######## design 1 ########
Fig. 1: design 1, wires at chosen ports, followed through buffers
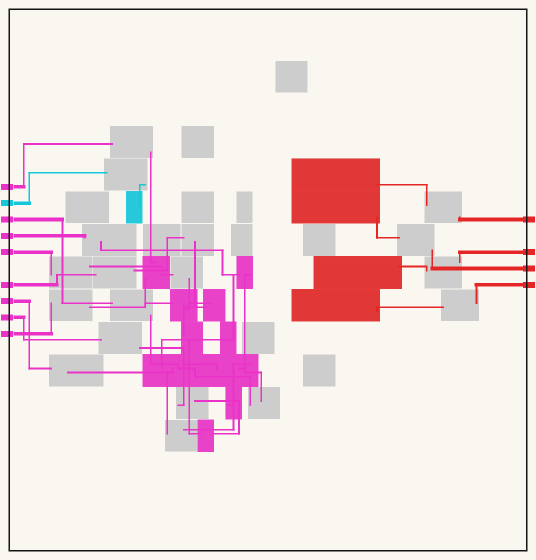

$ cat config.mk
export PLATFORM = sky130hd
export DESIGN_NAME = encoder_8x3
export DESIGN_NICKNAME = d
export VERILOG_FILES = /design/src/rtl/encoder_8x3.sv
export SDC_FILE = /design/constraint.sdc
export NUM_CORES = 1
export LEC_CHECK = 0
export ABC_AREA = 0
export CAP_MARGIN = 20
export CORE_AREA = 3 3 40 42
export DETAILED_ROUTE_END_ITERATION = 16
export DIE_AREA = 0 0 43 45
export MAX_ROUTING_LAYER = met4
export PLACE_DENSITY = 0.41
export SLEW_MARGIN = 20
export SYNTH_ARGS = -nofsm -noshare
export SYNTH_HDL_FRONTEND = slang
export SYNTH_SLANG_ARGS = --single-unit
$ cat constraint.sdc
create_clock -name clk -period 1.45 [get_ports clk]
set_clock_uncertainty 0.2 [all_clocks]
set_input_delay 0.29 -clock clk [delete_from_list [all_inputs] [get_ports clk]]
set_output_delay 0.29 -clock clk [all_outputs]
set_load 0.01 [all_outputs]
$ cat src/rtl/encoder_8x3.sv
// 8-to-3 priority encoder with a valid flag in b[3]; selectable MSB/LSB priority
// and an optional one-cycle output register.
module encoder_8x3 #(
  parameter int MSB_PRIORITY = 1,
  parameter int REG_OUT      = 1
) (
  input  logic       clk,
  input  logic       rst_n,
  input  logic [7:0] a,
  input  logic       en,
  output logic [3:0] b
);

  localparam int DATA_W = 8;
  localparam int IDX_W  = 3;

  // Highest set bit wins: later (higher) indices overwrite earlier ones.
  function automatic logic [IDX_W-1:0] enc_msb(input logic [DATA_W-1:0] v);
    logic [IDX_W-1:0] idx;
    idx = '0;
    for (int i = 0; i < DATA_W; i++) begin
      if (v[i]) idx = i[IDX_W-1:0];
    end
    return idx;
  endfunction

  function automatic logic [IDX_W-1:0] enc_lsb(input logic [DATA_W-1:0] v);
    logic [IDX_W-1:0] idx;
    idx = '0;
    for (int i = DATA_W - 1; i >= 0; i--) begin
      if (v[i]) idx = i[IDX_W-1:0];
    end
    return idx;
  endfunction

  logic             w_vld_p0;
  logic [IDX_W-1:0] w_idx_p0;
  logic [3:0]       w_b_p0;

  // Stage p0: combinational encode; index forced to 0 whenever not valid.
  always_comb begin
    w_vld_p0 = en & (|a);
    w_idx_p0 = '0;
    if (w_vld_p0) begin
      w_idx_p0 = (MSB_PRIORITY != 0) ? enc_msb(a) : enc_lsb(a);
    end
    w_b_p0 = {w_vld_p0, w_idx_p0};
  end

  generate
    if (REG_OUT != 0) begin : g_reg
      logic [3:0] r_b_p1;

      // Stage p1: registered output, synchronous active-low clear.
      always_ff @(posedge clk) begin
        if (!rst_n) r_b_p1 <= '0;
        else        r_b_p1 <= w_b_p0;
      end

      assign b = r_b_p1;
    end else begin : g_comb
      logic w_unused_ctl;
      assign w_unused_ctl = clk ^ rst_n;
      assign b            = w_b_p0;
    end
  endgenerate

endmodule

######## design 2 ########
File: src/rtl/drink_vend_ctrl_pkg.sv
// -----------------------------------------------------------------------------
// drink_pkg
// Shared types and helpers for the drink vending controller.
//   state_e     : controller FSM states
//   COIN_HALF   : coin_val encoding for a half-unit coin (worth 1 credit)
//   COIN_ONE    : coin_val encoding for a one-unit coin (worth 2 credits)
//   coin_value  : maps a coin_val bit to its credit value in half-units
// -----------------------------------------------------------------------------
package drink_pkg;

  typedef enum logic [1:0] {
    ST_IDLE    = 2'd0,
    ST_COLLECT = 2'd1,
    ST_VEND    = 2'd2,
    ST_CHANGE  = 2'd3
  } state_e;

  localparam logic COIN_HALF = 1'b0;
  localparam logic COIN_ONE  = 1'b1;

  function automatic logic [1:0] coin_value(input logic coin_val);
    return (coin_val == COIN_ONE) ? 2'd2 : 2'd1;
  endfunction

endpackage

File: src/rtl/drink_vend_ctrl_if.sv
// -----------------------------------------------------------------------------
// drink_vend_if
// Bundles the coin, dispense and change handshakes plus the status outputs of
// the vending controller.
//   master : environment side (coin acceptor, mechanism, front panel)
//   slave  : controller side (drink_vend_ctrl)
// Signals:
//   coin_valid/coin_val/coin_ready : coin intake handshake
//   cancel, restock                : front-panel requests
//   disp_req/disp_ack              : dispense mechanism handshake
//   chg_req/chg_ack                : half-unit change ejector handshake
//   credit, stock, sold_out, sales_cnt : status
// -----------------------------------------------------------------------------
interface drink_vend_if #(
  parameter int STOCK_W  = 4,
  parameter int CREDIT_W = 3
);

  logic                coin_valid;
  logic                coin_val;
  logic                coin_ready;
  logic                cancel;
  logic                restock;
  logic                disp_req;
  logic                disp_ack;
  logic                chg_req;
  logic                chg_ack;
  logic [CREDIT_W-1:0] credit;
  logic [STOCK_W-1:0]  stock;
  logic                sold_out;
  logic [7:0]          sales_cnt;

  modport master (
    output coin_valid, coin_val, cancel, restock, disp_ack, chg_ack,
    input  coin_ready, disp_req, chg_req, credit, stock, sold_out, sales_cnt
  );

  modport slave (
    input  coin_valid, coin_val, cancel, restock, disp_ack, chg_ack,
    output coin_ready, disp_req, chg_req, credit, stock, sold_out, sales_cnt
  );

endinterface

File: src/rtl/drink_stock_cnt.sv
// -----------------------------------------------------------------------------
// drink_stock_cnt
// Remaining-drink counter for one dispense channel.
//   clk      : clock
//   reset    : synchronous active-low reset, loads STOCK_INIT
//   load     : reload to STOCK_INIT (controller qualifies with IDLE)
//   dec      : one drink dispensed (controller qualifies with VEND ack)
//   stock    : current count
//   sold_out : stock == 0
// -----------------------------------------------------------------------------
module drink_stock_cnt
  import drink_pkg::*;
#(
  parameter int STOCK_W    = 4,
  parameter int STOCK_INIT = 8
) (
  input  logic               clk,
  input  logic               reset,
  input  logic               load,
  input  logic               dec,
  output logic [STOCK_W-1:0] stock,
  output logic               sold_out
);

  localparam logic [STOCK_W-1:0] INIT_VAL = STOCK_W'(STOCK_INIT);

  logic [STOCK_W-1:0] stock_q;
  logic [STOCK_W-1:0] stock_d;

  always_comb begin
    stock_d = stock_q;
    if (load) begin
      stock_d = INIT_VAL;
    end else if (dec && (stock_q != '0)) begin
      // The zero guard is belt-and-braces: VEND cannot be entered at zero.
      stock_d = stock_q - 1'b1;
    end
  end

  always_ff @(posedge clk) begin
    if (!reset) begin
      stock_q <= INIT_VAL;
    end else begin
      stock_q <= stock_d;
    end
  end

  assign stock    = stock_q;
  assign sold_out = (stock_q == '0);

endmodule

File: src/rtl/drink_vend_ctrl.sv
// -----------------------------------------------------------------------------
// drink_vend_ctrl
// Sequences one drink-dispense channel: collects coins into a credit register,
// requests a dispense once the price is reached, then pays back any remainder
// (or a cancelled credit) one half-unit coin at a time.
//   clk   : clock, all state changes on posedge
//   reset : synchronous active-low reset
//   bus   : drink_vend_if slave modport (coin, dispense and change handshakes
//           plus credit / stock / sold_out / sales_cnt status)
// -----------------------------------------------------------------------------
module drink_vend_ctrl
  import drink_pkg::*;
#(
  parameter int PRICE      = 3,
  parameter int STOCK_INIT = 8,
  parameter int STOCK_W    = 4,
  parameter int CREDIT_W   = 3
) (
  input  logic         clk,
  input  logic         reset,
  drink_vend_if.slave  bus
);

  localparam logic [CREDIT_W-1:0] PRICE_C = CREDIT_W'(PRICE);
  localparam logic [CREDIT_W-1:0] ONE_C   = CREDIT_W'(1);

  state_e              state_q, state_d;
  logic [CREDIT_W-1:0] credit_q, credit_d;
  logic [7:0]          sales_q, sales_d;
  logic                disp_req_q, disp_req_d;
  logic                chg_req_q, chg_req_d;

  logic                sold_out;
  logic [STOCK_W-1:0]  stock;
  logic                coin_ready;
  logic                coin_take;
  logic                vend_done;
  logic                stock_load;
  logic [CREDIT_W-1:0] credit_sum;
  logic [CREDIT_W-1:0] remainder;

  // Intake is open only while collecting and never on a cancel cycle, so a
  // coin offered together with cancel is left with the acceptor.
  assign coin_ready = ((state_q == ST_IDLE) || (state_q == ST_COLLECT))
                      && !sold_out && !bus.cancel;
  assign coin_take  = bus.coin_valid && coin_ready;
  assign vend_done  = (state_q == ST_VEND) && bus.disp_ack;
  assign stock_load = (state_q == ST_IDLE) && bus.restock;

  // Credit below PRICE plus at most 2 never exceeds PRICE+1, which fits.
  assign credit_sum = credit_q + CREDIT_W'(coin_value(bus.coin_val));
  assign remainder  = credit_q - PRICE_C;

  drink_stock_cnt #(
    .STOCK_W    (STOCK_W),
    .STOCK_INIT (STOCK_INIT)
  ) u_stock (
    .clk      (clk),
    .reset    (reset),
    .load     (stock_load),
    .dec      (vend_done),
    .stock    (stock),
    .sold_out (sold_out)
  );

  always_comb begin
    state_d  = state_q;
    credit_d = credit_q;
    sales_d  = sales_q;

    case (state_q)
      ST_IDLE, ST_COLLECT: begin
        if (coin_take) begin
          credit_d = credit_sum;
          state_d  = (credit_sum >= PRICE_C) ? ST_VEND : ST_COLLECT;
        end else if ((state_q == ST_COLLECT) && bus.cancel) begin
          // Full refund of whatever has been inserted so far.
          state_d = ST_CHANGE;
        end
      end
      ST_VEND: begin
        if (bus.disp_ack) begin
          credit_d = remainder;
          sales_d  = sales_q + 8'd1;
          state_d  = (remainder != '0) ? ST_CHANGE : ST_IDLE;
        end
      end
      ST_CHANGE: begin
        if (bus.chg_ack) begin
          credit_d = credit_q - ONE_C;
          state_d  = (credit_q == ONE_C) ? ST_IDLE : ST_CHANGE;
        end
      end
      default: begin
        state_d = ST_IDLE;
      end
    endcase

    // Requests are registered from the next state so they rise together with
    // the state entry and drop the cycle after the final ack.
    disp_req_d = (state_d == ST_VEND);
    chg_req_d  = (state_d == ST_CHANGE);
  end

  always_ff @(posedge clk) begin
    if (!reset) begin
      state_q    <= ST_IDLE;
      credit_q   <= '0;
      sales_q    <= '0;
      disp_req_q <= 1'b0;
      chg_req_q  <= 1'b0;
    end else begin
      state_q    <= state_d;
      credit_q   <= credit_d;
      sales_q    <= sales_d;
      disp_req_q <= disp_req_d;
      chg_req_q  <= chg_req_d;
    end
  end

  assign bus.coin_ready = coin_ready;
  assign bus.disp_req   = disp_req_q;
  assign bus.chg_req    = chg_req_q;
  assign bus.credit     = credit_q;
  assign bus.stock      = stock;
  assign bus.sold_out   = sold_out;
  assign bus.sales_cnt  = sales_q;

endmodule

File: src/flat_wrapper.sv
// flat-port wrapper written by rule: the top's interface ports become plain ports
module drink_vend_ctrl_flat import drink_pkg::*;
#(
  parameter int PRICE      = 3,
  parameter int STOCK_INIT = 8,
  parameter int STOCK_W    = 4,
  parameter int CREDIT_W   = 3
)
  (clk, reset, bus_coin_valid, bus_coin_val, bus_cancel, bus_restock, bus_disp_ack, bus_chg_ack, bus_coin_ready, bus_disp_req, bus_chg_req, bus_credit, bus_stock, bus_sold_out, bus_sales_cnt);
  drink_vend_if #(.STOCK_W(STOCK_W), .CREDIT_W(CREDIT_W)) bus_i ();
  input  logic clk;
  input  logic reset;
  input wire logic [$bits(bus_i.coin_valid)-1:0] bus_coin_valid;
  input wire logic [$bits(bus_i.coin_val)-1:0] bus_coin_val;
  input wire logic [$bits(bus_i.cancel)-1:0] bus_cancel;
  input wire logic [$bits(bus_i.restock)-1:0] bus_restock;
  input wire logic [$bits(bus_i.disp_ack)-1:0] bus_disp_ack;
  input wire logic [$bits(bus_i.chg_ack)-1:0] bus_chg_ack;
  output wire logic [$bits(bus_i.coin_ready)-1:0] bus_coin_ready;
  output wire logic [$bits(bus_i.disp_req)-1:0] bus_disp_req;
  output wire logic [$bits(bus_i.chg_req)-1:0] bus_chg_req;
  output wire logic [$bits(bus_i.credit)-1:0] bus_credit;
  output wire logic [$bits(bus_i.stock)-1:0] bus_stock;
  output wire logic [$bits(bus_i.sold_out)-1:0] bus_sold_out;
  output wire logic [$bits(bus_i.sales_cnt)-1:0] bus_sales_cnt;
  assign bus_i.coin_valid = bus_coin_valid;
  assign bus_i.coin_val = bus_coin_val;
  assign bus_i.cancel = bus_cancel;
  assign bus_i.restock = bus_restock;
  assign bus_i.disp_ack = bus_disp_ack;
  assign bus_i.chg_ack = bus_chg_ack;
  assign bus_coin_ready = bus_i.coin_ready;
  assign bus_disp_req = bus_i.disp_req;
  assign bus_chg_req = bus_i.chg_req;
  assign bus_credit = bus_i.credit;
  assign bus_stock = bus_i.stock;
  assign bus_sold_out = bus_i.sold_out;
  assign bus_sales_cnt = bus_i.sales_cnt;
  drink_vend_ctrl #(.PRICE(PRICE), .STOCK_INIT(STOCK_INIT), .STOCK_W(STOCK_W), .CREDIT_W(CREDIT_W)) u_core (.clk(clk), .reset(reset), .bus(bus_i));
endmodule
File: config.mk
export PLATFORM = sky130hd
export DESIGN_NAME = drink_vend_ctrl_flat
export DESIGN_NICKNAME = d
export VERILOG_FILES = /design/src/rtl/drink_vend_ctrl_pkg.sv /design/src/rtl/drink_vend_ctrl_if.sv /design/src/rtl/drink_stock_cnt.sv /design/src/rtl/drink_vend_ctrl.sv /design/src/flat_wrapper.sv
export SDC_FILE = /design/constraint.sdc
export NUM_CORES = 1
export LEC_CHECK = 0
export CAP_MARGIN = 0
export CORE_AREA = 3 3 53 55
export DETAILED_ROUTE_END_ITERATION = 10
export DIE_AREA = 0 0 56 58
export DONT_BUFFER_PORTS = 1
export PLACE_DENSITY = 0.6
export SLEW_MARGIN = 20
export SYNTH_ARGS = -nofsm -noshare
export SYNTH_HDL_FRONTEND = slang
export SYNTH_SLANG_ARGS = --single-unit
File: constraint.sdc
create_clock -name clk -period 2.3 [get_ports clk]
set_input_delay 0.69 -clock clk [delete_from_list [all_inputs] [get_ports clk]]
set_output_delay 0.69 -clock clk [all_outputs]
set_load 0.005 [all_outputs]
Fig. 2: design 2, drive-strength map
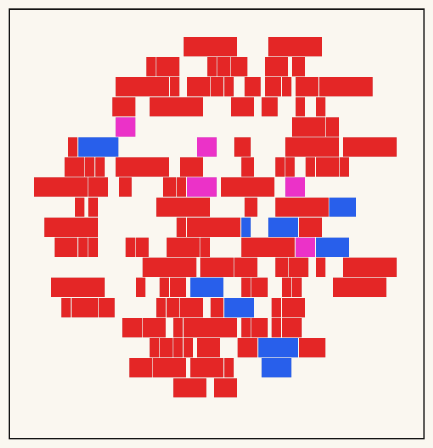
blue -> drive 2  # cells 9
magenta -> drive 3 to 4  # cells 5
red -> drive 1 or less  # cells 111
final critical-path setup slack: 81.3 ps
Synth-to-Final Area Change: 5.96%
non-clock buffer instance count of the final layout: 1
final non-filler cell area: 1130 sq um

==> impl_metrics.py, design 2 <==
# Generated from Yosys and OpenROAD reports
metrics = {
    "timing": {
        "timing.final.max_slew_violations": 0,
        "relSlewSlack_pct": 73.8,
        "worstMarginPinSlew_ps": 392,
        "fmax_mhz": 451,
    },
    "finish": {
        "numSequentialCells": 19,
        "n_all_inverters": 7,
        "layout-drive-gt1-share_pct": 11.2,
        "comb.multi_input.count": 94,
        "final-nonclk-buf-share_pct": 0.662,
        "final_cell_mix": "19 x dfxtp_1, 17 x nand2_1, 14 x nor2_1",
    },
    "die": {
        "die_x_um": 56,
        "die-height_um": 58,
        "fp.coreArea_sq_um": 2430,
    },
    "clock_tree": {
        "cts_tree": "built",
        "numCtsBuffers": 3,
        "post_cts.resized_instances": 3,
        "clock_tree_root": "clkbuf_4",
        "hold_buffers": 0,
    },
    "synth": {
        "syn-mean-instance-area_sq_um": 8.64,
        "yosys-top-cells-area": "dfxtp_1 36%, ha_1 8.2%, nand2_1 6.0%",
        "synth.cellmix.compoundShare_pct": 12.4,
        "synth_sequential_area_ratio_pct": 35.5,
        "synthesis.area_sq_um": 1070,
        "synth.lib_cells_used.distinct": 35,
        "post_synth_xor_area_fraction_pct": 8.18,
        "synth-cells-yosys": 124,
        "postSynthRegisterBits": 19,
        "synthMostInstantiatedCell": "dfxtp_1",
    },
    "setup_path": {
        "start_kind": "flop",
        "required_ps": 1610,
        "crit_path_end": "bus_coin_ready",
        "crit_path_max_fanout": 5,
        "r2r_setup_slack_ps": 260,
        "worst_r2r_startpoint": "u_core.bus.credit[0]",
    },
    "drt": {
        "met1_layer_wirelength_in_the_final_routing_um": 1010,
        "drt-wirelength-per-cell_um": 14.5,
        "remaining_drc_errors": 0,
    },
    "flow_run": {
        "max_cap_viol_count": 0,
        "stage_log_warnings": 29,
    },
    "placed_design": {
        "routabilityCongestion": 0.784,
    },
    "global_route": {
        "initial_antenna_violation_count": 0,
    },
    "power": {
        "final_power_mw": 0.801,
    },
    "run_status": {
        "run_status": "finished clean",
    },
}
[design 2: registers in the layout, indices dropped and copies added (netlist names)]
signal and cells:
u_core.bus.sales_cnt 8, u_core.state_q 2, u_core.bus.disp_req 1, u_core.bus.chg_req 1
u_core.bus.credit 3, u_core.u_stock.stock 4
[design 2: power by group]
part | switching (mW) | total [mW] | internal, mW
logic | 0.120 | 0.225 | 0.105
registers | 0.0505 | 0.410 | 0.360
clock network | 0.0990 | 0.166 | 0.0675
[design 2: critical path, stage by stage (launching register included)]
cell	delay, ps
dfxtp_1	370
inv_1	70
ha_2	200
or3b_4	430
inv_2	120
nor3_2	50
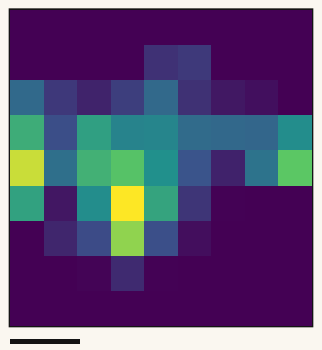
Fig. 3. Signal metal coverage by tile (design 1).
Scale bar: 10 um. 9 x 9 tiles, from dark purple (low) to yellow (high), scaled to the fullest tile. Values are wire area over tile area, all layers added.
tiles over half the peak = 12%
nearly empty tiles = 51%
emptiest ninth of the die = lower right
fullest tile = 0.25
mean over tiles = 0.044
Global Route Usage Sum: 5.75%
via count: 229
total routed wirelength: 503 um

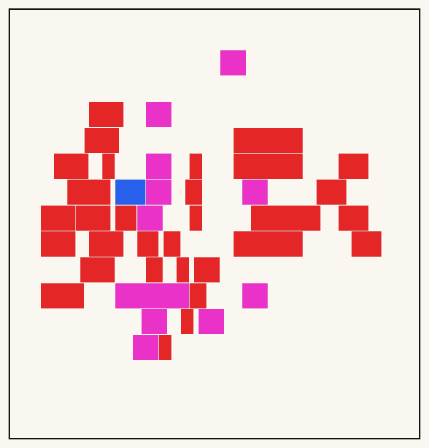
Fig. 4. Drive-strength map (design 1).
magenta -> drive 3 to 4  # cells 11
red -> drive 1 or less  # cells 31
blue -> drive 2  # cells 1
non-clock buffer instance count of the final layout: 21
Synth-to-Final Area Change: 148%
final critical-path setup slack: 69.4 ps
final non-filler cell area: 407 sq um

About Fig. 1:
cyan -> en  # bits 1, direction input, edge left, end cells 1, buffers 1, wire 12.6 um
red -> b  # bits 4, direction output, edge right, end cells 4, buffers 4, wire 44.0 um
magenta -> a  # bits 8, direction input, edge left, end cells 10, buffers 13, wire 227 um
number of port buffers: 14
number of top-level design ports: 15

==> impl_metrics.py, design 1 <==
# Generated from Yosys and OpenROAD reports
metrics = {
    "run_status": {
        "run_status": "finished clean",
    },
    "clock_tree": {
        "post_cts.repair.setup_buffers": 0,
        "post_cts.resized_instances": 4,
        "numCtsBuffers": 3,
    },
    "die": {
        "rows": 13,
        "die-height_um": 45,
        "die_x_um": 43,
        "n_tap_cell": 15,
    },
    "finish": {
        "finish.net_count": 56,
        "final_core_utilization_pct": 31.6,
        "n_all_inverters": 1,
        "area_dominant_class": "non-clock buffers",
        "final_cell_mix": "8 x clkdlybuf4s50_1, 7 x buf_4, 4 x nor2_1, 4 x dfxtp_1, 4 x dlygate4sd2_1",
        "clkCellAreaFrac_pct": 5.54,
        "fillCellCount": 148,
        "final_layout_top_logic_cell": "clkdlybuf4s50_1",
        "clockBufferCount": 3,
        "diodes": 0,
    },
    "power": {
        "netSwitchingFraction_pct": 20.7,
        "maxPowerGroup": "clock",
    },
    "global_route": {
        "grtUsageMet1_pct": 5.80,
        "grt_pass1_vias": 233,
        "grt-ovfl-total": 0,
        "grt_max_usage_layer": "met2",
    },
    "synth": {
        "enable_flop_cells": 0,
        "fp_nets": 30,
        "async_flop_share_pct": 0,
        "synth_largest_type_area_fraction_pct": 48.9,
        "dominantRegCellSynth": "dfxtp_1",
        "synthesis.yosys.warnings": 0,
    },
    "drt": {
        "wl_met2_um": 231,
        "met1_layer_wirelength_in_the_final_routing_um": 204,
    },
    "flow_run": {
        "max_cap_viol_count": 0,
        "stage_log_warnings": 26,
    },
    "timing": {
        "relSlewSlack_pct": 79.7,
        "rsz0062_at_grt": "no",
        "timing.final.max_slew_violations": 0,
    },
    "placed_design": {
        "place.detailed.instances": 55,
        "routabilityCongestion": 0.678,
    },
    "hold_path": {
        "worstHoldPathCells": 3,
    },
    "setup_path": {
        "start_kind": "primary input",
        "cp_data_arrival_time_ps": 1290,
    },
}
-- design 1: logic make-up (layout without fill, tap and decap cells) --
kind of cell / after synthesis / in the layout / synth area share [%]
simple gates: 8 / 8 / 26.7
compound gates: 6 / 6 / 22.1
flops: 4 / 4 / 48.9
buf+inv: 1 / 25 / 2.29
-- design 1: through the flow --
stage | worst slack, ps | TNS, ps
floorplan | 313 | 0
global placement | -235 | -532
detailed placement | -223 | -510
CTS | 23.5 | 0
global route | 4.83 | 0
finish | 69.4 | 0
-- design 1: critical path, stage by stage --
cell	delay, ps
clkdlybuf4s50_1	420
nor4_1	340
a21oi_2	110
a21boi_0	130

######## design 3 ########
`config.mk`:
```
export PLATFORM = sky130hd
export DESIGN_NAME = noise_fifo
export DESIGN_NICKNAME = d
export VERILOG_FILES = /design/src/rtl/noise_fifo_pkg.sv /design/src/rtl/noise_fifo_mem.sv /design/src/rtl/noise_fifo.sv
export SDC_FILE = /design/constraint.sdc
export NUM_CORES = 1
export LEC_CHECK = 0
export ABC_AREA = 1
export CAP_MARGIN = 30
export CORE_MARGIN = 5
export CORE_UTILIZATION = 65
export DETAILED_ROUTE_END_ITERATION = 8
export PLACE_DENSITY = 0.9
export SETUP_SLACK_MARGIN = 0.15
export SLEW_MARGIN = 20
export SYNTH_ARGS = -nofsm -noshare
export SYNTH_HDL_FRONTEND = slang
export SYNTH_SLANG_ARGS = --single-unit
```
`constraint.sdc`:
```
create_clock -name CLK -period 4.9 [get_ports CLK]
set_clock_uncertainty 0.1 [all_clocks]
set_input_delay 0.49 -clock CLK [delete_from_list [all_inputs] [get_ports CLK]]
set_output_delay 0.49 -clock CLK [all_outputs]
set_load 0.02 [all_outputs]
```
`src/rtl/noise_fifo_pkg.sv`:
```
// noise_fifo_pkg
//   Shared defaults and FSM encoding for the noise sample FIFO.
//   DATA_WIDTH_DEF  : default sample width
//   DEPTH_DEF       : default word capacity (power of two, >= 4)
//   PRIME_LEVEL_DEF : default fill level that primes the FIFO
//   state_t         : fill-tracking FSM encoding
package noise_fifo_pkg;

   localparam int DATA_WIDTH_DEF  = 12;
   localparam int DEPTH_DEF       = 32;
   localparam int PRIME_LEVEL_DEF = 8;

   typedef enum logic [1:0] {
      S_IDLE   = 2'd0,
      S_FILL   = 2'd1,
      S_PRIMED = 2'd2
   } state_t;

endpackage

```
`src/rtl/noise_fifo_mem.sv`:
```
// fifo_mem
//   Simple dual-port sample storage: synchronous write, registered read,
//   no reset on either the array or the read register.
//   clk     : clock
//   wr_en   : write strobe
//   wr_addr : write address
//   wr_data : write data
//   rd_en   : read strobe; rd_data holds when low
//   rd_addr : read address
//   rd_data : registered read data
module fifo_mem
   import noise_fifo_pkg::*;
#(
   parameter int DATA_WIDTH = DATA_WIDTH_DEF,
   parameter int DEPTH      = DEPTH_DEF
) (
   input  logic                     clk,
   input  logic                     wr_en,
   input  logic [$clog2(DEPTH)-1:0] wr_addr,
   input  logic [DATA_WIDTH-1:0]    wr_data,
   input  logic                     rd_en,
   input  logic [$clog2(DEPTH)-1:0] rd_addr,
   output logic [DATA_WIDTH-1:0]    rd_data
);

   logic [DATA_WIDTH-1:0] mem_q [DEPTH];
   logic [DATA_WIDTH-1:0] rd_data_q;

   // With both addresses equal (full FIFO, simultaneous read/write) the read
   // register captures the old word, which is the head being read out.
   always_ff @(posedge clk) begin
      if (wr_en) mem_q[wr_addr] <= wr_data;
      if (rd_en) rd_data_q <= mem_q[rd_addr];
   end

   assign rd_data = rd_data_q;

endmodule

```
`src/rtl/noise_fifo.sv`:
```
// noise_fifo
//   Buffers noise generator samples for the output register and tracks
//   whether enough samples are stored (PRIMED).
//   Optional macro NOISE_FIFO_ERR_FLAGS_EN builds the sticky OVERFLOW /
//   UNDERFLOW registers; without it both outputs are tied low.
//   CLK        : clock
//   RESET      : asynchronous active-high reset
//   WR_EN      : write strobe, WR_DATA : sample in
//   FIFO_REQ   : read request
//   CLEAR      : synchronous flush, overrides WR_EN / FIFO_REQ
//   DATA_OUT   : registered read data, DATA_VALID : updated this cycle
//   FULL / EMPTY / PRIMED / LEVEL : status
//   OVERFLOW / UNDERFLOW : sticky error flags
//
//   state    | meaning
//   S_IDLE   | nothing written since reset/clear/drain
//   S_FILL   | accepting samples, level below PRIME_LEVEL
//   S_PRIMED | enough samples stored for the consumer
module noise_fifo
   import noise_fifo_pkg::*;
#(
   parameter int DATA_WIDTH  = DATA_WIDTH_DEF,
   parameter int DEPTH       = DEPTH_DEF,
   parameter int PRIME_LEVEL = PRIME_LEVEL_DEF
) (
   input  logic                     CLK,
   input  logic                     RESET,
   input  logic                     WR_EN,
   input  logic [DATA_WIDTH-1:0]    WR_DATA,
   input  logic                     FIFO_REQ,
   input  logic                     CLEAR,
   output logic [DATA_WIDTH-1:0]    DATA_OUT,
   output logic                     DATA_VALID,
   output logic                     FULL,
   output logic                     EMPTY,
   output logic                     PRIMED,
   output logic [$clog2(DEPTH):0]   LEVEL,
   output logic                     OVERFLOW,
   output logic                     UNDERFLOW
);

   localparam int AW = $clog2(DEPTH);
   localparam logic [AW:0] PTR_ONE   = (AW+1)'(1);
   localparam logic [AW:0] PRIME_LVL = (AW+1)'(PRIME_LEVEL);

   logic [AW:0] wr_ptr_q, wr_ptr_d;
   logic [AW:0] rd_ptr_q, rd_ptr_d;
   logic [AW:0] level_q, level_d;
   logic        valid_q, valid_d;
   logic        seen_q, seen_d;
   state_t      state_q, state_d;

   logic                  empty, full, rd_fire, wr_fire;
   logic [DATA_WIDTH-1:0] mem_rd_data;

   assign empty = (wr_ptr_q == rd_ptr_q);
   assign full  = (wr_ptr_q[AW] != rd_ptr_q[AW]) &&
                  (wr_ptr_q[AW-1:0] == rd_ptr_q[AW-1:0]);

   // A full FIFO still accepts a write when a read frees the slot this cycle.
   assign rd_fire = FIFO_REQ && !empty && !CLEAR;
   assign wr_fire = WR_EN && (!full || rd_fire) && !CLEAR;

   always_comb begin
      wr_ptr_d = wr_ptr_q;
      rd_ptr_d = rd_ptr_q;
      if (CLEAR) begin
         wr_ptr_d = '0;
         rd_ptr_d = '0;
      end else begin
         if (wr_fire) wr_ptr_d = wr_ptr_q + PTR_ONE;
         if (rd_fire) rd_ptr_d = rd_ptr_q + PTR_ONE;
      end
      level_d = wr_ptr_d - rd_ptr_d;
      valid_d = rd_fire;
      seen_d  = seen_q || rd_fire;
   end

   always_comb begin
      state_d = state_q;
      if (CLEAR) begin
         state_d = S_IDLE;
      end else begin
         case (state_q)
            S_IDLE:   if (wr_fire) state_d = S_FILL;
            S_FILL:   if (level_q >= PRIME_LVL) state_d = S_PRIMED;
            S_PRIMED: if (empty && !wr_fire) state_d = S_IDLE;
            default:  state_d = S_IDLE;
         endcase
      end
   end

   always_ff @(posedge CLK or posedge RESET) begin
      if (RESET) begin
         wr_ptr_q <= '0;
         rd_ptr_q <= '0;
         level_q  <= '0;
         valid_q  <= 1'b0;
         seen_q   <= 1'b0;
         state_q  <= S_IDLE;
      end else begin
         wr_ptr_q <= wr_ptr_d;
         rd_ptr_q <= rd_ptr_d;
         level_q  <= level_d;
         valid_q  <= valid_d;
         seen_q   <= seen_d;
         state_q  <= state_d;
      end
   end

   fifo_mem #(
      .DATA_WIDTH (DATA_WIDTH),
      .DEPTH      (DEPTH)
   ) u_mem (
      .clk     (CLK),
      .wr_en   (wr_fire),
      .wr_addr (wr_ptr_q[AW-1:0]),
      .wr_data (WR_DATA),
      .rd_en   (rd_fire),
      .rd_addr (rd_ptr_q[AW-1:0]),
      .rd_data (mem_rd_data)
   );

   // The storage read register has no reset; seen_q masks it to zero until
   // the first read after reset, so DATA_OUT clears asynchronously with RESET.
   // CLEAR leaves seen_q alone so DATA_OUT holds across a flush.
   assign DATA_OUT   = seen_q ? mem_rd_data : '0;
   assign DATA_VALID = valid_q;
   assign FULL       = full;
   assign EMPTY      = empty;
   assign PRIMED     = (state_q == S_PRIMED);
   assign LEVEL      = level_q;

`ifdef NOISE_FIFO_ERR_FLAGS_EN
   logic ovf_q, ovf_d;
   logic unf_q, unf_d;

   always_comb begin
      ovf_d = ovf_q;
      unf_d = unf_q;
      if (CLEAR) begin
         ovf_d = 1'b0;
         unf_d = 1'b0;
      end else begin
         if (WR_EN && full && !rd_fire) ovf_d = 1'b1;
         if (FIFO_REQ && empty)         unf_d = 1'b1;
      end
   end

   always_ff @(posedge CLK or posedge RESET) begin
      if (RESET) begin
         ovf_q <= 1'b0;
         unf_q <= 1'b0;
      end else begin
         ovf_q <= ovf_d;
         unf_q <= unf_d;
      end
   end

   assign OVERFLOW  = ovf_q;
   assign UNDERFLOW = unf_q;
`else
   assign OVERFLOW  = 1'b0;
   assign UNDERFLOW = 1'b0;
`endif

endmodule

```
######## design 4 ########
`config.mk`:
```
export PLATFORM = sky130hd
export DESIGN_NAME = mu0_run_ctrl
export DESIGN_NICKNAME = d
export VERILOG_FILES = /design/src/rtl/mu0_pkg.sv /design/src/rtl/mu0_cycle_counter.sv /design/src/rtl/mu0_run_ctrl.sv
export SDC_FILE = /design/constraint.sdc
export NUM_CORES = 1
export LEC_CHECK = 0
export CORE_UTILIZATION = 44
export DETAILED_ROUTE_END_ITERATION = 7
export PLACE_DENSITY = 0.76
export SYNTH_ARGS = -nofsm -noshare
export SYNTH_HDL_FRONTEND = slang
export SYNTH_SLANG_ARGS = --single-unit
```
`constraint.sdc`:
```
create_clock -name clk -period 1.95 [get_ports clk]
set_input_delay 0.39 -clock clk [delete_from_list [all_inputs] [get_ports clk]]
set_output_delay 0.39 -clock clk [all_outputs]
set_load 0.05 [all_outputs]
```
`src/rtl/mu0_pkg.sv`:
```
// rtl/mu0_pkg.sv - shared types and defaults for the MU0 load/run controller
package mu0_pkg;

  localparam int ADDR_W_DEF  = 12;
  localparam int DATA_W_DEF  = 16;
  localparam int TIMEOUT_DEF = 1000;

  typedef enum logic [2:0] {
    ST_IDLE   = 3'd0,
    ST_LOAD   = 3'd1,
    ST_HOLD   = 3'd2,
    ST_RUN    = 3'd3,
    ST_FINISH = 3'd4,
    ST_ABORT  = 3'd5
  } state_t;

  function automatic logic is_busy(input state_t s);
    return (s == ST_LOAD) || (s == ST_HOLD) || (s == ST_RUN);
  endfunction

endpackage

```
`src/rtl/mu0_cycle_counter.sv`:
```
// rtl/mu0_cycle_counter.sv - run-cycle counter that saturates at the timeout limit
module mu0_cycle_counter
  import mu0_pkg::*;
#(
  parameter int CNT_W   = 16,
  parameter int TIMEOUT = TIMEOUT_DEF
) (
  input  logic             clk,
  input  logic             reset,
  input  logic             clear,
  input  logic             en,
  output logic [CNT_W-1:0] count,
  output logic             at_limit
);

  localparam logic [CNT_W-1:0] LIMIT = CNT_W'(TIMEOUT);

  always_ff @(posedge clk) begin
    if (reset || clear) begin
      count <= '0;
    end else if (en && (count != LIMIT)) begin
      count <= count + CNT_W'(1);
    end
  end

  assign at_limit = (count == LIMIT);

endmodule

```
`src/rtl/mu0_run_ctrl.sv`:
```
// rtl/mu0_run_ctrl.sv - loads a program into MU0 memory, releases reset and supervises the run
module mu0_run_ctrl
  import mu0_pkg::*;
#(
  parameter int ADDR_W     = ADDR_W_DEF,
  parameter int DATA_W     = DATA_W_DEF,
  parameter int CNT_W      = 16,
  parameter int RST_CYCLES = 2,
  parameter int TIMEOUT    = TIMEOUT_DEF
) (
  input  logic              clk,
  input  logic              reset,
  input  logic              start,
  input  logic              load_valid,
  input  logic [DATA_W-1:0] load_data,
  input  logic              load_last,
  output logic              load_ready,
  output logic [ADDR_W-1:0] mem_addr,
  output logic [DATA_W-1:0] mem_wdata,
  output logic              mem_wen,
  output logic              cpu_reset,
  input  logic              cpu_halted,
  output logic              busy,
  output logic              done,
  output logic              timed_out,
  output logic [CNT_W-1:0]  cycle_count
);

  localparam int                HOLD_W    = (RST_CYCLES > 1) ? $clog2(RST_CYCLES) : 1;
  localparam logic [HOLD_W-1:0] HOLD_LAST = HOLD_W'(RST_CYCLES - 1);
  localparam logic [ADDR_W-1:0] ADDR_MAX  = '1;

  state_t            state;
  state_t            state_next;
  logic [ADDR_W-1:0] addr_cnt;
  logic [HOLD_W-1:0] hold_cnt;
  logic              start_ok;
  logic              accept;
  logic              last_word;
  logic              run_en;
  logic              at_limit;
  logic              cpu_reset_d;
  logic              busy_d;
  logic              done_d;
  logic              timed_out_d;

  assign start_ok  = start && ((state == ST_IDLE) || (state == ST_FINISH) || (state == ST_ABORT));
  assign accept    = (state == ST_LOAD) && load_valid;
  // The top word of memory ends the load so the address counter never wraps.
  assign last_word = load_last || (addr_cnt == ADDR_MAX);

  always_ff @(posedge clk) begin
    if (reset) begin
      state <= ST_IDLE;
    end else begin
      state <= state_next;
    end
  end

  always_comb begin
    state_next = state;
    case (state)
      ST_IDLE, ST_FINISH, ST_ABORT: begin
        if (start) state_next = ST_LOAD;
      end
      ST_LOAD: begin
        if (accept && last_word) state_next = ST_HOLD;
      end
      ST_HOLD: begin
        if (hold_cnt == HOLD_LAST) state_next = ST_RUN;
      end
      ST_RUN: begin
        // A halt seen on the timeout cycle still counts as a normal finish.
        if (cpu_halted) begin
          state_next = ST_FINISH;
        end else if (at_limit) begin
          state_next = ST_ABORT;
        end
      end
      default: state_next = ST_IDLE;
    endcase
  end

  // Registered outputs are computed from the next state so they line up with it.
  always_comb begin
    cpu_reset_d = !((state_next == ST_RUN) || (state_next == ST_FINISH));
    busy_d      = is_busy(state_next);
    done_d      = (state_next == ST_FINISH);
    timed_out_d = (state_next == ST_ABORT);
    run_en      = (state_next == ST_RUN);
  end

  assign load_ready = (state == ST_LOAD);

  always_ff @(posedge clk) begin
    if (reset) begin
      cpu_reset <= 1'b1;
      busy      <= 1'b0;
      done      <= 1'b0;
      timed_out <= 1'b0;
      mem_wen   <= 1'b0;
      mem_addr  <= '0;
      mem_wdata <= '0;
      addr_cnt  <= '0;
      hold_cnt  <= '0;
    end else begin
      cpu_reset <= cpu_reset_d;
      busy      <= busy_d;
      done      <= done_d;
      timed_out <= timed_out_d;
      mem_wen   <= accept;
      if (accept) begin
        mem_addr  <= addr_cnt;
        mem_wdata <= load_data;
        if (addr_cnt != ADDR_MAX) addr_cnt <= addr_cnt + ADDR_W'(1);
      end
      if (start_ok) addr_cnt <= '0;
      hold_cnt <= (state == ST_HOLD) ? hold_cnt + HOLD_W'(1) : '0;
    end
  end

  mu0_cycle_counter #(
    .CNT_W  (CNT_W),
    .TIMEOUT(TIMEOUT)
  ) u_cycle_counter (
    .clk     (clk),
    .reset   (reset),
    .clear   (start_ok),
    .en      (run_en),
    .count   (cycle_count),
    .at_limit(at_limit)
  );

endmodule

```

==> notes/layouts.md <==
Pictures saved along the way, in no particular order.

Routing congestion map.
shot_01.png
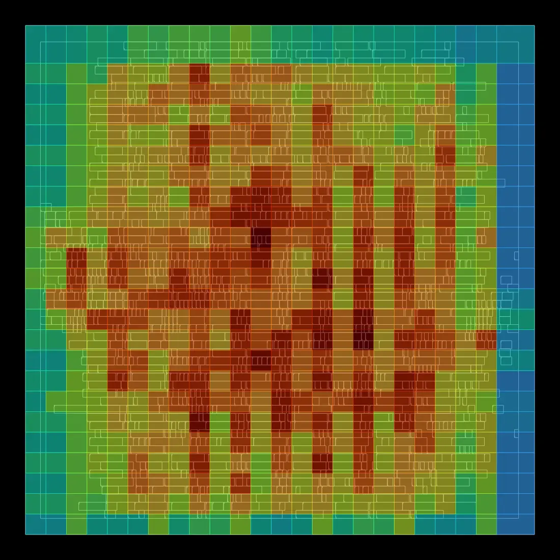
shot_02.png
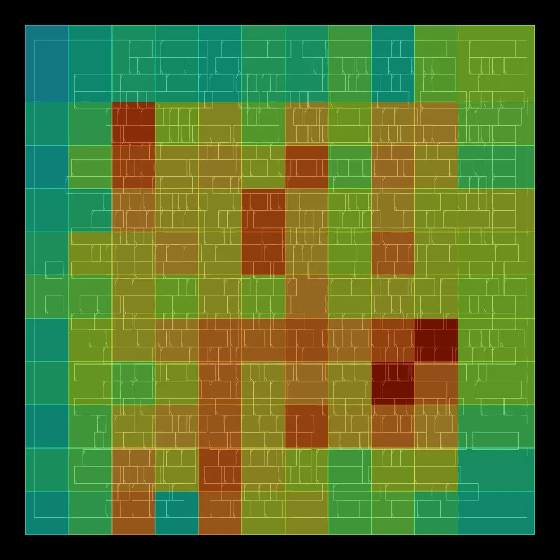
shot_01.png comes from design 3.
shot_02.png comes from design 4.

Fig. 5: design 4, drive-strength map
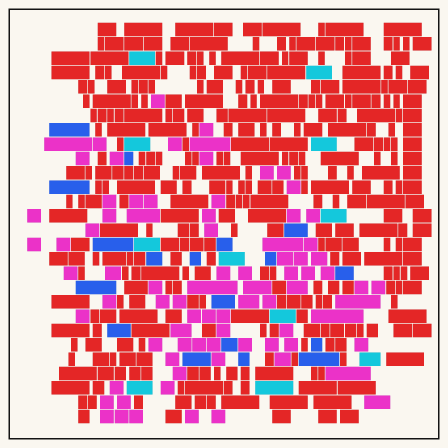
red -> drive 1 or less  # cells 342
magenta -> drive 3 to 4  # cells 81
cyan -> drive 6 and up  # cells 11
blue -> drive 2  # cells 18
final non-filler cell area: 4140 sq um
final critical-path setup slack: 25.4 ps
Synth-to-Final Area Change: 50.0%
non-clock buffer instance count of the final layout: 121

==> impl_metrics.py, design 4 <==
# Generated from Yosys and OpenROAD reports
metrics = {
    "run_status": {
        "run_status": "finished clean",
    },
    "synth": {
        "synth_sequential_area_ratio_pct": 47.1,
        "synthesis.yosys.warnings": 0,
        "post_synth_xor_area_fraction_pct": 5.39,
        "synth_largest_type_area_fraction_pct": 47.1,
        "ys_sh_mux_pct": 0.725,
    },
    "finish": {
        "layout-drive-gt1-share_pct": 24.3,
        "area_dominant_class": "combinational gates",
        "layout.cells.non_filler": 527,
        "final_core_utilization_pct": 69.2,
        "finish.net_count": 472,
        "clockBufferCount": 12,
    },
    "global_route": {
        "grt_max_usage_layer": "met2",
        "grtUsageMet1_pct": 27.3,
        "globalRouteMet3Util_pct": 4.61,
        "grt_start_max_net_pins": 32,
    },
    "setup_path": {
        "cp_data_arrival_time_ps": 2200,
        "crit_type": "reg2reg",
        "end_kind": "flop",
        "crit_path_start": "addr_cnt[1]",
    },
    "clock_tree": {
        "hold_buffers": 0,
        "numCtsBuffers": 9,
    },
    "power": {
        "power_report.internal_total_mw": 2.05,
        "power_density_nw_per_um2": 694,
        "pwr.group.sequential_mw": 1.38,
        "seqPwrFrac_pct": 48.0,
    },
    "placed_design": {
        "post_dp_cell_area_sq_um": 3820,
        "routabilityCongestion": 0.855,
    },
    "timing": {
        "finalSetupViolCount": 0,
        "final.setup_skew_ps": 7.40,
    },
    "drt": {
        "first_pass_iters": 4,
        "drt.antenna.violating_nets": 0,
        "wl_met2_um": 3440,
        "topRoutingLayerUsed": "met4",
        "drt-wirelength-per-cell_um": 13.7,
        "route.met3.wl_um": 331,
        "remaining_drc_errors": 0,
    },
}
design 4: flip-flops by register name, summed over array words and instances (netlist names):
register and cells:
mem_wdata 16, u_cycle_counter.count 16, addr_cnt 12, mem_addr 12, state 3, busy 1
cpu_reset 1, done 1, hold_cnt 1, mem_wen 1, timed_out 1
design 4: critical path: stages (launching register included):
cell	delay [ps]
dfxtp_2	350
ha_4	150
nand3_4	100
nor4_4	320
nor2_2	70
or4_1	410
or3_1	330
a21oi_2	130
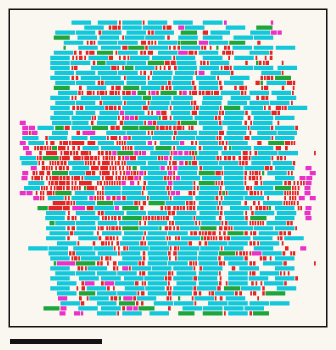
Fig. 6. Cell classes on the final placement (design 3).
Scale bar: 50 um.
red -> all other logic  # cells 823
green -> clock drivers and dummy loads  # cells 72
magenta -> other buffers and delay cells  # cells 86
cyan -> flip-flops  # cells 418
sequential fraction of total cell area: 65.0%
Core Region: 25,800 sq um

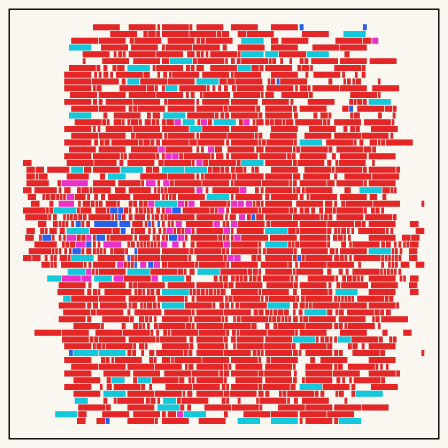
Fig. 7. Drive-strength map (design 3).
cyan -> drive 6 and up  # cells 63
blue -> drive 2  # cells 27
red -> drive 1 or less  # cells 1,258
magenta -> drive 3 to 4  # cells 51
final non-filler cell area: 19,100 sq um
final critical-path setup slack: 979 ps
non-clock buffer instance count of the final layout: 86
Synth-to-Final Area Change: 13.0%

==> impl_metrics.py, design 3 <==
# Generated from Yosys and OpenROAD reports
metrics = {
    "finish": {
        "layout.cells.non_filler": 1734,
        "layout-drive-gt1-share_pct": 10.1,
        "diodes": 0,
    },
    "global_route": {
        "initial_antenna_violation_count": 0,
    },
    "flow_run": {
        "max_cap_viol_count": 0,
    },
    "power": {
        "seqPwrFrac_pct": 49.9,
        "p_switching_mw": 1.97,
    },
    "drt": {
        "drt_iter0_markers": 1905,
        "routed-via-count": 11600,
    },
    "setup_path": {
        "slowest_delay_ps": 840,
        "number_of_cells_on_the_critical_path": 19,
        "crit_type": "reg2reg",
    },
    "clock_tree": {
        "clock_latency_ps": 530,
    },
    "die": {
        "ios": 41,
    },
    "timing": {
        "rsz0062_at_grt": "no",
        "final.min_clock_period_ps": 3920,
    },
    "synth": {
        "synth_top_cell_by_area": "edfxtp_1",
    },
    "run_status": {
        "run_status": "finished clean",
    },
}
[design 3: logic make-up after synthesis]
kind of cell / count (synthesis) / share of synthesized area (%)
and+or+nand+nor: 415 / 10.6
AOI/OAI and AO/OA: 329 / 11.2
xor gates and xnor gates: 6 / 0.310
DFF: 418 / 73.4
adders and majority gates: 11 / 0.857
other: 1 / 0.0221
buffers and inverters: 142 / 3.61
[design 3: cell type report]
type	instances	share of cell area, %
Multi-Input combinational cell	763	20.4
Clock inverter	21	1.12
Sequential cell	418	65.0
Inverter	60	1.20
Clock buffer	51	5.82
Timing Repair Buffer	86	4.30
Tap cell	335	2.19

######## design 5 ########
Fig. 8: design 5, cell classes on the final placement
Scale bar: 50 um.
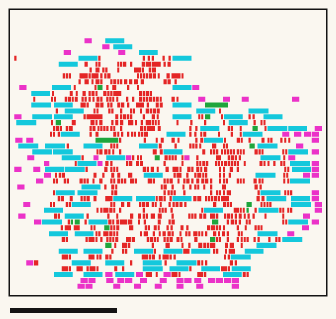

$ cat src/rtl/i2c_tgt_pkg.sv
// Shared types and constants for the I2C laser-driver register target.
// The state encoding is exported on STATE for status readback and ChipScope.
`timescale 1ns/1ps
package i2c_tgt_pkg;

  typedef enum logic [3:0] {
    ST_IDLE      = 4'd0,
    ST_DEV       = 4'd1,
    ST_DEV_ACK   = 4'd2,
    ST_REG       = 4'd3,
    ST_REG_ACK   = 4'd4,
    ST_WR        = 4'd5,
    ST_WR_ACK    = 4'd6,
    ST_RD        = 4'd7,
    ST_RD_ACK    = 4'd8,
    ST_WAIT_STOP = 4'd9
  } tgt_state_e;

  // Bit-counter value that marks the ninth (acknowledge) clock of a byte.
  localparam logic [3:0] ACK_BIT = 4'd8;

  function automatic int REG_IDX_W(input int n_regs);
    return (n_regs <= 2) ? 1 : $clog2(n_regs);
  endfunction

endpackage

$ cat src/rtl/i2c_bus_sync.sv
// Brings SCL/SDA into the CLK40 domain and produces one-cycle edge, START and
// STOP pulses, three CLK40 cycles after the pad change.
`timescale 1ns/1ps
module i2c_bus_sync (
  input  logic i_clk,
  input  logic i_rst,
  input  logic i_scl,
  input  logic i_sda,
  output logic o_scl_rise,
  output logic o_scl_fall,
  output logic o_start,
  output logic o_stop,
  output logic o_sda
);

  logic [1:0] r_scl_sync;
  logic [1:0] r_sda_sync;
  logic       r_scl_hist;
  logic       r_sda_hist;
  logic       r_scl_rise;
  logic       r_scl_fall;
  logic       r_start;
  logic       r_stop;

  // Flops reset to the idle-bus level so leaving reset never fakes an event.
  always_ff @(posedge i_clk or posedge i_rst) begin
    if (i_rst) begin
      r_scl_sync <= 2'b11;
      r_sda_sync <= 2'b11;
      r_scl_hist <= 1'b1;
      r_sda_hist <= 1'b1;
      r_scl_rise <= 1'b0;
      r_scl_fall <= 1'b0;
      r_start    <= 1'b0;
      r_stop     <= 1'b0;
    end else begin
      r_scl_sync <= {r_scl_sync[0], i_scl};
      r_sda_sync <= {r_sda_sync[0], i_sda};
      r_scl_hist <= r_scl_sync[1];
      r_sda_hist <= r_sda_sync[1];
      r_scl_rise <= r_scl_sync[1] & ~r_scl_hist;
      r_scl_fall <= ~r_scl_sync[1] & r_scl_hist;
      r_start    <= r_scl_sync[1] & r_scl_hist & r_sda_hist & ~r_sda_sync[1];
      r_stop     <= r_scl_sync[1] & r_scl_hist & ~r_sda_hist & r_sda_sync[1];
    end
  end

  assign o_scl_rise = r_scl_rise;
  assign o_scl_fall = r_scl_fall;
  assign o_start    = r_start;
  assign o_stop     = r_stop;
  // Data bit aligned with the registered pulses.
  assign o_sda      = r_sda_hist;

endmodule

$ cat src/rtl/i2c_ld_target.sv
// I2C target emulating the laser-driver register file for loopback and
// bring-up builds: pointer writes, burst writes and burst reads.
`timescale 1ns/1ps
module i2c_ld_target
  import i2c_tgt_pkg::*;
#(
  parameter logic [7:0]  DEV_ADDR     = 8'hFC,
  parameter int          N_REGS       = 7,
  parameter logic [55:0] REG_DEFAULTS = 56'h04FFFF88008087
) (
  input  logic                  CLK40,
  input  logic                  rst_fifo,
  input  logic                  SCL_IN,
  input  logic                  SDA_IN,
  output logic                  SDA_OE,
  output logic [8*N_REGS-1:0]   REGS,
  output logic                  WR_STB,
  output logic [3:0]            WR_IDX,
  output logic                  BUSY,
  output logic [3:0]            STATE
);

  localparam int             PW       = REG_IDX_W(N_REGS);
  localparam logic [PW-1:0]  LAST_IDX = PW'(N_REGS - 1);

  logic w_scl_rise;
  logic w_scl_fall;
  logic w_start;
  logic w_stop;
  logic w_sda;

  tgt_state_e    r_state;
  tgt_state_e    w_state_nxt;
  logic [3:0]    r_bitcnt;
  logic [3:0]    w_bitcnt_nxt;
  logic [7:0]    r_shift;
  logic [7:0]    w_shift_nxt;
  logic [PW-1:0] r_ptr;
  logic [PW-1:0] w_ptr_nxt;
  logic [PW-1:0] w_ptr_inc;
  logic          r_sda_oe;
  logic          w_sda_oe_nxt;
  logic          r_busy;
  logic          w_busy_nxt;
  logic          w_wr_en;
  logic          r_wr_stb;
  logic [3:0]    r_wr_idx;
  logic [7:0]    r_regs [N_REGS];
  logic [7:0]    w_byte_in;
  logic [7:0]    w_rd_cur;
  logic [7:0]    w_rd_inc;
  logic          w_addr_match;
  logic          w_reg_ok;

  i2c_bus_sync u_sync (
    .i_clk      (CLK40),
    .i_rst      (rst_fifo),
    .i_scl      (SCL_IN),
    .i_sda      (SDA_IN),
    .o_scl_rise (w_scl_rise),
    .o_scl_fall (w_scl_fall),
    .o_start    (w_start),
    .o_stop     (w_stop),
    .o_sda      (w_sda)
  );

  assign w_ptr_inc    = (r_ptr == LAST_IDX) ? '0 : r_ptr + PW'(1);
  assign w_byte_in    = {r_shift[6:0], w_sda};
  assign w_rd_cur     = r_regs[r_ptr];
  assign w_rd_inc     = r_regs[w_ptr_inc];
  assign w_addr_match = (r_shift[7:1] == DEV_ADDR[7:1]);
  assign w_reg_ok     = (r_shift < 8'(N_REGS));

  always_ff @(posedge CLK40 or posedge rst_fifo) begin
    if (rst_fifo) r_state <= ST_IDLE;
    else          r_state <= w_state_nxt;
  end

  always_comb begin
    w_state_nxt  = r_state;
    w_bitcnt_nxt = r_bitcnt;
    w_shift_nxt  = r_shift;
    w_ptr_nxt    = r_ptr;
    w_sda_oe_nxt = r_sda_oe;
    w_busy_nxt   = r_busy;
    w_wr_en      = 1'b0;
    if (w_stop) begin
      w_state_nxt  = ST_IDLE;
      w_bitcnt_nxt = '0;
      w_sda_oe_nxt = 1'b0;
      w_busy_nxt   = 1'b0;
    end else if (w_start) begin
      // Pointer survives a repeated START so write-pointer + Sr + read works.
      w_state_nxt  = ST_DEV;
      w_bitcnt_nxt = '0;
      w_sda_oe_nxt = 1'b0;
    end else begin
      unique case (r_state)
        ST_DEV, ST_REG, ST_WR: begin
          if (w_scl_rise && r_bitcnt != ACK_BIT) begin
            w_shift_nxt  = w_byte_in;
            w_bitcnt_nxt = r_bitcnt + 4'd1;
            if (r_state == ST_WR && r_bitcnt == ACK_BIT - 4'd1) w_wr_en = 1'b1;
          end else if (w_scl_fall && r_bitcnt == ACK_BIT) begin
            if (r_state == ST_DEV) begin
              if (w_addr_match) begin
                w_state_nxt  = ST_DEV_ACK;
                w_sda_oe_nxt = 1'b1;
                w_busy_nxt   = 1'b1;
              end else begin
                w_state_nxt  = ST_WAIT_STOP;
                w_busy_nxt   = 1'b0;
              end
            end else if (r_state == ST_REG) begin
              if (w_reg_ok) begin
                w_state_nxt  = ST_REG_ACK;
                w_ptr_nxt    = r_shift[PW-1:0];
                w_sda_oe_nxt = 1'b1;
              end else begin
                w_state_nxt  = ST_WAIT_STOP;
                w_busy_nxt   = 1'b0;
              end
            end else begin
              w_state_nxt  = ST_WR_ACK;
              w_sda_oe_nxt = 1'b1;
            end
          end
        end
        ST_DEV_ACK: begin
          // Read: load on the ACK clock rise so the first bit goes out on its fall.
          if (w_scl_rise && r_shift[0]) begin
            w_state_nxt  = ST_RD;
            w_shift_nxt  = w_rd_cur;
            w_bitcnt_nxt = '0;
          end else if (w_scl_fall && !r_shift[0]) begin
            w_state_nxt  = ST_REG;
            w_sda_oe_nxt = 1'b0;
            w_bitcnt_nxt = '0;
          end
        end
        ST_REG_ACK, ST_WR_ACK: begin
          if (w_scl_fall) begin
            w_state_nxt  = ST_WR;
            w_sda_oe_nxt = 1'b0;
            w_bitcnt_nxt = '0;
            if (r_state == ST_WR_ACK) w_ptr_nxt = w_ptr_inc;
          end
        end
        ST_RD: begin
          if (w_scl_rise && r_bitcnt != ACK_BIT) begin
            w_shift_nxt  = {r_shift[6:0], 1'b0};
            w_bitcnt_nxt = r_bitcnt + 4'd1;
          end else if (w_scl_fall) begin
            if (r_bitcnt == ACK_BIT) begin
              w_state_nxt  = ST_RD_ACK;
              w_sda_oe_nxt = 1'b0;
            end else begin
              w_sda_oe_nxt = ~r_shift[7];
            end
          end
        end
        ST_RD_ACK: begin
          if (w_scl_rise) begin
            if (!w_sda) begin
              w_state_nxt  = ST_RD;
              w_ptr_nxt    = w_ptr_inc;
              w_shift_nxt  = w_rd_inc;
              w_bitcnt_nxt = '0;
            end else begin
              w_state_nxt  = ST_WAIT_STOP;
              w_busy_nxt   = 1'b0;
            end
          end
        end
        ST_WAIT_STOP: begin
          w_sda_oe_nxt = 1'b0;
          w_busy_nxt   = 1'b0;
        end
        default: begin
          w_sda_oe_nxt = 1'b0;
        end
      endcase
    end
  end

  always_ff @(posedge CLK40 or posedge rst_fifo) begin
    if (rst_fifo) begin
      r_bitcnt <= '0;
      r_shift  <= '0;
      r_ptr    <= '0;
      r_sda_oe <= 1'b0;
      r_busy   <= 1'b0;
      r_wr_stb <= 1'b0;
      r_wr_idx <= '0;
      for (int i = 0; i < N_REGS; i++) r_regs[i] <= REG_DEFAULTS[8*i +: 8];
    end else begin
      r_bitcnt <= w_bitcnt_nxt;
      r_shift  <= w_shift_nxt;
      r_ptr    <= w_ptr_nxt;
      r_sda_oe <= w_sda_oe_nxt;
      r_busy   <= w_busy_nxt;
      r_wr_stb <= w_wr_en;
      if (w_wr_en) begin
        r_regs[r_ptr] <= w_byte_in;
        r_wr_idx      <= 4'(r_ptr);
      end
    end
  end

  genvar g;
  generate
    for (g = 0; g < N_REGS; g++) begin : g_regs_out
      assign REGS[8*g +: 8] = r_regs[g];
    end
  endgenerate

  assign SDA_OE = r_sda_oe;
  assign WR_STB = r_wr_stb;
  assign WR_IDX = r_wr_idx;
  assign BUSY   = r_busy;
  assign STATE  = r_state;

endmodule

$ cat config.mk
export PLATFORM = sky130hd
export DESIGN_NAME = i2c_ld_target
export DESIGN_NICKNAME = d
export VERILOG_FILES = /design/src/rtl/i2c_tgt_pkg.sv /design/src/rtl/i2c_bus_sync.sv /design/src/rtl/i2c_ld_target.sv
export SDC_FILE = /design/constraint.sdc
export NUM_CORES = 1
export LEC_CHECK = 0
export ABC_AREA = 1
export CORE_ASPECT_RATIO = 0.9
export CORE_MARGIN = 1.5
export CORE_UTILIZATION = 30
export CTS_BUF_LIST = sky130_fd_sc_hd__clkbuf_4
export DETAILED_ROUTE_END_ITERATION = 7
export GPL_ROUTABILITY_DRIVEN = 0
export HOLD_SLACK_MARGIN = 0.03
export PLACE_DENSITY_LB_ADDON = 0.3
export SLEW_MARGIN = 40
export SYNTH_ARGS = -nofsm -noshare
export SYNTH_HDL_FRONTEND = slang
export SYNTH_SLANG_ARGS = --single-unit
$ cat constraint.sdc
create_clock -name CLK40 -period 6 [get_ports CLK40]
set_input_delay 0.9 -clock CLK40 [delete_from_list [all_inputs] [get_ports CLK40]]
set_output_delay 0.9 -clock CLK40 [all_outputs]
set_load 0.01 [all_outputs]
######## design 6 ########
## src/rtl/div_pkg.sv

```systemverilog
// Shared types and constants for the sequential divider and its rate-path users.
package div_pkg;

  typedef logic [1:0] state_t;

  localparam state_t ST_IDLE  = 2'd0;
  localparam state_t ST_CALC  = 2'd1;
  localparam state_t ST_ROUND = 2'd2;
  localparam state_t ST_FIN   = 2'd3;

  localparam int DEF_WIDTH = 8;

  // BPM = K_BPM / beat_period, for a 250 Hz beat-period tick (60 * 250).
  localparam int unsigned K_BPM = 15000;

endpackage

```

## src/rtl/trial_subtractor.sv

```systemverilog
// Combinational (W+1)-bit trial subtraction A-B with borrow-out for the restoring divider.
module trial_subtractor #(
  parameter int WIDTH = 8
) (
  input  logic [WIDTH:0] a_i,
  input  logic [WIDTH:0] b_i,
  output logic [WIDTH:0] diff_o,
  output logic           borrow_o
);

  assign {borrow_o, diff_o} = {1'b0, a_i} - {1'b0, b_i};

endmodule

```

## src/rtl/seq_divider.sv

```systemverilog
// Multi-cycle unsigned restoring divider with START/DONE handshake.
// Optional round-to-nearest quotient stage enabled by defining DIV_ROUND_EN.
module seq_divider
  import div_pkg::*;
#(
  parameter int WIDTH = DEF_WIDTH
) (
  input  logic             clk_i,
  input  logic             rst_n_i,
  input  logic             start_i,
  input  logic [WIDTH-1:0] dividend_i,
  input  logic [WIDTH-1:0] divisor_i,
  output logic [WIDTH-1:0] quotient_o,
  output logic [WIDTH-1:0] remainder_o,
  output logic             busy_o,
  output logic             done_o,
  output logic             dz_o
);

  localparam int CNT_W = $clog2(WIDTH);

  state_t           state_q, state_d;
  logic [CNT_W-1:0] cnt_q, cnt_d;
  logic             busy_q, busy_d, done_q, done_d, dz_q, dz_d;
  logic [WIDTH-1:0] quot_q, quot_d, rem_q, rem_d;
  // dvd_q shifts the dividend out MSB-first while quotient bits shift in at the LSB.
  logic [WIDTH-1:0] acc_q, acc_d, dvd_q, dvd_d, dsr_q, dsr_d;

  logic [WIDTH:0]   sub_a, sub_diff, sel_rem;
  logic             sub_borrow;
  logic [WIDTH-1:0] step_rem, step_q;
  logic             unused_sel_msb;

  // acc' needs WIDTH+1 bits: 2*acc+1 can exceed WIDTH bits when the divisor is large.
  assign sub_a = {acc_q, dvd_q[WIDTH-1]};

  trial_subtractor #(.WIDTH(WIDTH)) u_trial_sub (
    .a_i      (sub_a),
    .b_i      ({1'b0, dsr_q}),
    .diff_o   (sub_diff),
    .borrow_o (sub_borrow)
  );

  assign sel_rem        = sub_borrow ? sub_a : sub_diff;
  assign step_rem       = sel_rem[WIDTH-1:0];
  assign step_q         = {dvd_q[WIDTH-2:0], ~sub_borrow};
  assign unused_sel_msb = sel_rem[WIDTH];

`ifdef DIV_ROUND_EN
  function automatic logic [WIDTH-1:0] round_quot(input logic [WIDTH-1:0] q,
                                                  input logic [WIDTH-1:0] r,
                                                  input logic [WIDTH-1:0] d);
    if (({r, 1'b0} >= {1'b0, d}) && (q != {WIDTH{1'b1}})) return q + 1'b1;
    return q;
  endfunction
`endif

  always_comb begin
    state_d = state_q;
    cnt_d   = cnt_q;
    busy_d  = busy_q;
    done_d  = 1'b0;
    dz_d    = dz_q;
    quot_d  = quot_q;
    rem_d   = rem_q;
    acc_d   = acc_q;
    dvd_d   = dvd_q;
    dsr_d   = dsr_q;
    case (state_q)
      ST_IDLE: begin
        if (start_i) begin
          acc_d = '0;
          dvd_d = dividend_i;
          dsr_d = divisor_i;
          cnt_d = CNT_W'(WIDTH - 1);
          if (divisor_i == '0) begin
            state_d = ST_FIN;
            quot_d  = '1;
            rem_d   = dividend_i;
            dz_d    = 1'b1;
            done_d  = 1'b1;
          end else begin
            state_d = ST_CALC;
            busy_d  = 1'b1;
          end
        end
      end
      ST_CALC: begin
        acc_d = step_rem;
        dvd_d = step_q;
        cnt_d = cnt_q - CNT_W'(1);
        if (cnt_q == '0) begin
`ifdef DIV_ROUND_EN
          state_d = ST_ROUND;
`else
          state_d = ST_FIN;
          quot_d  = step_q;
          rem_d   = step_rem;
          dz_d    = 1'b0;
          done_d  = 1'b1;
          busy_d  = 1'b0;
`endif
        end
      end
`ifdef DIV_ROUND_EN
      ST_ROUND: begin
        state_d = ST_FIN;
        quot_d  = round_quot(dvd_q, acc_q, dsr_q);
        rem_d   = acc_q;
        dz_d    = 1'b0;
        done_d  = 1'b1;
        busy_d  = 1'b0;
      end
`endif
      ST_FIN:  state_d = ST_IDLE;
      default: state_d = ST_IDLE;
    endcase
  end

  always_ff @(posedge clk_i or negedge rst_n_i) begin
    if (!rst_n_i) begin
      state_q <= ST_IDLE;
      cnt_q   <= '0;
      busy_q  <= 1'b0;
      done_q  <= 1'b0;
      dz_q    <= 1'b0;
      quot_q  <= '0;
      rem_q   <= '0;
    end else begin
      state_q <= state_d;
      cnt_q   <= cnt_d;
      busy_q  <= busy_d;
      done_q  <= done_d;
      dz_q    <= dz_d;
      quot_q  <= quot_d;
      rem_q   <= rem_d;
    end
  end

  // Working datapath registers are always overwritten on an accepted START.
  always_ff @(posedge clk_i) begin
    acc_q <= acc_d;
    dvd_q <= dvd_d;
    dsr_q <= dsr_d;
  end

  assign quotient_o  = quot_q;
  assign remainder_o = rem_q;
  assign busy_o      = busy_q;
  assign done_o      = done_q;
  assign dz_o        = dz_q;

endmodule

```

## config.mk

```make
export PLATFORM = sky130hd
export DESIGN_NAME = seq_divider
export DESIGN_NICKNAME = d
export VERILOG_FILES = /design/src/rtl/div_pkg.sv /design/src/rtl/trial_subtractor.sv /design/src/rtl/seq_divider.sv
export SDC_FILE = /design/constraint.sdc
export NUM_CORES = 1
export LEC_CHECK = 0
export ABC_AREA = 0
export ABC_CLOCK_PERIOD_IN_PS = 2400
export CAP_MARGIN = 0
export CORE_MARGIN = 2
export CORE_UTILIZATION = 40
export DETAILED_ROUTE_END_ITERATION = 8
export PLACE_DENSITY = 0.72
export SETUP_SLACK_MARGIN = 0.2
export SYNTH_ARGS = -nofsm -noshare
export SYNTH_HDL_FRONTEND = slang
export SYNTH_SLANG_ARGS = --single-unit
```

## constraint.sdc

```tcl
create_clock -name clk_i -period 2.4 [get_ports clk_i]
set_clock_uncertainty 0.1 [all_clocks]
set_input_delay 0.6 -clock clk_i [delete_from_list [all_inputs] [get_ports clk_i]]
set_output_delay 0.6 -clock clk_i [all_outputs]
set_load 0.01 [all_outputs]
```


## Gallery

Drive-strength map.
picture 1
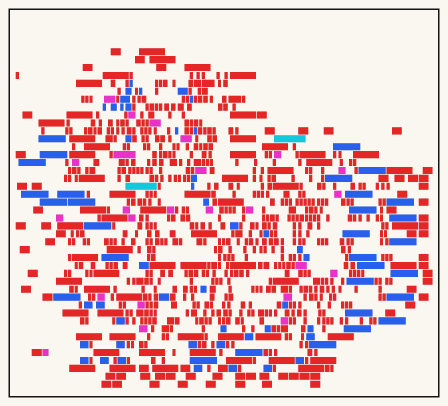
picture 2
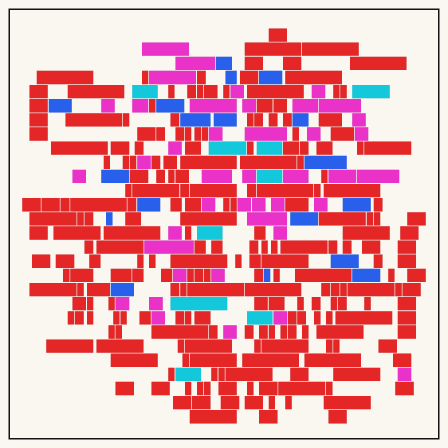
design 5: picture 1
design 6: picture 2
Of these, most cells: picture 1

Fig. 9: design 6, routing congestion map
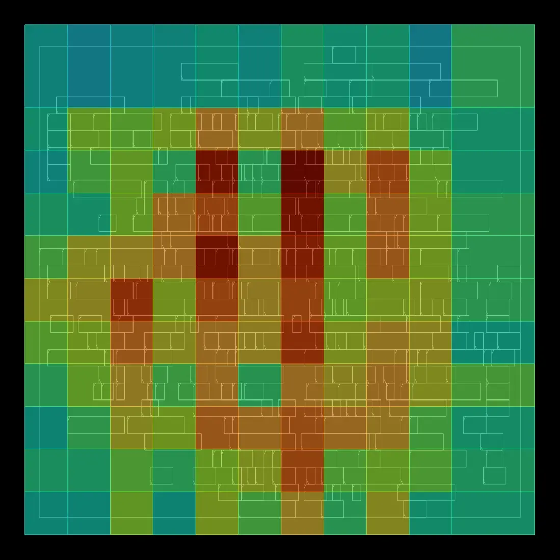
share of the core filled with cells: 57.2%
Global Route Usage Sum: 18.2%

==> impl_metrics.py, design 6 <==
# Generated from Yosys and OpenROAD reports
metrics = {
    "run_status": {
        "run_status": "finished clean",
    },
    "clock_tree": {
        "cts.clk_slew.worst_paths_ps": 100,
        "cts_tree": "built",
    },
    "power": {
        "p_switching_mw": 1.90,
    },
    "synth": {
        "ys_sh_mux_pct": 2.50,
        "synth.cellmix.compoundShare_pct": 14.4,
        "dominantRegCellSynth": "edfxtp_1",
        "async_flop_share_pct": 50.0,
        "ys_top_logic_family": "simple AND/OR/NAND/NOR gates",
        "postSynthRegisterBits": 48,
    },
    "hold_path": {
        "worstHoldPathCells": 2,
    },
    "drt": {
        "remaining_drc_errors": 0,
    },
    "timing": {
        "fmax_mhz": 433,
    },
    "die": {
        "fp.coreArea_sq_um": 5920,
    },
    "setup_path": {
        "cpLargestDelayFamily": "AND-OR/OR-AND gates",
    },
    "finish": {
        "synthToLayoutAreaGrowth_pct": 38.1,
        "diodes": 0,
    },
}
-- design 6: repair_timing --
action	in CTS	in global routing
resized	7	17
pin swaps	2	6
buffers inserted	3	8
endpoints found under the setup margin	13	16
-- design 6: per-stage QoR --
stage          cells  setup WS, ps  util [%]  cell area, sq um  power (mW)
6_report         373          88.3      57.2              3390        5.05
5_1_grt          373          12.7      57.2              3390        5.40
4_1_cts          365           118      54.0              3200        4.52
3_5_place_dp     354          28.1      50.9              3010        3.78
3_3_place_gp     354          88.8      50.9              3010        3.71
2_1_floorplan    233           279         -              2450        2.95
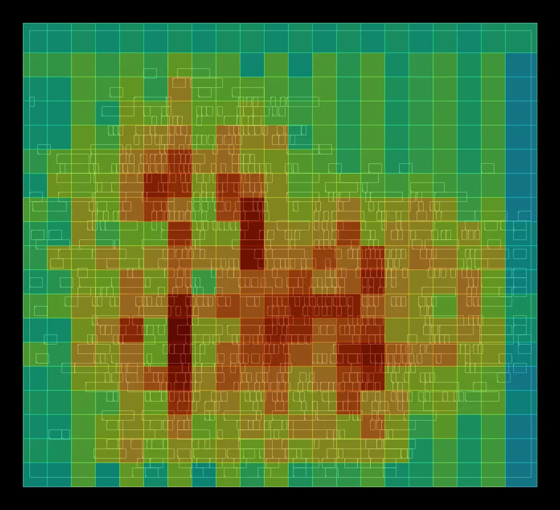
Fig. 10. Routing congestion map (design 5).
grt met1 use: 29.0%
GRT Max-Usage Layer: met1
WL per Instance: 16.6 um
share of the core filled with cells: 36.3%

Notes on Fig. 8 above:
cyan -> flip-flops  # cells 91
green -> clock drivers and dummy loads  # cells 16
magenta -> other buffers and delay cells  # cells 74
red -> all other logic  # cells 707
final non-filler cell area: 6660 sq um
sequential fraction of total cell area: 34.7%

==> impl_metrics.py, design 5 <==
# Generated from Yosys and OpenROAD reports
metrics = {
    "run_status": {
        "run_status": "finished clean",
    },
    "setup_path": {
        "cpLargestDelayFamily": "buffers and inverters",
        "crit_path_max_fanout": 10,
        "start_kind": "flop",
        "crit_path_start": "STATE[3]",
        "timing.critical_path.buf_inv": 1,
        "worst_r2r_startpoint": "r_ptr[0]",
        "required_ps": 5100,
        "crit_type": "reg2out",
        "r2r-end": "r_shift[3]",
    },
    "timing": {
        "final.setup_skew_ps": 34.2,
        "finalSetupViolCount": 0,
        "final_hold_viol_count": 0,
    },
    "finish": {
        "logic_area_sq_um": 2820,
        "final_cell_mix": "331 x nand2_1, 100 x nand3_1, 74 x inv_1",
        "clkCellAreaFrac_pct": 2.40,
        "area_dominant_class": "combinational gates",
    },
    "power": {
        "p_clk_mw": 0.401,
        "leakage_nw": 3.20,
    },
    "synth": {
        "synthesis.yosys.warnings": 0,
        "synthMostInstantiatedCell": "nand2_1",
        "synthesis.area_sq_um": 5600,
        "enable_flop_cells": 0,
    },
    "drt": {
        "topRoutingLayerUsed": "met4",
    },
    "die": {
        "ios": 71,
    },
    "global_route": {
        "grt_first_pass_wirelength_um": 29800,
    },
    "placed_design": {
        "post_dp_cell_area_sq_um": 6500,
    },
    "hold_path": {
        "holdCritStartpoint": "u_sync.r_scl_sync[0]",
    },
}
-- design 5: kinds of logic (layout without fill, tap and decap cells) --
group,count (synthesis),in the layout,synth area share (%)
and+or+nand+nor,550,550,42.1
buffers and inverters,115,176,8.42
DFF,91,91,41.3
AOI/OAI and AO/OA,68,68,7.66
adders and majority gates,2,2,0.446
other,1,3,0.0669

######## design 7 ########
Fig. 11: design 7, signal metal coverage by tile
Scale bar: 20 um. 15 x 20 tiles, from dark purple (low) to yellow (high), scaled to the fullest tile. Values are wire area over tile area, all layers added.
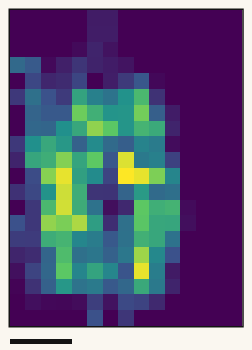

File: src/rtl/ofdm_rx_pkg.sv
// Shared OFDM receive-chain definitions: SIGNAL-field rate codes, code-rate
// enum, per-rate coded/data bits per OFDM symbol, depuncturer FSM states.
// No ports; imported by the depuncturer and its rate lookup.
package ofdm_rx_pkg;

    // 4-bit SIGNAL-field rate codes
    localparam logic [3:0] RATE_6M  = 4'b1101;
    localparam logic [3:0] RATE_9M  = 4'b1111;
    localparam logic [3:0] RATE_12M = 4'b0101;
    localparam logic [3:0] RATE_18M = 4'b0111;
    localparam logic [3:0] RATE_24M = 4'b1001;
    localparam logic [3:0] RATE_36M = 4'b1011;
    localparam logic [3:0] RATE_48M = 4'b0001;
    localparam logic [3:0] RATE_54M = 4'b0011;

    typedef enum logic [1:0] {
        CR12 = 2'd0,
        CR23 = 2'd1,
        CR34 = 2'd2
    } code_rate_e;

    // Coded bits per OFDM symbol, by modulation
    localparam logic [8:0] NCBPS_BPSK  = 9'd48;
    localparam logic [8:0] NCBPS_QPSK  = 9'd96;
    localparam logic [8:0] NCBPS_16QAM = 9'd192;
    localparam logic [8:0] NCBPS_64QAM = 9'd288;

    // Data bits per OFDM symbol, by rate
    localparam logic [8:0] NDBPS_6M  = 9'd24;
    localparam logic [8:0] NDBPS_9M  = 9'd36;
    localparam logic [8:0] NDBPS_12M = 9'd48;
    localparam logic [8:0] NDBPS_18M = 9'd72;
    localparam logic [8:0] NDBPS_24M = 9'd96;
    localparam logic [8:0] NDBPS_36M = 9'd144;
    localparam logic [8:0] NDBPS_48M = 9'd192;
    localparam logic [8:0] NDBPS_54M = 9'd216;

    typedef enum logic [1:0] {
        ST_IDLE = 2'd0,
        ST_RUN  = 2'd1,
        ST_ERR  = 2'd2
    } dp_state_e;

    // Highest phase of the puncturing pattern (pattern period - 1)
    function automatic logic [1:0] last_phase(input code_rate_e cr);
        case (cr)
            CR23:    last_phase = 2'd2;
            CR34:    last_phase = 2'd3;
            default: last_phase = 2'd1;
        endcase
    endfunction

endpackage

File: src/rtl/depunct_rate_lut.sv
// Purpose: decode the SIGNAL-field rate code into code rate, Ncbps and legality.
// Latency: combinational. Backpressure: none (pure decode).
// Ports: rate_i (4b code) -> cr_o (code_rate_e as 2b), ncbps_o (9b), legal_o.
module depunct_rate_lut
    import ofdm_rx_pkg::*;
(
    input  logic [3:0] rate_i,
    output logic [1:0] cr_o,
    output logic [8:0] ncbps_o,
    output logic       legal_o
);

    always_comb begin
        cr_o    = CR12;
        ncbps_o = NCBPS_BPSK;
        legal_o = 1'b1;
        case (rate_i)
            RATE_6M:  begin cr_o = CR12; ncbps_o = NCBPS_BPSK;  end
            RATE_9M:  begin cr_o = CR34; ncbps_o = NCBPS_BPSK;  end
            RATE_12M: begin cr_o = CR12; ncbps_o = NCBPS_QPSK;  end
            RATE_18M: begin cr_o = CR34; ncbps_o = NCBPS_QPSK;  end
            RATE_24M: begin cr_o = CR12; ncbps_o = NCBPS_16QAM; end
            RATE_36M: begin cr_o = CR34; ncbps_o = NCBPS_16QAM; end
            RATE_48M: begin cr_o = CR23; ncbps_o = NCBPS_64QAM; end
            RATE_54M: begin cr_o = CR34; ncbps_o = NCBPS_64QAM; end
            default:  legal_o = 1'b0;
        endcase
    end

endmodule

File: src/rtl/depuncturer.sv
// Purpose: rebuild the rate-1/2 (A,B) pair stream from the punctured serial
//   bit stream, marking re-inserted positions as erasures; flags symbol end.
// Latency: 1 cycle from accepted bit to out_valid. Backpressure: none; at most
//   one pair per input bit, so the output never needs to stall the input.
// Ports: Clk, Reset (async, active-low), Start (sync clear when low), Rate,
//   x/x_valid in; a/b/ea/eb/out_valid/sym_end pair out; rate_err status.
module depuncturer
    import ofdm_rx_pkg::*;
#(
    parameter logic ERASE_VAL = 1'b0
) (
    input  logic       Clk,
    input  logic       Reset,
    input  logic       Start,
    input  logic [3:0] Rate,
    input  logic       x,
    input  logic       x_valid,
    output logic       a,
    output logic       b,
    output logic       ea,
    output logic       eb,
    output logic       out_valid,
    output logic       sym_end,
    output logic       rate_err
);

    logic [1:0] lut_cr;
    logic [8:0] lut_ncbps;
    logic       lut_legal;

    depunct_rate_lut u_lut (
        .rate_i  (Rate),
        .cr_o    (lut_cr),
        .ncbps_o (lut_ncbps),
        .legal_o (lut_legal)
    );

    dp_state_e  state_q;
    code_rate_e cr_q;
    logic [8:0] ncbps_q;
    logic [8:0] cnt_q, cnt_d;
    logic [1:0] ph_q, ph_d;
    logic       hold_q;
    logic       a_q, b_q, ea_q, eb_q;
    logic       out_valid_q, sym_end_q, rate_err_q;

    logic       accept;
    logic       cnt_wrap;
    logic       emit_d;
    logic       a_d, b_d, ea_d, eb_d;

    always_comb begin
        accept   = (state_q == ST_RUN) && x_valid;
        cnt_wrap = (cnt_q == ncbps_q - 9'd1);
        cnt_d    = cnt_wrap ? 9'd0 : cnt_q + 9'd1;
        ph_d     = (ph_q == last_phase(cr_q)) ? 2'd0 : ph_q + 2'd1;

        emit_d = 1'b0;
        a_d    = a_q;
        b_d    = b_q;
        ea_d   = ea_q;
        eb_d   = eb_q;
        // Phase 0 only captures A; later phases each complete one pair.
        case (ph_q)
            2'd1: begin emit_d = 1'b1; a_d = hold_q;    b_d = x;         ea_d = 1'b0; eb_d = 1'b0; end
            2'd2: begin emit_d = 1'b1; a_d = x;         b_d = ERASE_VAL; ea_d = 1'b0; eb_d = 1'b1; end
            2'd3: begin emit_d = 1'b1; a_d = ERASE_VAL; b_d = x;         ea_d = 1'b1; eb_d = 1'b0; end
            default: ;
        endcase
    end

    always_ff @(posedge Clk or negedge Reset) begin
        if (!Reset) begin
            state_q     <= ST_IDLE;
            cr_q        <= CR12;
            ncbps_q     <= 9'd0;
            cnt_q       <= 9'd0;
            ph_q        <= 2'd0;
            hold_q      <= 1'b0;
            a_q         <= 1'b0;
            b_q         <= 1'b0;
            ea_q        <= 1'b0;
            eb_q        <= 1'b0;
            out_valid_q <= 1'b0;
            sym_end_q   <= 1'b0;
            rate_err_q  <= 1'b0;
        end else if (!Start) begin
            // Synchronous packet abort: any half-built pair is dropped.
            state_q     <= ST_IDLE;
            cr_q        <= CR12;
            ncbps_q     <= 9'd0;
            cnt_q       <= 9'd0;
            ph_q        <= 2'd0;
            hold_q      <= 1'b0;
            a_q         <= 1'b0;
            b_q         <= 1'b0;
            ea_q        <= 1'b0;
            eb_q        <= 1'b0;
            out_valid_q <= 1'b0;
            sym_end_q   <= 1'b0;
            rate_err_q  <= 1'b0;
        end else begin
            out_valid_q <= 1'b0;
            sym_end_q   <= 1'b0;
            case (state_q)
                ST_IDLE: begin
                    // Rate is sampled only here; later changes are ignored.
                    cnt_q <= 9'd0;
                    ph_q  <= 2'd0;
                    if (lut_legal) begin
                        state_q <= ST_RUN;
                        cr_q    <= code_rate_e'(lut_cr);
                        ncbps_q <= lut_ncbps;
                    end else begin
                        state_q    <= ST_ERR;
                        rate_err_q <= 1'b1;
                    end
                end
                ST_RUN: begin
                    if (accept) begin
                        ph_q  <= ph_d;
                        cnt_q <= cnt_d;
                        if (ph_q == 2'd0) begin
                            hold_q <= x;
                        end
                        if (emit_d) begin
                            a_q         <= a_d;
                            b_q         <= b_d;
                            ea_q        <= ea_d;
                            eb_q        <= eb_d;
                            out_valid_q <= 1'b1;
                            sym_end_q   <= cnt_wrap;
                        end
                    end
                end
                default: ; // ST_ERR: hold until Start drops
            endcase
        end
    end

    assign a         = a_q;
    assign b         = b_q;
    assign ea        = ea_q;
    assign eb        = eb_q;
    assign out_valid = out_valid_q;
    assign sym_end   = sym_end_q;
    assign rate_err  = rate_err_q;

endmodule

File: config.mk
export PLATFORM = sky130hd
export DESIGN_NAME = depuncturer
export DESIGN_NICKNAME = d
export VERILOG_FILES = /design/src/rtl/ofdm_rx_pkg.sv /design/src/rtl/depunct_rate_lut.sv /design/src/rtl/depuncturer.sv
export SDC_FILE = /design/constraint.sdc
export NUM_CORES = 1
export LEC_CHECK = 0
export ABC_AREA = 1
export CORE_AREA = 5 5 70 97
export CTS_BUF_LIST = sky130_fd_sc_hd__clkbuf_2 sky130_fd_sc_hd__clkbuf_4 sky130_fd_sc_hd__clkbuf_8
export CTS_CLUSTER_DIAMETER = 100
export DETAILED_ROUTE_END_ITERATION = 10
export DIE_AREA = 0 0 75 102
export PLACE_DENSITY = 0.54
export SLEW_MARGIN = 20
export SYNTH_ARGS = -nofsm -noshare
export SYNTH_HDL_FRONTEND = slang
export SYNTH_SLANG_ARGS = --single-unit
File: constraint.sdc
create_clock -name Clk -period 3.3 [get_ports Clk]
set_clock_uncertainty 0.05 [all_clocks]
set_input_delay 0.66 -clock Clk [delete_from_list [all_inputs] [get_ports Clk]]
set_output_delay 0.66 -clock Clk [all_outputs]
set_load 0.03 [all_outputs]
######## design 8 ########
## src/rtl/qpsk_pkg.sv

```systemverilog
// Shared constants for the QPSK hard-slice / dibit packing path.
package qpsk_pkg;

    localparam int unsigned SYM_PER_WORD = 16;
    localparam int unsigned DIBIT_W      = 2;
    localparam int unsigned WORD_W       = SYM_PER_WORD * DIBIT_W;
    localparam int unsigned SYM_IDX_W    = $clog2(SYM_PER_WORD);
    localparam int unsigned USER_W       = SYM_IDX_W + 1;

    localparam logic [1:0] ROT_0   = 2'd0;
    localparam logic [1:0] ROT_90  = 2'd1;
    localparam logic [1:0] ROT_180 = 2'd2;
    localparam logic [1:0] ROT_270 = 2'd3;

    // Counter width for a 0..n-1 index, never narrower than one bit.
    function automatic int unsigned cnt_width(input int unsigned n);
        return (n > 1) ? $clog2(n) : 1;
    endfunction

endpackage

```

## src/rtl/qpsk_slicer.sv

```systemverilog
// Combinational hard slicer: sign bits of I/Q, rotated in 90 degree steps, to one dibit.
module qpsk_slicer
    import qpsk_pkg::*;
#(
    parameter int unsigned IQ_W = 16
) (
    input  logic [2*IQ_W-1:0]  iq_i,
    input  logic [1:0]         rot_i,
    output logic [DIBIT_W-1:0] dibit_o
);

    logic si;
    logic sq;
    logic unused_mag;

    // Zero slices as positive: only the sign bit matters.
    assign si = iq_i[2*IQ_W-1];
    assign sq = iq_i[IQ_W-1];
    assign unused_mag = ^{iq_i[2*IQ_W-2:IQ_W], iq_i[IQ_W-2:0]};

    always_comb begin
        dibit_o = {si, sq};
        unique case (rot_i)
            ROT_0:   dibit_o = {si, sq};
            ROT_90:  dibit_o = {~sq, si};
            ROT_180: dibit_o = {~si, ~sq};
            ROT_270: dibit_o = {sq, ~si};
        endcase
    end

endmodule

```

## src/rtl/qpsk_symbol_packer.sv

```systemverilog
// Packs 16 sliced QPSK dibits MSB-first per 32-bit word and frames words into packets.
module qpsk_symbol_packer
    import qpsk_pkg::*;
#(
    parameter int unsigned PKT_WORDS = 64,
    parameter int unsigned IQ_W      = 16
) (
    input  logic              ce_clk,
    input  logic              ce_rst,
    input  logic [1:0]        rot_sel,
    input  logic [2*IQ_W-1:0] i_tdata,
    input  logic              i_tvalid,
    input  logic              i_tlast,
    output logic              i_tready,
    output logic [31:0]       o_tdata,
    output logic [4:0]        o_tuser,
    output logic              o_tlast,
    output logic              o_tvalid,
    input  logic              o_tready,
    output logic [31:0]       sym_count
);

    localparam int unsigned WCNT_W = cnt_width(PKT_WORDS);
    localparam logic [WCNT_W-1:0] LAST_WORD = WCNT_W'(PKT_WORDS - 1);
    localparam logic [SYM_IDX_W-1:0] LAST_SYM = SYM_IDX_W'(SYM_PER_WORD - 1);

    logic [DIBIT_W-1:0]   dibit;
    logic                 accept;
    logic                 commit;
    logic                 word_last;
    logic [SYM_IDX_W:0]   bit_lo;
    logic [WORD_W-1:0]    word_next;

    logic [WORD_W-1:0]    shift_q,   shift_d;
    logic [SYM_IDX_W-1:0] sym_idx_q, sym_idx_d;
    logic [WCNT_W-1:0]    wcnt_q,    wcnt_d;
    logic [WORD_W-1:0]    data_q,    data_d;
    logic [USER_W-1:0]    user_q,    user_d;
    logic                 last_q,    last_d;
    logic                 valid_q,   valid_d;
    logic [31:0]          cnt_q,     cnt_d;

    qpsk_slicer #(
        .IQ_W (IQ_W)
    ) u_slicer (
        .iq_i    (i_tdata),
        .rot_i   (rot_sel),
        .dibit_o (dibit)
    );

    assign i_tready  = ~ce_rst & (~valid_q | o_tready);
    assign accept    = i_tvalid & i_tready;
    assign commit    = accept & ((sym_idx_q == LAST_SYM) | i_tlast);
    assign word_last = i_tlast | (wcnt_q == LAST_WORD);
    assign bit_lo    = (SYM_IDX_W+1)'(WORD_W - DIBIT_W) - {sym_idx_q, 1'b0};

    // Low bits of shift_q are always clear, so a flushed partial word is zero-padded.
    always_comb begin
        word_next = shift_q;
        word_next[bit_lo +: DIBIT_W] = dibit;
    end

    always_comb begin
        shift_d   = shift_q;
        sym_idx_d = sym_idx_q;
        wcnt_d    = wcnt_q;
        data_d    = data_q;
        user_d    = user_q;
        last_d    = last_q;
        valid_d   = valid_q;
        cnt_d     = cnt_q;
        if (valid_q && o_tready) begin
            valid_d = 1'b0;
        end
        if (accept) begin
            cnt_d = cnt_q + 32'd1;
            if (commit) begin
                shift_d   = '0;
                sym_idx_d = '0;
                data_d    = word_next;
                user_d    = {1'b0, sym_idx_q} + USER_W'(1);
                last_d    = word_last;
                valid_d   = 1'b1;
                wcnt_d    = word_last ? '0 : wcnt_q + WCNT_W'(1);
            end else begin
                shift_d   = word_next;
                sym_idx_d = sym_idx_q + SYM_IDX_W'(1);
            end
        end
    end

    always_ff @(posedge ce_clk or posedge ce_rst) begin
        if (ce_rst) begin
            shift_q   <= '0;
            sym_idx_q <= '0;
            wcnt_q    <= '0;
            data_q    <= '0;
            user_q    <= '0;
            last_q    <= 1'b0;
            valid_q   <= 1'b0;
            cnt_q     <= '0;
        end else begin
            shift_q   <= shift_d;
            sym_idx_q <= sym_idx_d;
            wcnt_q    <= wcnt_d;
            data_q    <= data_d;
            user_q    <= user_d;
            last_q    <= last_d;
            valid_q   <= valid_d;
            cnt_q     <= cnt_d;
        end
    end

    assign o_tdata   = data_q;
    assign o_tuser   = user_q;
    assign o_tlast   = last_q;
    assign o_tvalid  = valid_q;
    assign sym_count = cnt_q;

endmodule

```

## config.mk

```make
export PLATFORM = sky130hd
export DESIGN_NAME = qpsk_symbol_packer
export DESIGN_NICKNAME = d
export VERILOG_FILES = /design/src/rtl/qpsk_pkg.sv /design/src/rtl/qpsk_slicer.sv /design/src/rtl/qpsk_symbol_packer.sv
export SDC_FILE = /design/constraint.sdc
export NUM_CORES = 1
export LEC_CHECK = 0
export ABC_AREA = 1
export ABC_CLOCK_PERIOD_IN_PS = 4550
export CAP_MARGIN = 20
export CORE_AREA = 2 2 109 111
export CTS_CLUSTER_DIAMETER = 120
export CTS_CLUSTER_SIZE = 16
export DETAILED_ROUTE_END_ITERATION = 12
export DIE_AREA = 0 0 111 113
export GPL_ROUTABILITY_DRIVEN = 0
export PLACE_DENSITY = 0.88
export SLEW_MARGIN = 25
export SYNTH_ARGS = -nofsm -noshare
export SYNTH_HDL_FRONTEND = slang
export SYNTH_HIERARCHICAL = 1
export SYNTH_SLANG_ARGS = --single-unit
```

## constraint.sdc

```tcl
create_clock -name ce_clk -period 4.55 [get_ports ce_clk]
set_clock_uncertainty 0.1 [all_clocks]
set_input_delay 0.455 -clock ce_clk [delete_from_list [all_inputs] [get_ports ce_clk]]
set_output_delay 0.455 -clock ce_clk [all_outputs]
set_load 0.01 [all_outputs]
```

######## design 9 ########
$ cat config.mk
export PLATFORM = sky130hd
export DESIGN_NAME = param_stack_flat
export DESIGN_NICKNAME = d
export VERILOG_FILES = /design/src/rtl/param_stack_if.sv /design/src/rtl/param_stack.sv /design/src/flat_wrapper.sv
export SDC_FILE = /design/constraint.sdc
export NUM_CORES = 1
export LEC_CHECK = 0
export CORE_UTILIZATION = 50
export DETAILED_ROUTE_END_ITERATION = 10
export GPL_TIMING_DRIVEN = 0
export PLACE_DENSITY = 0.77
export SLEW_MARGIN = 20
export SYNTH_ARGS = -nofsm -noshare
export SYNTH_HDL_FRONTEND = slang
export SYNTH_SLANG_ARGS = --single-unit
$ cat constraint.sdc
create_clock -name CLK -period 5.85 [get_ports CLK]
set_clock_uncertainty 0.1 [all_clocks]
set_input_delay 1.17 -clock CLK [delete_from_list [all_inputs] [get_ports CLK]]
set_output_delay 1.17 -clock CLK [all_outputs]
set_load 0.005 [all_outputs]
$ cat src/rtl/param_stack_if.sv
// rtl/param_stack_if.sv - strobe/data bundle between control unit, datapath and param_stack
// Purpose: groups the stack command strobes, push data and status/result outputs.
// Ports (signals):
//   CLR, PUSH, POP   command strobes, sampled every rising edge
//   inpData          word to push
//   opData           last popped word (registered)
//   TOS              current top entry, 0 when empty (combinational)
//   count            number of valid entries
//   EMPTY, FULL      occupancy status
//   OVF, UNF         sticky rejected-push / rejected-pop flags
// Modports: master = control unit / datapath side, slave = stack side.
interface param_stack_if #(
  parameter int WIDTH = 19,
  parameter int DEPTH = 32
);
  localparam int PW = $clog2(DEPTH + 1);

  logic             CLR;
  logic             PUSH;
  logic             POP;
  logic [WIDTH-1:0] inpData;
  logic [WIDTH-1:0] opData;
  logic [WIDTH-1:0] TOS;
  logic [PW-1:0]    count;
  logic             EMPTY;
  logic             FULL;
  logic             OVF;
  logic             UNF;

  modport master (
    output CLR, PUSH, POP, inpData,
    input  opData, TOS, count, EMPTY, FULL, OVF, UNF
  );

  modport slave (
    input  CLR, PUSH, POP, inpData,
    output opData, TOS, count, EMPTY, FULL, OVF, UNF
  );
endinterface

$ cat src/rtl/param_stack.sv
// rtl/param_stack.sv - parametrised synchronous LIFO stack with status and sticky errors
// Purpose: DEPTH x WIDTH register-array stack; sp (== count) points one past the top.
// Ports:
//   CLK    clock, all state updates on rising edge
//   RST_N  asynchronous active-low reset
//   bus    param_stack_if.slave: CLR/PUSH/POP/inpData in;
//          opData/TOS/count/EMPTY/FULL/OVF/UNF out
module param_stack #(
  parameter int WIDTH = 19,
  parameter int DEPTH = 32
) (
  input  logic         CLK,
  input  logic         RST_N,
  param_stack_if.slave bus
);
  localparam int PW = $clog2(DEPTH + 1);
  localparam int AW = (DEPTH > 1) ? $clog2(DEPTH) : 1;

  logic [WIDTH-1:0] mem [DEPTH];
  logic [PW-1:0]    sp;
  logic [WIDTH-1:0] op_q;
  logic             ovf_q;
  logic             unf_q;

  logic             empty;
  logic             full;
  logic [AW-1:0]    top_idx;
  logic [AW-1:0]    push_idx;
  logic [AW-1:0]    wr_idx;
  logic             wr_en;

  assign empty    = (sp == '0);
  assign full     = (sp == PW'(DEPTH));
  // top_idx is meaningless when empty; every user qualifies it with !empty.
  assign top_idx  = AW'(sp - PW'(1));
  assign push_idx = AW'(sp);

  // A simultaneous push+pop on a non-empty stack overwrites the top in place;
  // every other accepted push lands at sp (which is 0 when empty).
  assign wr_en  = !bus.CLR && bus.PUSH && (bus.POP || !full);
  assign wr_idx = (bus.POP && !empty) ? top_idx : push_idx;

  // Array contents are not reset.
  always_ff @(posedge CLK) begin
    if (wr_en) begin
      mem[wr_idx] <= bus.inpData;
    end
  end

  always_ff @(posedge CLK or negedge RST_N) begin
    if (!RST_N) begin
      sp    <= '0;
      op_q  <= '0;
      ovf_q <= 1'b0;
      unf_q <= 1'b0;
    end else if (bus.CLR) begin
      sp    <= '0;
      ovf_q <= 1'b0;
      unf_q <= 1'b0;
    end else begin
      case ({bus.PUSH, bus.POP})
        2'b10: begin
          if (full) ovf_q <= 1'b1;
          else      sp    <= sp + PW'(1);
        end
        2'b01: begin
          if (empty) begin
            unf_q <= 1'b1;
          end else begin
            op_q <= mem[top_idx];
            sp   <= sp - PW'(1);
          end
        end
        2'b11: begin
          // Replace: old top goes out, new word takes its slot, depth unchanged.
          if (empty) sp   <= PW'(1);
          else       op_q <= mem[top_idx];
        end
        default: ;
      endcase
    end
  end

  assign bus.opData = op_q;
  assign bus.TOS    = empty ? '0 : mem[top_idx];
  assign bus.count  = sp;
  assign bus.EMPTY  = empty;
  assign bus.FULL   = full;
  assign bus.OVF    = ovf_q;
  assign bus.UNF    = unf_q;
endmodule

$ cat src/flat_wrapper.sv
// flat-port wrapper written by rule: the top's interface ports become plain ports
module param_stack_flat 
#(
  parameter int WIDTH = 19,
  parameter int DEPTH = 32
)
  (CLK, RST_N, bus_CLR, bus_PUSH, bus_POP, bus_inpData, bus_opData, bus_TOS, bus_count, bus_EMPTY, bus_FULL, bus_OVF, bus_UNF);
  param_stack_if #(.WIDTH(WIDTH), .DEPTH(DEPTH)) bus_i ();
  input  logic CLK;
  input  logic RST_N;
  input wire logic [$bits(bus_i.CLR)-1:0] bus_CLR;
  input wire logic [$bits(bus_i.PUSH)-1:0] bus_PUSH;
  input wire logic [$bits(bus_i.POP)-1:0] bus_POP;
  input wire logic [$bits(bus_i.inpData)-1:0] bus_inpData;
  output wire logic [$bits(bus_i.opData)-1:0] bus_opData;
  output wire logic [$bits(bus_i.TOS)-1:0] bus_TOS;
  output wire logic [$bits(bus_i.count)-1:0] bus_count;
  output wire logic [$bits(bus_i.EMPTY)-1:0] bus_EMPTY;
  output wire logic [$bits(bus_i.FULL)-1:0] bus_FULL;
  output wire logic [$bits(bus_i.OVF)-1:0] bus_OVF;
  output wire logic [$bits(bus_i.UNF)-1:0] bus_UNF;
  assign bus_i.CLR = bus_CLR;
  assign bus_i.PUSH = bus_PUSH;
  assign bus_i.POP = bus_POP;
  assign bus_i.inpData = bus_inpData;
  assign bus_opData = bus_i.opData;
  assign bus_TOS = bus_i.TOS;
  assign bus_count = bus_i.count;
  assign bus_EMPTY = bus_i.EMPTY;
  assign bus_FULL = bus_i.FULL;
  assign bus_OVF = bus_i.OVF;
  assign bus_UNF = bus_i.UNF;
  param_stack #(.WIDTH(WIDTH), .DEPTH(DEPTH)) u_core (.CLK(CLK), .RST_N(RST_N), .bus(bus_i));
endmodule
Fig. 12: design 8, signal metal coverage by tile
Scale bar: 20 um. 22 x 23 tiles, from dark purple (low) to yellow (high), scaled to the fullest tile. Values are wire area over tile area, all layers added.
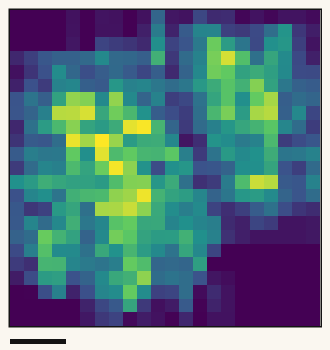
nearly empty tiles = 14%
tiles over half the peak = 28%
emptiest ninth of the die = lower right
via count: 5,177
WL per Instance: 14.0 um
Global Route Usage Sum: 23.5%
total routed wirelength: 13,900 um

==> impl_metrics.py, design 8 <==
# Generated from Yosys and OpenROAD reports
metrics = {
    "global_route": {
        "grt-ovfl-total": 0,
        "grt_max_usage_layer": "met2",
        "grt_pass1_vias": 5119,
    },
    "timing": {
        "worstMarginPinSlew_ps": 898,
        "timing.final.max_slew_violations": 0,
        "final.period_utilization_pct": 56.8,
        "final_hold_viol_count": 0,
        "fmax_mhz": 387,
    },
    "finish": {
        "final_cell_area_sq_um": 7230,
        "sh_seq_area_pct": 39.1,
        "final.signal_buffer_count": 85,
        "final-nonclk-buf-share_pct": 11.6,
        "n_all_inverters": 82,
        "area_dominant_class": "flip-flops and latches",
        "layout-drive-gt1-share_pct": 5.90,
        "numSequentialCells": 113,
        "finish.net_count": 879,
    },
    "clock_tree": {
        "clock_latency_ps": 410,
        "post_cts.resized_instances": 0,
        "numCtsBuffers": 17,
    },
    "placed_design": {
        "place.detailed.instances": 959,
        "port_buffers": 80,
        "worst_setup_slack_after_placement_ps": 1580,
        "dp_hpwl_um": 9100,
    },
    "synth": {
        "ys_area_sq_um": 5740,
        "fp_nets": 798,
        "synth_top_cell_by_area": "dfrtp_1",
        "synth_sequential_area_ratio_pct": 49.3,
        "synthesis.yosys.warnings": 6,
        "synth.cellmix.compoundShare_pct": 6.33,
        "postSynthRegisterBits": 113,
    },
    "power": {
        "maxPowerGroup": "clock",
        "power_report.internal_total_mw": 2.30,
        "p_clk_mw": 1.33,
        "seqPwrFrac_pct": 39.0,
        "power_density_nw_per_um2": 442,
        "pwr.group.sequential_mw": 1.25,
        "power.share.combinational_pct": 19.4,
        "final_power_mw": 3.20,
    },
    "die": {
        "floorplan.die_area_sq_um": 12500,
        "rows": 39,
        "fp.coreArea_sq_um": 11300,
        "floorplanUtilization_pct": 50.9,
        "die_x_um": 111,
    },
    "setup_path": {
        "worstRegToRegCells": 7,
        "end_kind": "flop",
        "start_kind": "flop",
        "worst_r2r_startpoint": "sym_idx_q[0]",
        "crit_type": "reg2reg",
        "crit_path_start": "sym_idx_q[0]",
    },
    "drt": {
        "drt.antenna.violating_nets": 0,
        "topRoutingLayerUsed": "met4",
        "drt_iter0_markers": 420,
        "route.met3.wl_um": 682,
        "avgViaCountPerCell": 5.22,
        "met1_layer_wirelength_in_the_final_routing_um": 6200,
        "first_pass_iters": 5,
    },
    "hold_path": {
        "hold_path_class": "reg2reg",
    },
    "run_status": {
        "run_status": "finished clean",
    },
}
==> design 8: critical path, cell delays in order (launching register included) <==
cell	delay, ps
dfrtp_1	480
ha_1	290
nand3_4	240
a21oi_4	210
buf_4	360
inv_2	440
nand2_1	180
o21ai_1	90
==> design 8: registers in the layout, indices dropped and copies added, names as in the netlist <==
register	count
o_tdata	32
o_tlast	1
o_tuser	5
o_tvalid	1
shift_q	32
sym_count	32
sym_idx_q	4
wcnt_q	6
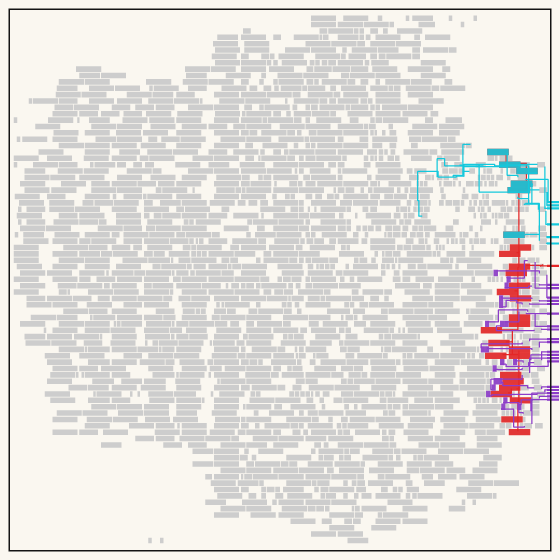
Fig. 13. Wires at chosen ports, followed through buffers (design 9).
red -> RST_N  # bits 1, direction input, edge right, end cells 27, buffers 1, wire 165 um
purple -> bus_TOS  # bits 19, direction output, edge right, end cells 19, buffers 19, wire 477 um
cyan -> bus_count  # bits 6, direction output, edge right, end cells 6, buffers 6, wire 341 um
number of top-level design ports: 72
number of port buffers: 70

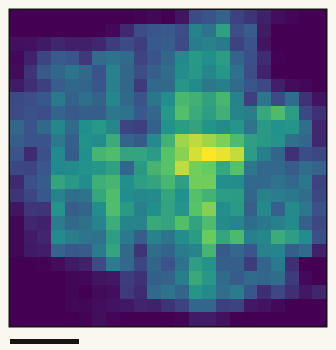
Fig. 14. Signal metal coverage by tile (design 9).
Scale bar: 50 um. 23 x 23 tiles, from dark purple (low) to yellow (high), scaled to the fullest tile. Values are wire area over tile area, all layers added.
nearly empty tiles = 15%
mean over tiles = 0.21
fullest tile = 0.70
Global Route Usage Sum: 26.0%
via count: 15,200
total routed wirelength: 68,400 um

==> impl_metrics.py, design 9 <==
# Generated from Yosys and OpenROAD reports
metrics = {
    "run_status": {
        "run_status": "finished clean",
    },
    "synth": {
        "syn-mean-instance-area_sq_um": 17.7,
        "synth_simple_gate_area_share_pct": 7.31,
        "synth_largest_type_area_fraction_pct": 69.9,
        "yosys-top-cells-area": "edfxtp_1 70%, mux4_2 6.5%, mux2i_1 3.6%",
        "ys_sh_mux_pct": 10.3,
        "synth.lib_cells_used.distinct": 69,
        "synthMostInstantiatedCell": "edfxtp_1",
        "synth.cellmix.compoundShare_pct": 6.58,
    },
    "finish": {
        "final-nonclk-buf-share_pct": 6.27,
        "layout.cells.non_filler": 2394,
        "numSequentialCells": 635,
        "comb-cell-share_pct": 23.2,
        "area.sequential_sq_um": 18900,
    },
    "timing": {
        "finalSetupViolCount": 0,
        "fmax_mhz": 175,
        "totalNegativeSetupSlack_ps": 0,
        "final.period_utilization_pct": 98.0,
        "relSlewSlack_pct": 16.9,
    },
    "flow_run": {
        "max_cap_viol_count": 0,
    },
    "placed_design": {
        "dp_hpwl_um": 44900,
    },
    "power": {
        "p_switching_mw": 5.42,
        "leakage_nw": 10.3,
        "clock_power_share_pct": 27.1,
        "maxPowerGroup": "combinational logic",
        "power_density_nw_per_um2": 495,
    },
    "setup_path": {
        "crit_type": "reg2out",
        "end_kind": "output port",
        "timing.critical_path.buf_inv": 7,
        "start_kind": "flop",
        "timing.critical_path.slowest_stage_cell": "a2111oi_0",
        "slowest_delay_ps": 570,
        "cp_data_arrival_time_ps": 4460,
        "worstRegToRegCells": 13,
    },
    "clock_tree": {
        "clock_latency_ps": 600,
        "hold_buffers": 0,
        "clock_tree_root": "clkbuf_16",
    },
    "global_route": {
        "grt_pass1_vias": 15200,
        "grt_start_max_net_pins": 33,
    },
    "die": {
        "floorplanUtilization_pct": 50.7,
    },
    "drt": {
        "first_pass_iters": 6,
    },
}
-- design 9: layer usage --
metal,up-vias,part of all wire (%),GRT usage [%]
li1,6411,-,-
met1,7787,39,35.2
met2,874,48,41.2
met3,156,8.5,5.31
met4,0,4.2,10.7
met5,-,0,0
-- design 9: logic make-up (layout without fill, tap and decap cells) --
logic type      count (synthesis)  in the layout
flops                         635            635
simple gates                  335            335
compound gates                188            188
mux                           172            172
buf+inv                       139            376
xor+xnor                        5              5
fa+ha+maj                       3              3
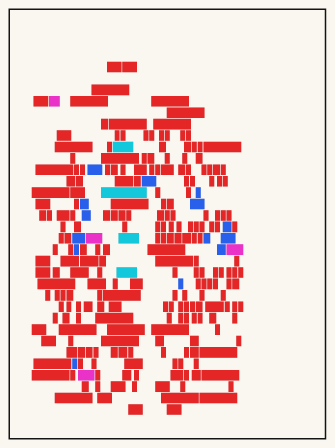
Fig. 15. Drive-strength map (design 7).
red -> drive 1 or less  # cells 227
blue -> drive 2  # cells 14
magenta -> drive 3 to 4  # cells 4
cyan -> drive 6 and up  # cells 4
non-clock buffer instance count of the final layout: 16
Synth-to-Final Area Change: 18.0%
final critical-path setup slack: 1270 ps
final non-filler cell area: 2000 sq um

About Fig. 11:
fullest tile = 0.32
mean over tiles = 0.071
nearly empty tiles = 43%
emptiest ninth of the die = upper right
WL per Instance: 11.0 um
via count: 1,445
total routed wirelength: 3520 um
Global Route Usage Sum: 10.2%

==> impl_metrics.py, design 7 <==
# Generated from Yosys and OpenROAD reports
metrics = {
    "drt": {
        "drt.antenna.violating_nets": 0,
        "route.met3.wl_um": 73,
        "avgViaCountPerCell": 4.53,
        "topRoutingLayerUsed": "met4",
        "drt_iter0_markers": 49,
        "first_pass_iters": 4,
    },
    "global_route": {
        "grt-ovfl-total": 0,
        "grt_pass1_vias": 1467,
        "grt_start_max_net_pins": 29,
    },
    "synth": {
        "synth_sequential_area_ratio_pct": 41.4,
        "synthMostInstantiatedCell": "nand2_1",
        "dominantRegCellSynth": "dfrtp_1",
        "synth_largest_type_area_fraction_pct": 41.4,
        "ys_area_sq_um": 1690,
        "post_synth_inst_count": 231,
        "postSynthRegisterBits": 28,
    },
    "hold_path": {
        "hold_path_class": "reg2reg",
        "whs_endpoint": "eb",
        "holdCritStartpoint": "eb",
        "worstHoldPathCells": 2,
    },
    "finish": {
        "area_dominant_class": "combinational gates",
        "diodes": 0,
        "fillCellCount": 629,
        "finish.net_count": 266,
        "clockBufferCount": 3,
        "n_all_inverters": 40,
        "comb.multi_input.count": 161,
        "sh_seq_area_pct": 35.1,
    },
    "timing": {
        "rsz0062_at_grt": "no",
        "fmax_mhz": 492,
        "relSlewSlack_pct": 74.0,
    },
    "setup_path": {
        "number_of_cells_on_the_critical_path": 1,
        "crit_path_end": "b",
        "crit_path_max_fanout": 2,
        "r2r_setup_slack_ps": 1670,
    },
    "power": {
        "p_clk_mw": 0.269,
        "power_density_nw_per_um2": 394,
        "netSwitchingFraction_pct": 26.6,
        "leakage_nw": 1.06,
        "final_power_mw": 0.787,
        "pwr.group.sequential_mw": 0.373,
    },
    "die": {
        "rows": 33,
        "ios": 16,
        "die-height_um": 102,
        "floorplan.die_area_sq_um": 7650,
        "fp.coreArea_sq_um": 5820,
        "die_x_um": 75,
    },
    "run_status": {
        "run_status": "finished clean",
    },
    "clock_tree": {
        "clock_latency_ps": 280,
        "hold_buffers": 0,
    },
    "placed_design": {
        "routabilityCongestion": 0.824,
    },
}
==> design 7: cell families after synthesis <==
kind of cell,Yosys count,share of synthesized area [%]
AND/OR/NAND/NOR,128,33.9
buffers and inverters,42,9.69
flip-flops,28,41.4
AND-OR/OR-AND,22,7.77
adder cells (fa/ha/maj),7,5.18
XOR/XNOR,4,2.07
==> design 7: stage by stage <==
stage	util [%]	hold WS [ps]	setup slack [ps]	cell area, sq um
global placement	33.1	426	1100	1920
CTS	34.3	449	1250	2000
global route	34.3	502	1180	2000
detailed placement	33.1	422	1060	1920
floorplan	-	314	1850	1690
finish	34.3	443	1270	2000

######## design 10 ########
Fig. 16: design 10, signal metal coverage by tile
Scale bar: 20 um. 16 x 17 tiles, from dark purple (low) to yellow (high), scaled to the fullest tile. Values are wire area over tile area, all layers added.
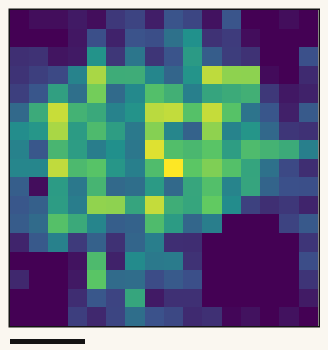

===== src/rtl/pc_pkg.sv =====
// Shared types for the program-counter stage: FSM states,
// next-PC selection codes and default widths.
package pc_pkg;

   localparam int ADDR_W_PADRAO = 10;
   localparam int OFFS_W_PADRAO = 16;

   typedef enum logic [1:0] {
      EXECUTA,
      ESPERA_ENTRADA,
      PARADO
   } estado_t;

   typedef enum logic [2:0] {
      SEQ,
      BRANCH,
      JUMP,
      JR,
      HOLD
   } sel_pc_t;

endpackage


===== src/rtl/unidade_pc_proximo.sv =====
// Combinational next-PC adder and target mux; all arithmetic
// wraps modulo 2^ADDR_W.
module unidade_pc_proximo
   import pc_pkg::*;
#(
   parameter int ADDR_W = ADDR_W_PADRAO,
   parameter int DATA_W = 32,
   parameter int OFFS_W = OFFS_W_PADRAO
) (
   input  logic [ADDR_W-1:0] pc,
   input  sel_pc_t           sel,
   input  logic [OFFS_W-1:0] offset,
   input  logic [ADDR_W-1:0] endereco_jump,
   input  logic [DATA_W-1:0] registrador_jr,
   output logic [ADDR_W-1:0] proximo
);

   localparam int SW = (OFFS_W > ADDR_W) ? OFFS_W : ADDR_W;
   localparam int RW = (DATA_W > ADDR_W) ? DATA_W : ADDR_W;

   logic [SW-1:0] alvo_branch;
   logic [RW-1:0] alvo_jr;
   logic          unused_bits;

   // Only the low ADDR_W bits of the wide sum matter.
   assign alvo_branch = SW'(pc) + SW'(1) + SW'($signed(offset));
   assign alvo_jr     = RW'(registrador_jr);
   assign unused_bits = ^{alvo_branch, alvo_jr};

   always_comb begin
      proximo = pc;
      unique case (sel)
         SEQ:     proximo = pc + ADDR_W'(1);
         BRANCH:  proximo = alvo_branch[ADDR_W-1:0];
         JUMP:    proximo = endereco_jump;
         JR:      proximo = alvo_jr[ADDR_W-1:0];
         HOLD:    proximo = pc;
         default: proximo = pc;
      endcase
   end

endmodule


===== src/rtl/unidade_pc.sv =====
// Program-counter stage with run/wait/halt sequencing.
// Optional redirect counter: PC_CONTADOR_DESVIO_EN.
module unidade_pc
   import pc_pkg::*;
#(
   parameter int ADDR_W   = ADDR_W_PADRAO,
   parameter int DATA_W   = 32,
   parameter int OFFS_W   = OFFS_W_PADRAO,
   parameter int RESET_PC = 0
) (
   input  logic              clock,
   input  logic              reset,
   input  logic              habilita,
   input  logic              control_branch,
   input  logic              control_jump,
   input  logic              control_jr,
   input  logic              control_halt,
   input  logic              control_in,
   input  logic              entrada_valida,
   input  logic              continuar,
   input  logic [OFFS_W-1:0] offset,
   input  logic [ADDR_W-1:0] endereco_jump,
   input  logic [DATA_W-1:0] registrador_jr,
   output logic [ADDR_W-1:0] pc,
   output logic [ADDR_W-1:0] pc_link,
   output logic              parado,
   output logic              esperando,
   output logic [31:0]       contador_desvios
);

   estado_t           estado;
   estado_t           estado_prox;
   sel_pc_t           sel;
   logic              desvio;
   logic [ADDR_W-1:0] proximo;

   assign pc_link = pc + ADDR_W'(1);

   unidade_pc_proximo #(
      .ADDR_W (ADDR_W),
      .DATA_W (DATA_W),
      .OFFS_W (OFFS_W)
   ) u_proximo (
      .pc             (pc),
      .sel            (sel),
      .offset         (offset),
      .endereco_jump  (endereco_jump),
      .registrador_jr (registrador_jr),
      .proximo        (proximo)
   );

   // Controls overlap, so the EXECUTA decode is a strict priority chain.
   always_comb begin
      sel         = HOLD;
      estado_prox = estado;
      desvio      = 1'b0;
      unique case (estado)
         EXECUTA: begin
            priority case (1'b1)
               control_halt:
                  estado_prox = PARADO;
               (control_in && !entrada_valida):
                  estado_prox = ESPERA_ENTRADA;
               control_jr: begin
                  sel    = JR;
                  desvio = 1'b1;
               end
               control_jump: begin
                  sel    = JUMP;
                  desvio = 1'b1;
               end
               control_branch: begin
                  sel    = BRANCH;
                  desvio = 1'b1;
               end
               default:
                  sel = SEQ;
            endcase
         end
         ESPERA_ENTRADA: begin
            if (entrada_valida) begin
               sel         = SEQ;
               estado_prox = EXECUTA;
            end
         end
         PARADO: begin
            if (continuar) begin
               sel         = SEQ;
               estado_prox = EXECUTA;
            end
         end
         default:
            estado_prox = EXECUTA;
      endcase
   end

   always_ff @(posedge clock) begin
      if (reset) begin
         pc        <= ADDR_W'(RESET_PC);
         estado    <= EXECUTA;
         parado    <= 1'b0;
         esperando <= 1'b0;
      end else if (habilita) begin
         pc        <= proximo;
         estado    <= estado_prox;
         parado    <= (estado_prox == PARADO);
         esperando <= (estado_prox == ESPERA_ENTRADA);
      end
   end

`ifdef PC_CONTADOR_DESVIO_EN
   logic [31:0] contador_q;

   always_ff @(posedge clock) begin
      if (reset)
         contador_q <= '0;
      else if (habilita && desvio)
         contador_q <= contador_q + 32'd1;
   end

   assign contador_desvios = contador_q;
`else
   logic unused_desvio;

   assign unused_desvio    = desvio;
   assign contador_desvios = '0;
`endif

endmodule

===== config.mk =====
export PLATFORM = sky130hd
export DESIGN_NAME = unidade_pc
export DESIGN_NICKNAME = d
export VERILOG_FILES = /design/src/rtl/pc_pkg.sv /design/src/rtl/unidade_pc_proximo.sv /design/src/rtl/unidade_pc.sv
export SDC_FILE = /design/constraint.sdc
export NUM_CORES = 1
export LEC_CHECK = 0
export ABC_AREA = 1
export CAP_MARGIN = 5
export CORE_AREA = 2 2 80 82
export CTS_CLUSTER_DIAMETER = 40
export DETAILED_ROUTE_END_ITERATION = 10
export DIE_AREA = 0 0 82 84
export PLACE_DENSITY_LB_ADDON = 0.3
export SYNTH_ARGS = -nofsm -noshare
export SYNTH_HDL_FRONTEND = slang
export SYNTH_HIERARCHICAL = 1
export SYNTH_SLANG_ARGS = --single-unit

===== constraint.sdc =====
create_clock -name clock -period 2.71 [get_ports clock]
set_input_delay 0.542 -clock clock [delete_from_list [all_inputs] [get_ports clock]]
set_output_delay 0.542 -clock clock [all_outputs]
set_load 0.01 [all_outputs]

######## design 11 ########
==> src/rtl/alp_pkg.sv <==
// Shared definitions for the alp two-register arithmetic/logic processor:
// op-code enumeration and default datapath width.
package alp_pkg;

  localparam int ALP_W_DEF = 4;

  typedef enum logic [2:0] {
    OP_ADD = 3'b000,
    OP_SUB = 3'b001,
    OP_AND = 3'b010,
    OP_OR  = 3'b011,
    OP_XOR = 3'b100,
    OP_NOT = 3'b101,
    OP_SHL = 3'b110,
    OP_SHR = 3'b111
  } alp_op_e;

endpackage

==> src/rtl/alp_if.sv <==
// Strobe/operand bus into alp and the registered R0/R1/error readback.
// master drives strobes and operands; slave (the processor) drives the registers.
interface alp_if #(
  parameter int W = alp_pkg::ALP_W_DEF
);
  logic [W-1:0] data_in;
  logic [2:0]   op;
  logic         load;
  logic         comp;
  logic         clr;
  logic         ERRreg;
  logic [W-1:0] OUT_0;
  logic [W-1:0] OUT_1;

  modport master (
    output data_in, op, load, comp, clr,
    input  ERRreg, OUT_0, OUT_1
  );

  modport slave (
    input  data_in, op, load, comp, clr,
    output ERRreg, OUT_0, OUT_1
  );
endinterface

==> src/rtl/alp_alu.sv <==
// Combinational ALU for alp: result = op(a, b) truncated to W bits, plus error flag.
// Optional ALP_SAT_EN makes ADD/SHL overflow clamp to all ones and SUB underflow to zero.
module alp_alu
  import alp_pkg::*;
#(
  parameter int W = ALP_W_DEF
) (
  input  alp_op_e      op,
  input  logic [W-1:0] a,
  input  logic [W-1:0] b,
  output logic [W-1:0] result,
  output logic         err
);

  logic [W:0] sum;
  logic       borrow;

  assign sum    = {1'b0, a} + {1'b0, b};
  assign borrow = (a < b);

  always_comb begin
    result = '0;
    err    = 1'b0;
    unique case (op)
      OP_ADD: begin
        err = sum[W];
`ifdef ALP_SAT_EN
        result = sum[W] ? '1 : sum[W-1:0];
`else
        result = sum[W-1:0];
`endif
      end
      OP_SUB: begin
        err = borrow;
`ifdef ALP_SAT_EN
        result = borrow ? '0 : (a - b);
`else
        result = a - b;
`endif
      end
      OP_AND: result = a & b;
      OP_OR:  result = a | b;
      OP_XOR: result = a ^ b;
      OP_NOT: result = ~a;
      OP_SHL: begin
        err = a[W-1];
`ifdef ALP_SAT_EN
        result = a[W-1] ? '1 : {a[W-2:0], 1'b0};
`else
        result = {a[W-2:0], 1'b0};
`endif
      end
      OP_SHR: result = {1'b0, a[W-1:1]};
      default: begin
        result = '0;
        err    = 1'b0;
      end
    endcase
  end

endmodule

==> src/rtl/alp.sv <==
// alp top: R0/R1 register pair, sticky error flag and strobe priority
// (reset > clr > load&comp > load > comp > hold). Saturation build: ALP_SAT_EN.
module alp
  import alp_pkg::*;
#(
  parameter int W = ALP_W_DEF
) (
  input logic   clk,
  input logic   reset_n,
  alp_if.slave  bus
);

  logic [W-1:0] r0;
  logic [W-1:0] r1;
  logic         err_q;
  logic [W-1:0] alu_result;
  logic         alu_err;

  alp_alu #(.W(W)) u_alu (
    .op     (alp_op_e'(bus.op)),
    .a      (r0),
    .b      (r1),
    .result (alu_result),
    .err    (alu_err)
  );

  always_ff @(posedge clk) begin
    if (!reset_n) begin
      r0    <= '0;
      r1    <= '0;
      err_q <= 1'b0;
    end else if (bus.clr) begin
      r0    <= '0;
      r1    <= '0;
      err_q <= 1'b0;
    end else if (bus.load && bus.comp) begin
      err_q <= 1'b1;
    end else if (bus.load) begin
      r1 <= r0;
      r0 <= bus.data_in;
    end else if (bus.comp) begin
      r0 <= alu_result;
      // sticky: a clean compute never clears a previous error
      if (alu_err) err_q <= 1'b1;
    end
  end

  assign bus.OUT_0  = r0;
  assign bus.OUT_1  = r1;
  assign bus.ERRreg = err_q;

endmodule

==> src/flat_wrapper.sv <==
// flat-port wrapper written by rule: the top's interface ports become plain ports
module alp_flat import alp_pkg::*;
#(
  parameter int W = ALP_W_DEF
)
  (clk, reset_n, bus_data_in, bus_op, bus_load, bus_comp, bus_clr, bus_ERRreg, bus_OUT_0, bus_OUT_1);
  alp_if #(.W(W)) bus_i ();
  input logic clk;
  input logic reset_n;
  input wire logic [$bits(bus_i.data_in)-1:0] bus_data_in;
  input wire logic [$bits(bus_i.op)-1:0] bus_op;
  input wire logic [$bits(bus_i.load)-1:0] bus_load;
  input wire logic [$bits(bus_i.comp)-1:0] bus_comp;
  input wire logic [$bits(bus_i.clr)-1:0] bus_clr;
  output wire logic [$bits(bus_i.ERRreg)-1:0] bus_ERRreg;
  output wire logic [$bits(bus_i.OUT_0)-1:0] bus_OUT_0;
  output wire logic [$bits(bus_i.OUT_1)-1:0] bus_OUT_1;
  assign bus_i.data_in = bus_data_in;
  assign bus_i.op = bus_op;
  assign bus_i.load = bus_load;
  assign bus_i.comp = bus_comp;
  assign bus_i.clr = bus_clr;
  assign bus_ERRreg = bus_i.ERRreg;
  assign bus_OUT_0 = bus_i.OUT_0;
  assign bus_OUT_1 = bus_i.OUT_1;
  alp #(.W(W)) u_core (.clk(clk), .reset_n(reset_n), .bus(bus_i));
endmodule
==> config.mk <==
export PLATFORM = sky130hd
export DESIGN_NAME = alp_flat
export DESIGN_NICKNAME = d
export VERILOG_FILES = /design/src/rtl/alp_pkg.sv /design/src/rtl/alp_if.sv /design/src/rtl/alp_alu.sv /design/src/rtl/alp.sv /design/src/flat_wrapper.sv
export SDC_FILE = /design/constraint.sdc
export NUM_CORES = 1
export LEC_CHECK = 0
export ABC_AREA = 1
export ABC_CLOCK_PERIOD_IN_PS = 1900
export CAP_MARGIN = 25
export CORE_MARGIN = 2
export CORE_UTILIZATION = 53
export CTS_BUF_LIST = sky130_fd_sc_hd__clkbuf_4 sky130_fd_sc_hd__clkbuf_8
export DETAILED_ROUTE_END_ITERATION = 10
export PLACE_DENSITY = 0.82
export REMOVE_ABC_BUFFERS = 1
export SYNTH_ARGS = -nofsm -noshare
export SYNTH_HDL_FRONTEND = slang
export SYNTH_SLANG_ARGS = --single-unit
export TNS_END_PERCENT = 10
==> constraint.sdc <==
create_clock -name clk -period 1.9 [get_ports clk]
set_input_delay 0.38 -clock clk [delete_from_list [all_inputs] [get_ports clk]]
set_output_delay 0.38 -clock clk [all_outputs]
set_load 0.02 [all_outputs]

==> notes/layouts.md <==
Pictures saved along the way, in no particular order.

Drive-strength map.
(a)
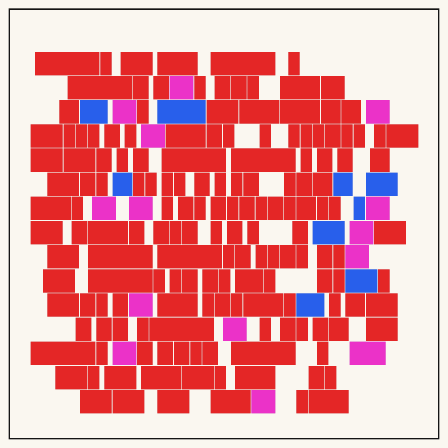
(b)
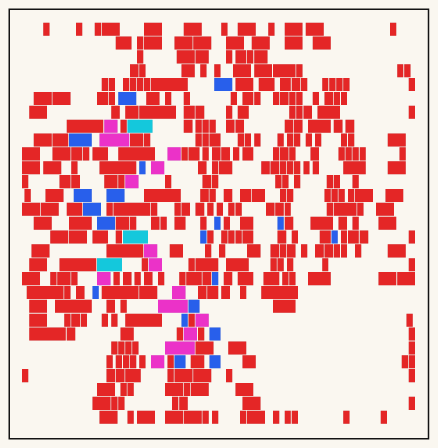
For design 10, see (b).
For design 11, see (a).
The one with the most cells is (b).

Key to (b):
magenta -> drive 3 to 4  # cells 14
blue -> drive 2  # cells 19
cyan -> drive 6 and up  # cells 3
red -> drive 1 or less  # cells 368

Fig. 17: design 10, wires at chosen ports, followed through buffers
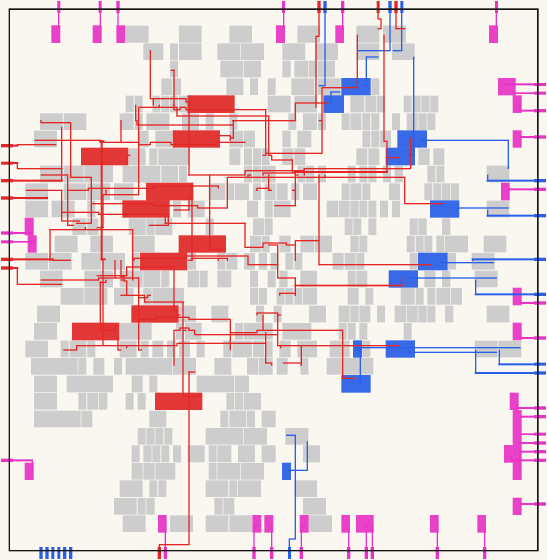
blue -> offset  # bits 16, direction input, edge 7 bottom, 6 right, 3 top, end cells 11, buffers 10, wire 236 um
red -> pc  # bits 10, direction output, edge 6 left, 3 top, 1 bottom, end cells 10, buffers 17, wire 1,070 um
magenta -> contador_desvios  # bits 32, direction output, edge 14 right, 9 bottom, 6 top, 3 left, end cells 32, buffers 0, wire 107 um
number of top-level design ports: 122
number of port buffers: 61

Notes on Fig. 16 above:
nearly empty tiles = 18%
densest ninth of the die = centre
fullest tile = 0.40
tiles over half the peak = 28%
emptiest ninth of the die = lower right
mean over tiles = 0.13
total routed wirelength: 5580 um
via count: 2,290
Global Route Usage Sum: 17.0%
WL per Instance: 11.6 um

==> impl_metrics.py, design 10 <==
# Generated from Yosys and OpenROAD reports
metrics = {
    "global_route": {
        "grtUsageMet1_pct": 23.0,
        "globalRouteMet3Util_pct": 1.84,
        "grt_max_usage_layer": "met2",
        "grt_first_pass_wirelength_um": 9270,
    },
    "setup_path": {
        "worstRegToRegCells": 14,
        "crit_path_start": "pc[3]",
        "number_of_cells_on_the_critical_path": 4,
    },
    "clock_tree": {
        "hold_buffers": 0,
        "cts_tree": "built",
    },
    "hold_path": {
        "hold_path_class": "reg2reg",
        "holdCritStartpoint": "esperando",
        "whs_endpoint": "esperando",
    },
    "die": {
        "die_x_um": 82,
    },
    "synth": {
        "async_flop_share_pct": 0,
        "synth_largest_type_area_fraction_pct": 15.9,
        "ys_sh_mux_pct": 0,
        "ys_top_logic_family": "simple AND/OR/NAND/NOR gates",
        "ys_area_sq_um": 2030,
        "enable_flop_cells": 0,
        "post_synth_inst_count": 334,
        "synth.lib_cells_used.distinct": 33,
        "syn-mean-instance-area_sq_um": 6.08,
    },
    "timing": {
        "final.setup_skew_ps": 1.99,
        "finalSetupViolCount": 0,
        "final.min_clock_period_ps": 2480,
        "final.period_utilization_pct": 91.5,
        "timing.final.max_slew_violations": 0,
        "finalWorstSetupSlack_ps": 230,
    },
    "drt": {
        "first_pass_iters": 4,
    },
    "finish": {
        "diodes": 0,
        "layout.cells.non_filler": 481,
    },
    "power": {
        "ir_drop_uv": 273,
        "leakage_nw": 1.27,
        "power_combinational_mw": 0.424,
    },
    "run_status": {
        "run_status": "finished clean",
    },
    "placed_design": {
        "routabilityCongestion": 0.808,
    },
}
## design 10: stage by stage
stage | power, mW | utilization [%] | instance area, sq um
floorplan | 0.515 | - | 2150
finish | 0.831 | 44.6 | 2720
global placement | 0.657 | 43.9 | 2680
CTS | 0.832 | 44.6 | 2720
global route | 0.896 | 44.6 | 2720
detailed placement | 0.661 | 43.9 | 2680
## design 10: final cells by class
| type | count | area [sq um] |
|---|---|---|
| multi-input cells | 265 | 1420 |
| inverters | 50 | 188 |
| flip-flops and latches | 14 | 280 |
| well taps | 77 | 96.3 |
| repair buffers | 72 | 693 |
| clock buffers | 3 | 41.3 |
| fillers | 664 | 3380 |
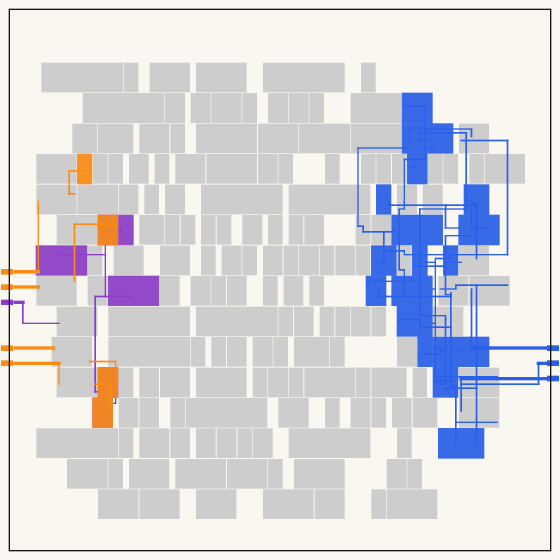
Fig. 18. Wires at chosen ports, followed through buffers (design 11).
orange -> bus_data_in  # bits 4, direction input, edge left, end cells 4, buffers 4, wire 41.9 um
blue -> bus_op  # bits 3, direction input, edge right, end cells 21, buffers 7, wire 261 um
purple -> bus_load  # bits 1, direction input, edge left, end cells 6, buffers 1, wire 33.8 um
number of top-level design ports: 21
number of port buffers: 20

==> impl_metrics.py, design 11 <==
# Generated from Yosys and OpenROAD reports
metrics = {
    "drt": {
        "routed-via-count": 1170,
        "drt.antenna.violating_nets": 0,
    },
    "hold_path": {
        "whs_endpoint": "u_core.bus.ERRreg",
    },
    "global_route": {
        "grt_max_usage_layer": "met2",
        "grt_pass1_vias": 1032,
        "globalRouteMet2Util_pct": 47.1,
        "globalRouteMet3Util_pct": 3.33,
    },
    "synth": {
        "yosys-top-cells-area": "dfxtp_1 17%, ha_1 17%, nand2_1 8.7%",
        "synth_top_cell_by_area": "dfxtp_1",
        "dominantRegCellSynth": "dfxtp_1",
        "post_synth_inst_count": 156,
        "ys_top_logic_family": "simple AND/OR/NAND/NOR gates",
        "synth.lib_cells_used.distinct": 24,
    },
    "finish": {
        "area.sequential_sq_um": 180,
        "comb.multi_input.count": 119,
        "final.signal_buffer_count": 29,
        "clockBufferCount": 4,
        "final_cell_area_sq_um": 1330,
        "logic_area_sq_um": 729,
        "numSequentialCells": 9,
        "finish.net_count": 214,
        "layout.cells.non_filler": 210,
    },
    "setup_path": {
        "start_kind": "flop",
        "crit_path_max_fanout": 6,
        "timing.critical_path.buf_inv": 1,
    },
    "run_status": {
        "run_status": "finished clean",
    },
    "timing": {
        "final_hold_viol_count": 0,
        "final.period_utilization_pct": 94.7,
    },
    "die": {
        "fp.coreArea_sq_um": 1780,
        "die_x_um": 48.2,
    },
    "placed_design": {
        "dp_hpwl_um": 2240,
        "routabilityCongestion": 0.928,
    },
    "power": {
        "final_power_mw": 0.587,
        "ir_drop_uv": 343,
        "leakage_nw": 0.607,
    },
    "clock_tree": {
        "clock_latency_ps": 270,
        "cts.clk_slew.worst_paths_ps": 70,
        "cts.path.max_buffers": 2,
        "post_cts.resized_instances": 0,
        "post_cts.repair.setup_buffers": 0,
    },
}
-- design 11: power by group --
| group | switching, mW | internal, mW | total [mW] |
|---|---|---|---|
| Clock | 0.0752 | 0.0956 | 0.171 |
| Sequential | 0.0107 | 0.197 | 0.208 |
| Combinational | 0.117 | 0.0911 | 0.208 |
| Total | 0.203 | 0.384 | 0.587 |
-- design 11: flip-flops by register name, summed over array words and instances, names as in the netlist --
name and count:
u_core.bus.OUT_0 4, u_core.bus.OUT_1 4, u_core.bus.ERRreg 1


==> gallery <==
Cell classes on the final placement.
image #1
Scale bar: 20 um.
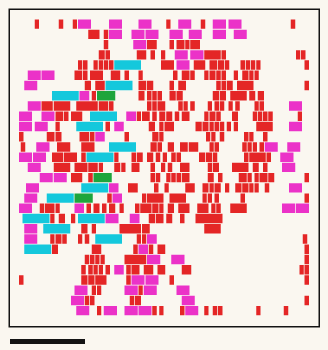
image #2
Scale bar: 20 um.
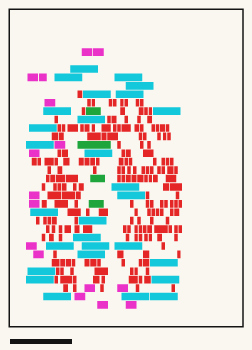
image #3
Scale bar: 10 um.
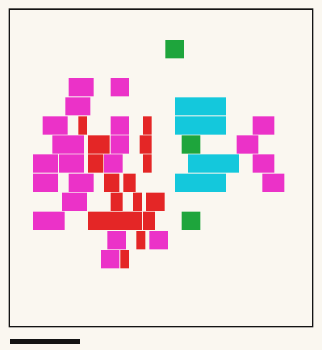
image #4
Scale bar: 10 um.
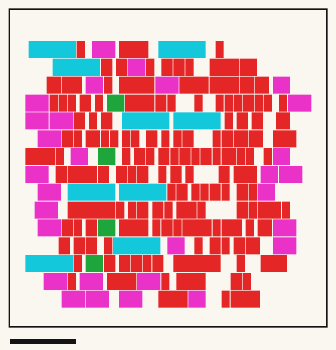
image #5
Scale bar: 20 um.
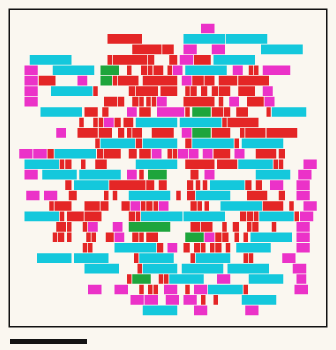
image #6
Scale bar: 20 um.
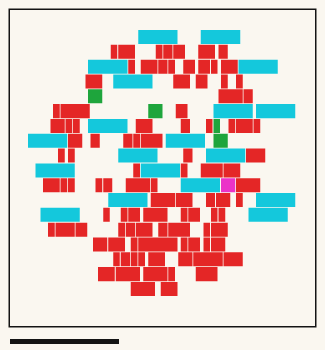
design 10: image #1
design 1: image #3
design 6: image #5
design 11: image #4
design 7: image #2
design 2: image #6
Of these, fewest sequential cells: image #3
Of these, smallest die: image #3


==> notes/layouts.md <==
Pictures saved along the way, in no particular order.

Cell classes on the final placement.
panel A
Scale bar: 20 um.
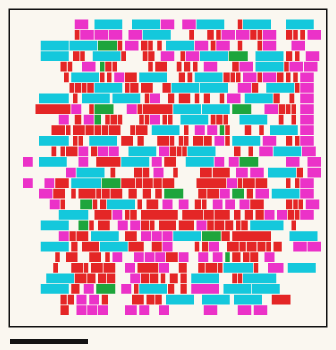
panel B
Scale bar: 50 um.
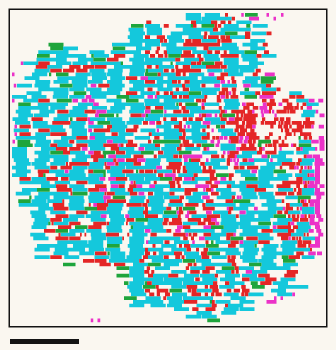
panel C
Scale bar: 20 um.
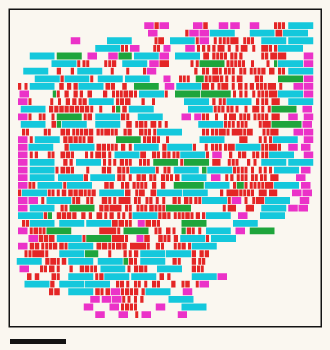
design 8 -> panel C
design 9 -> panel B
design 4 -> panel A

Key to panel B:
green -> clock drivers and dummy loads  # cells 114
cyan -> flip-flops  # cells 635
red -> all other logic  # cells 730
magenta -> other buffers and delay cells  # cells 235

Power and IR drop assume default switching activity.
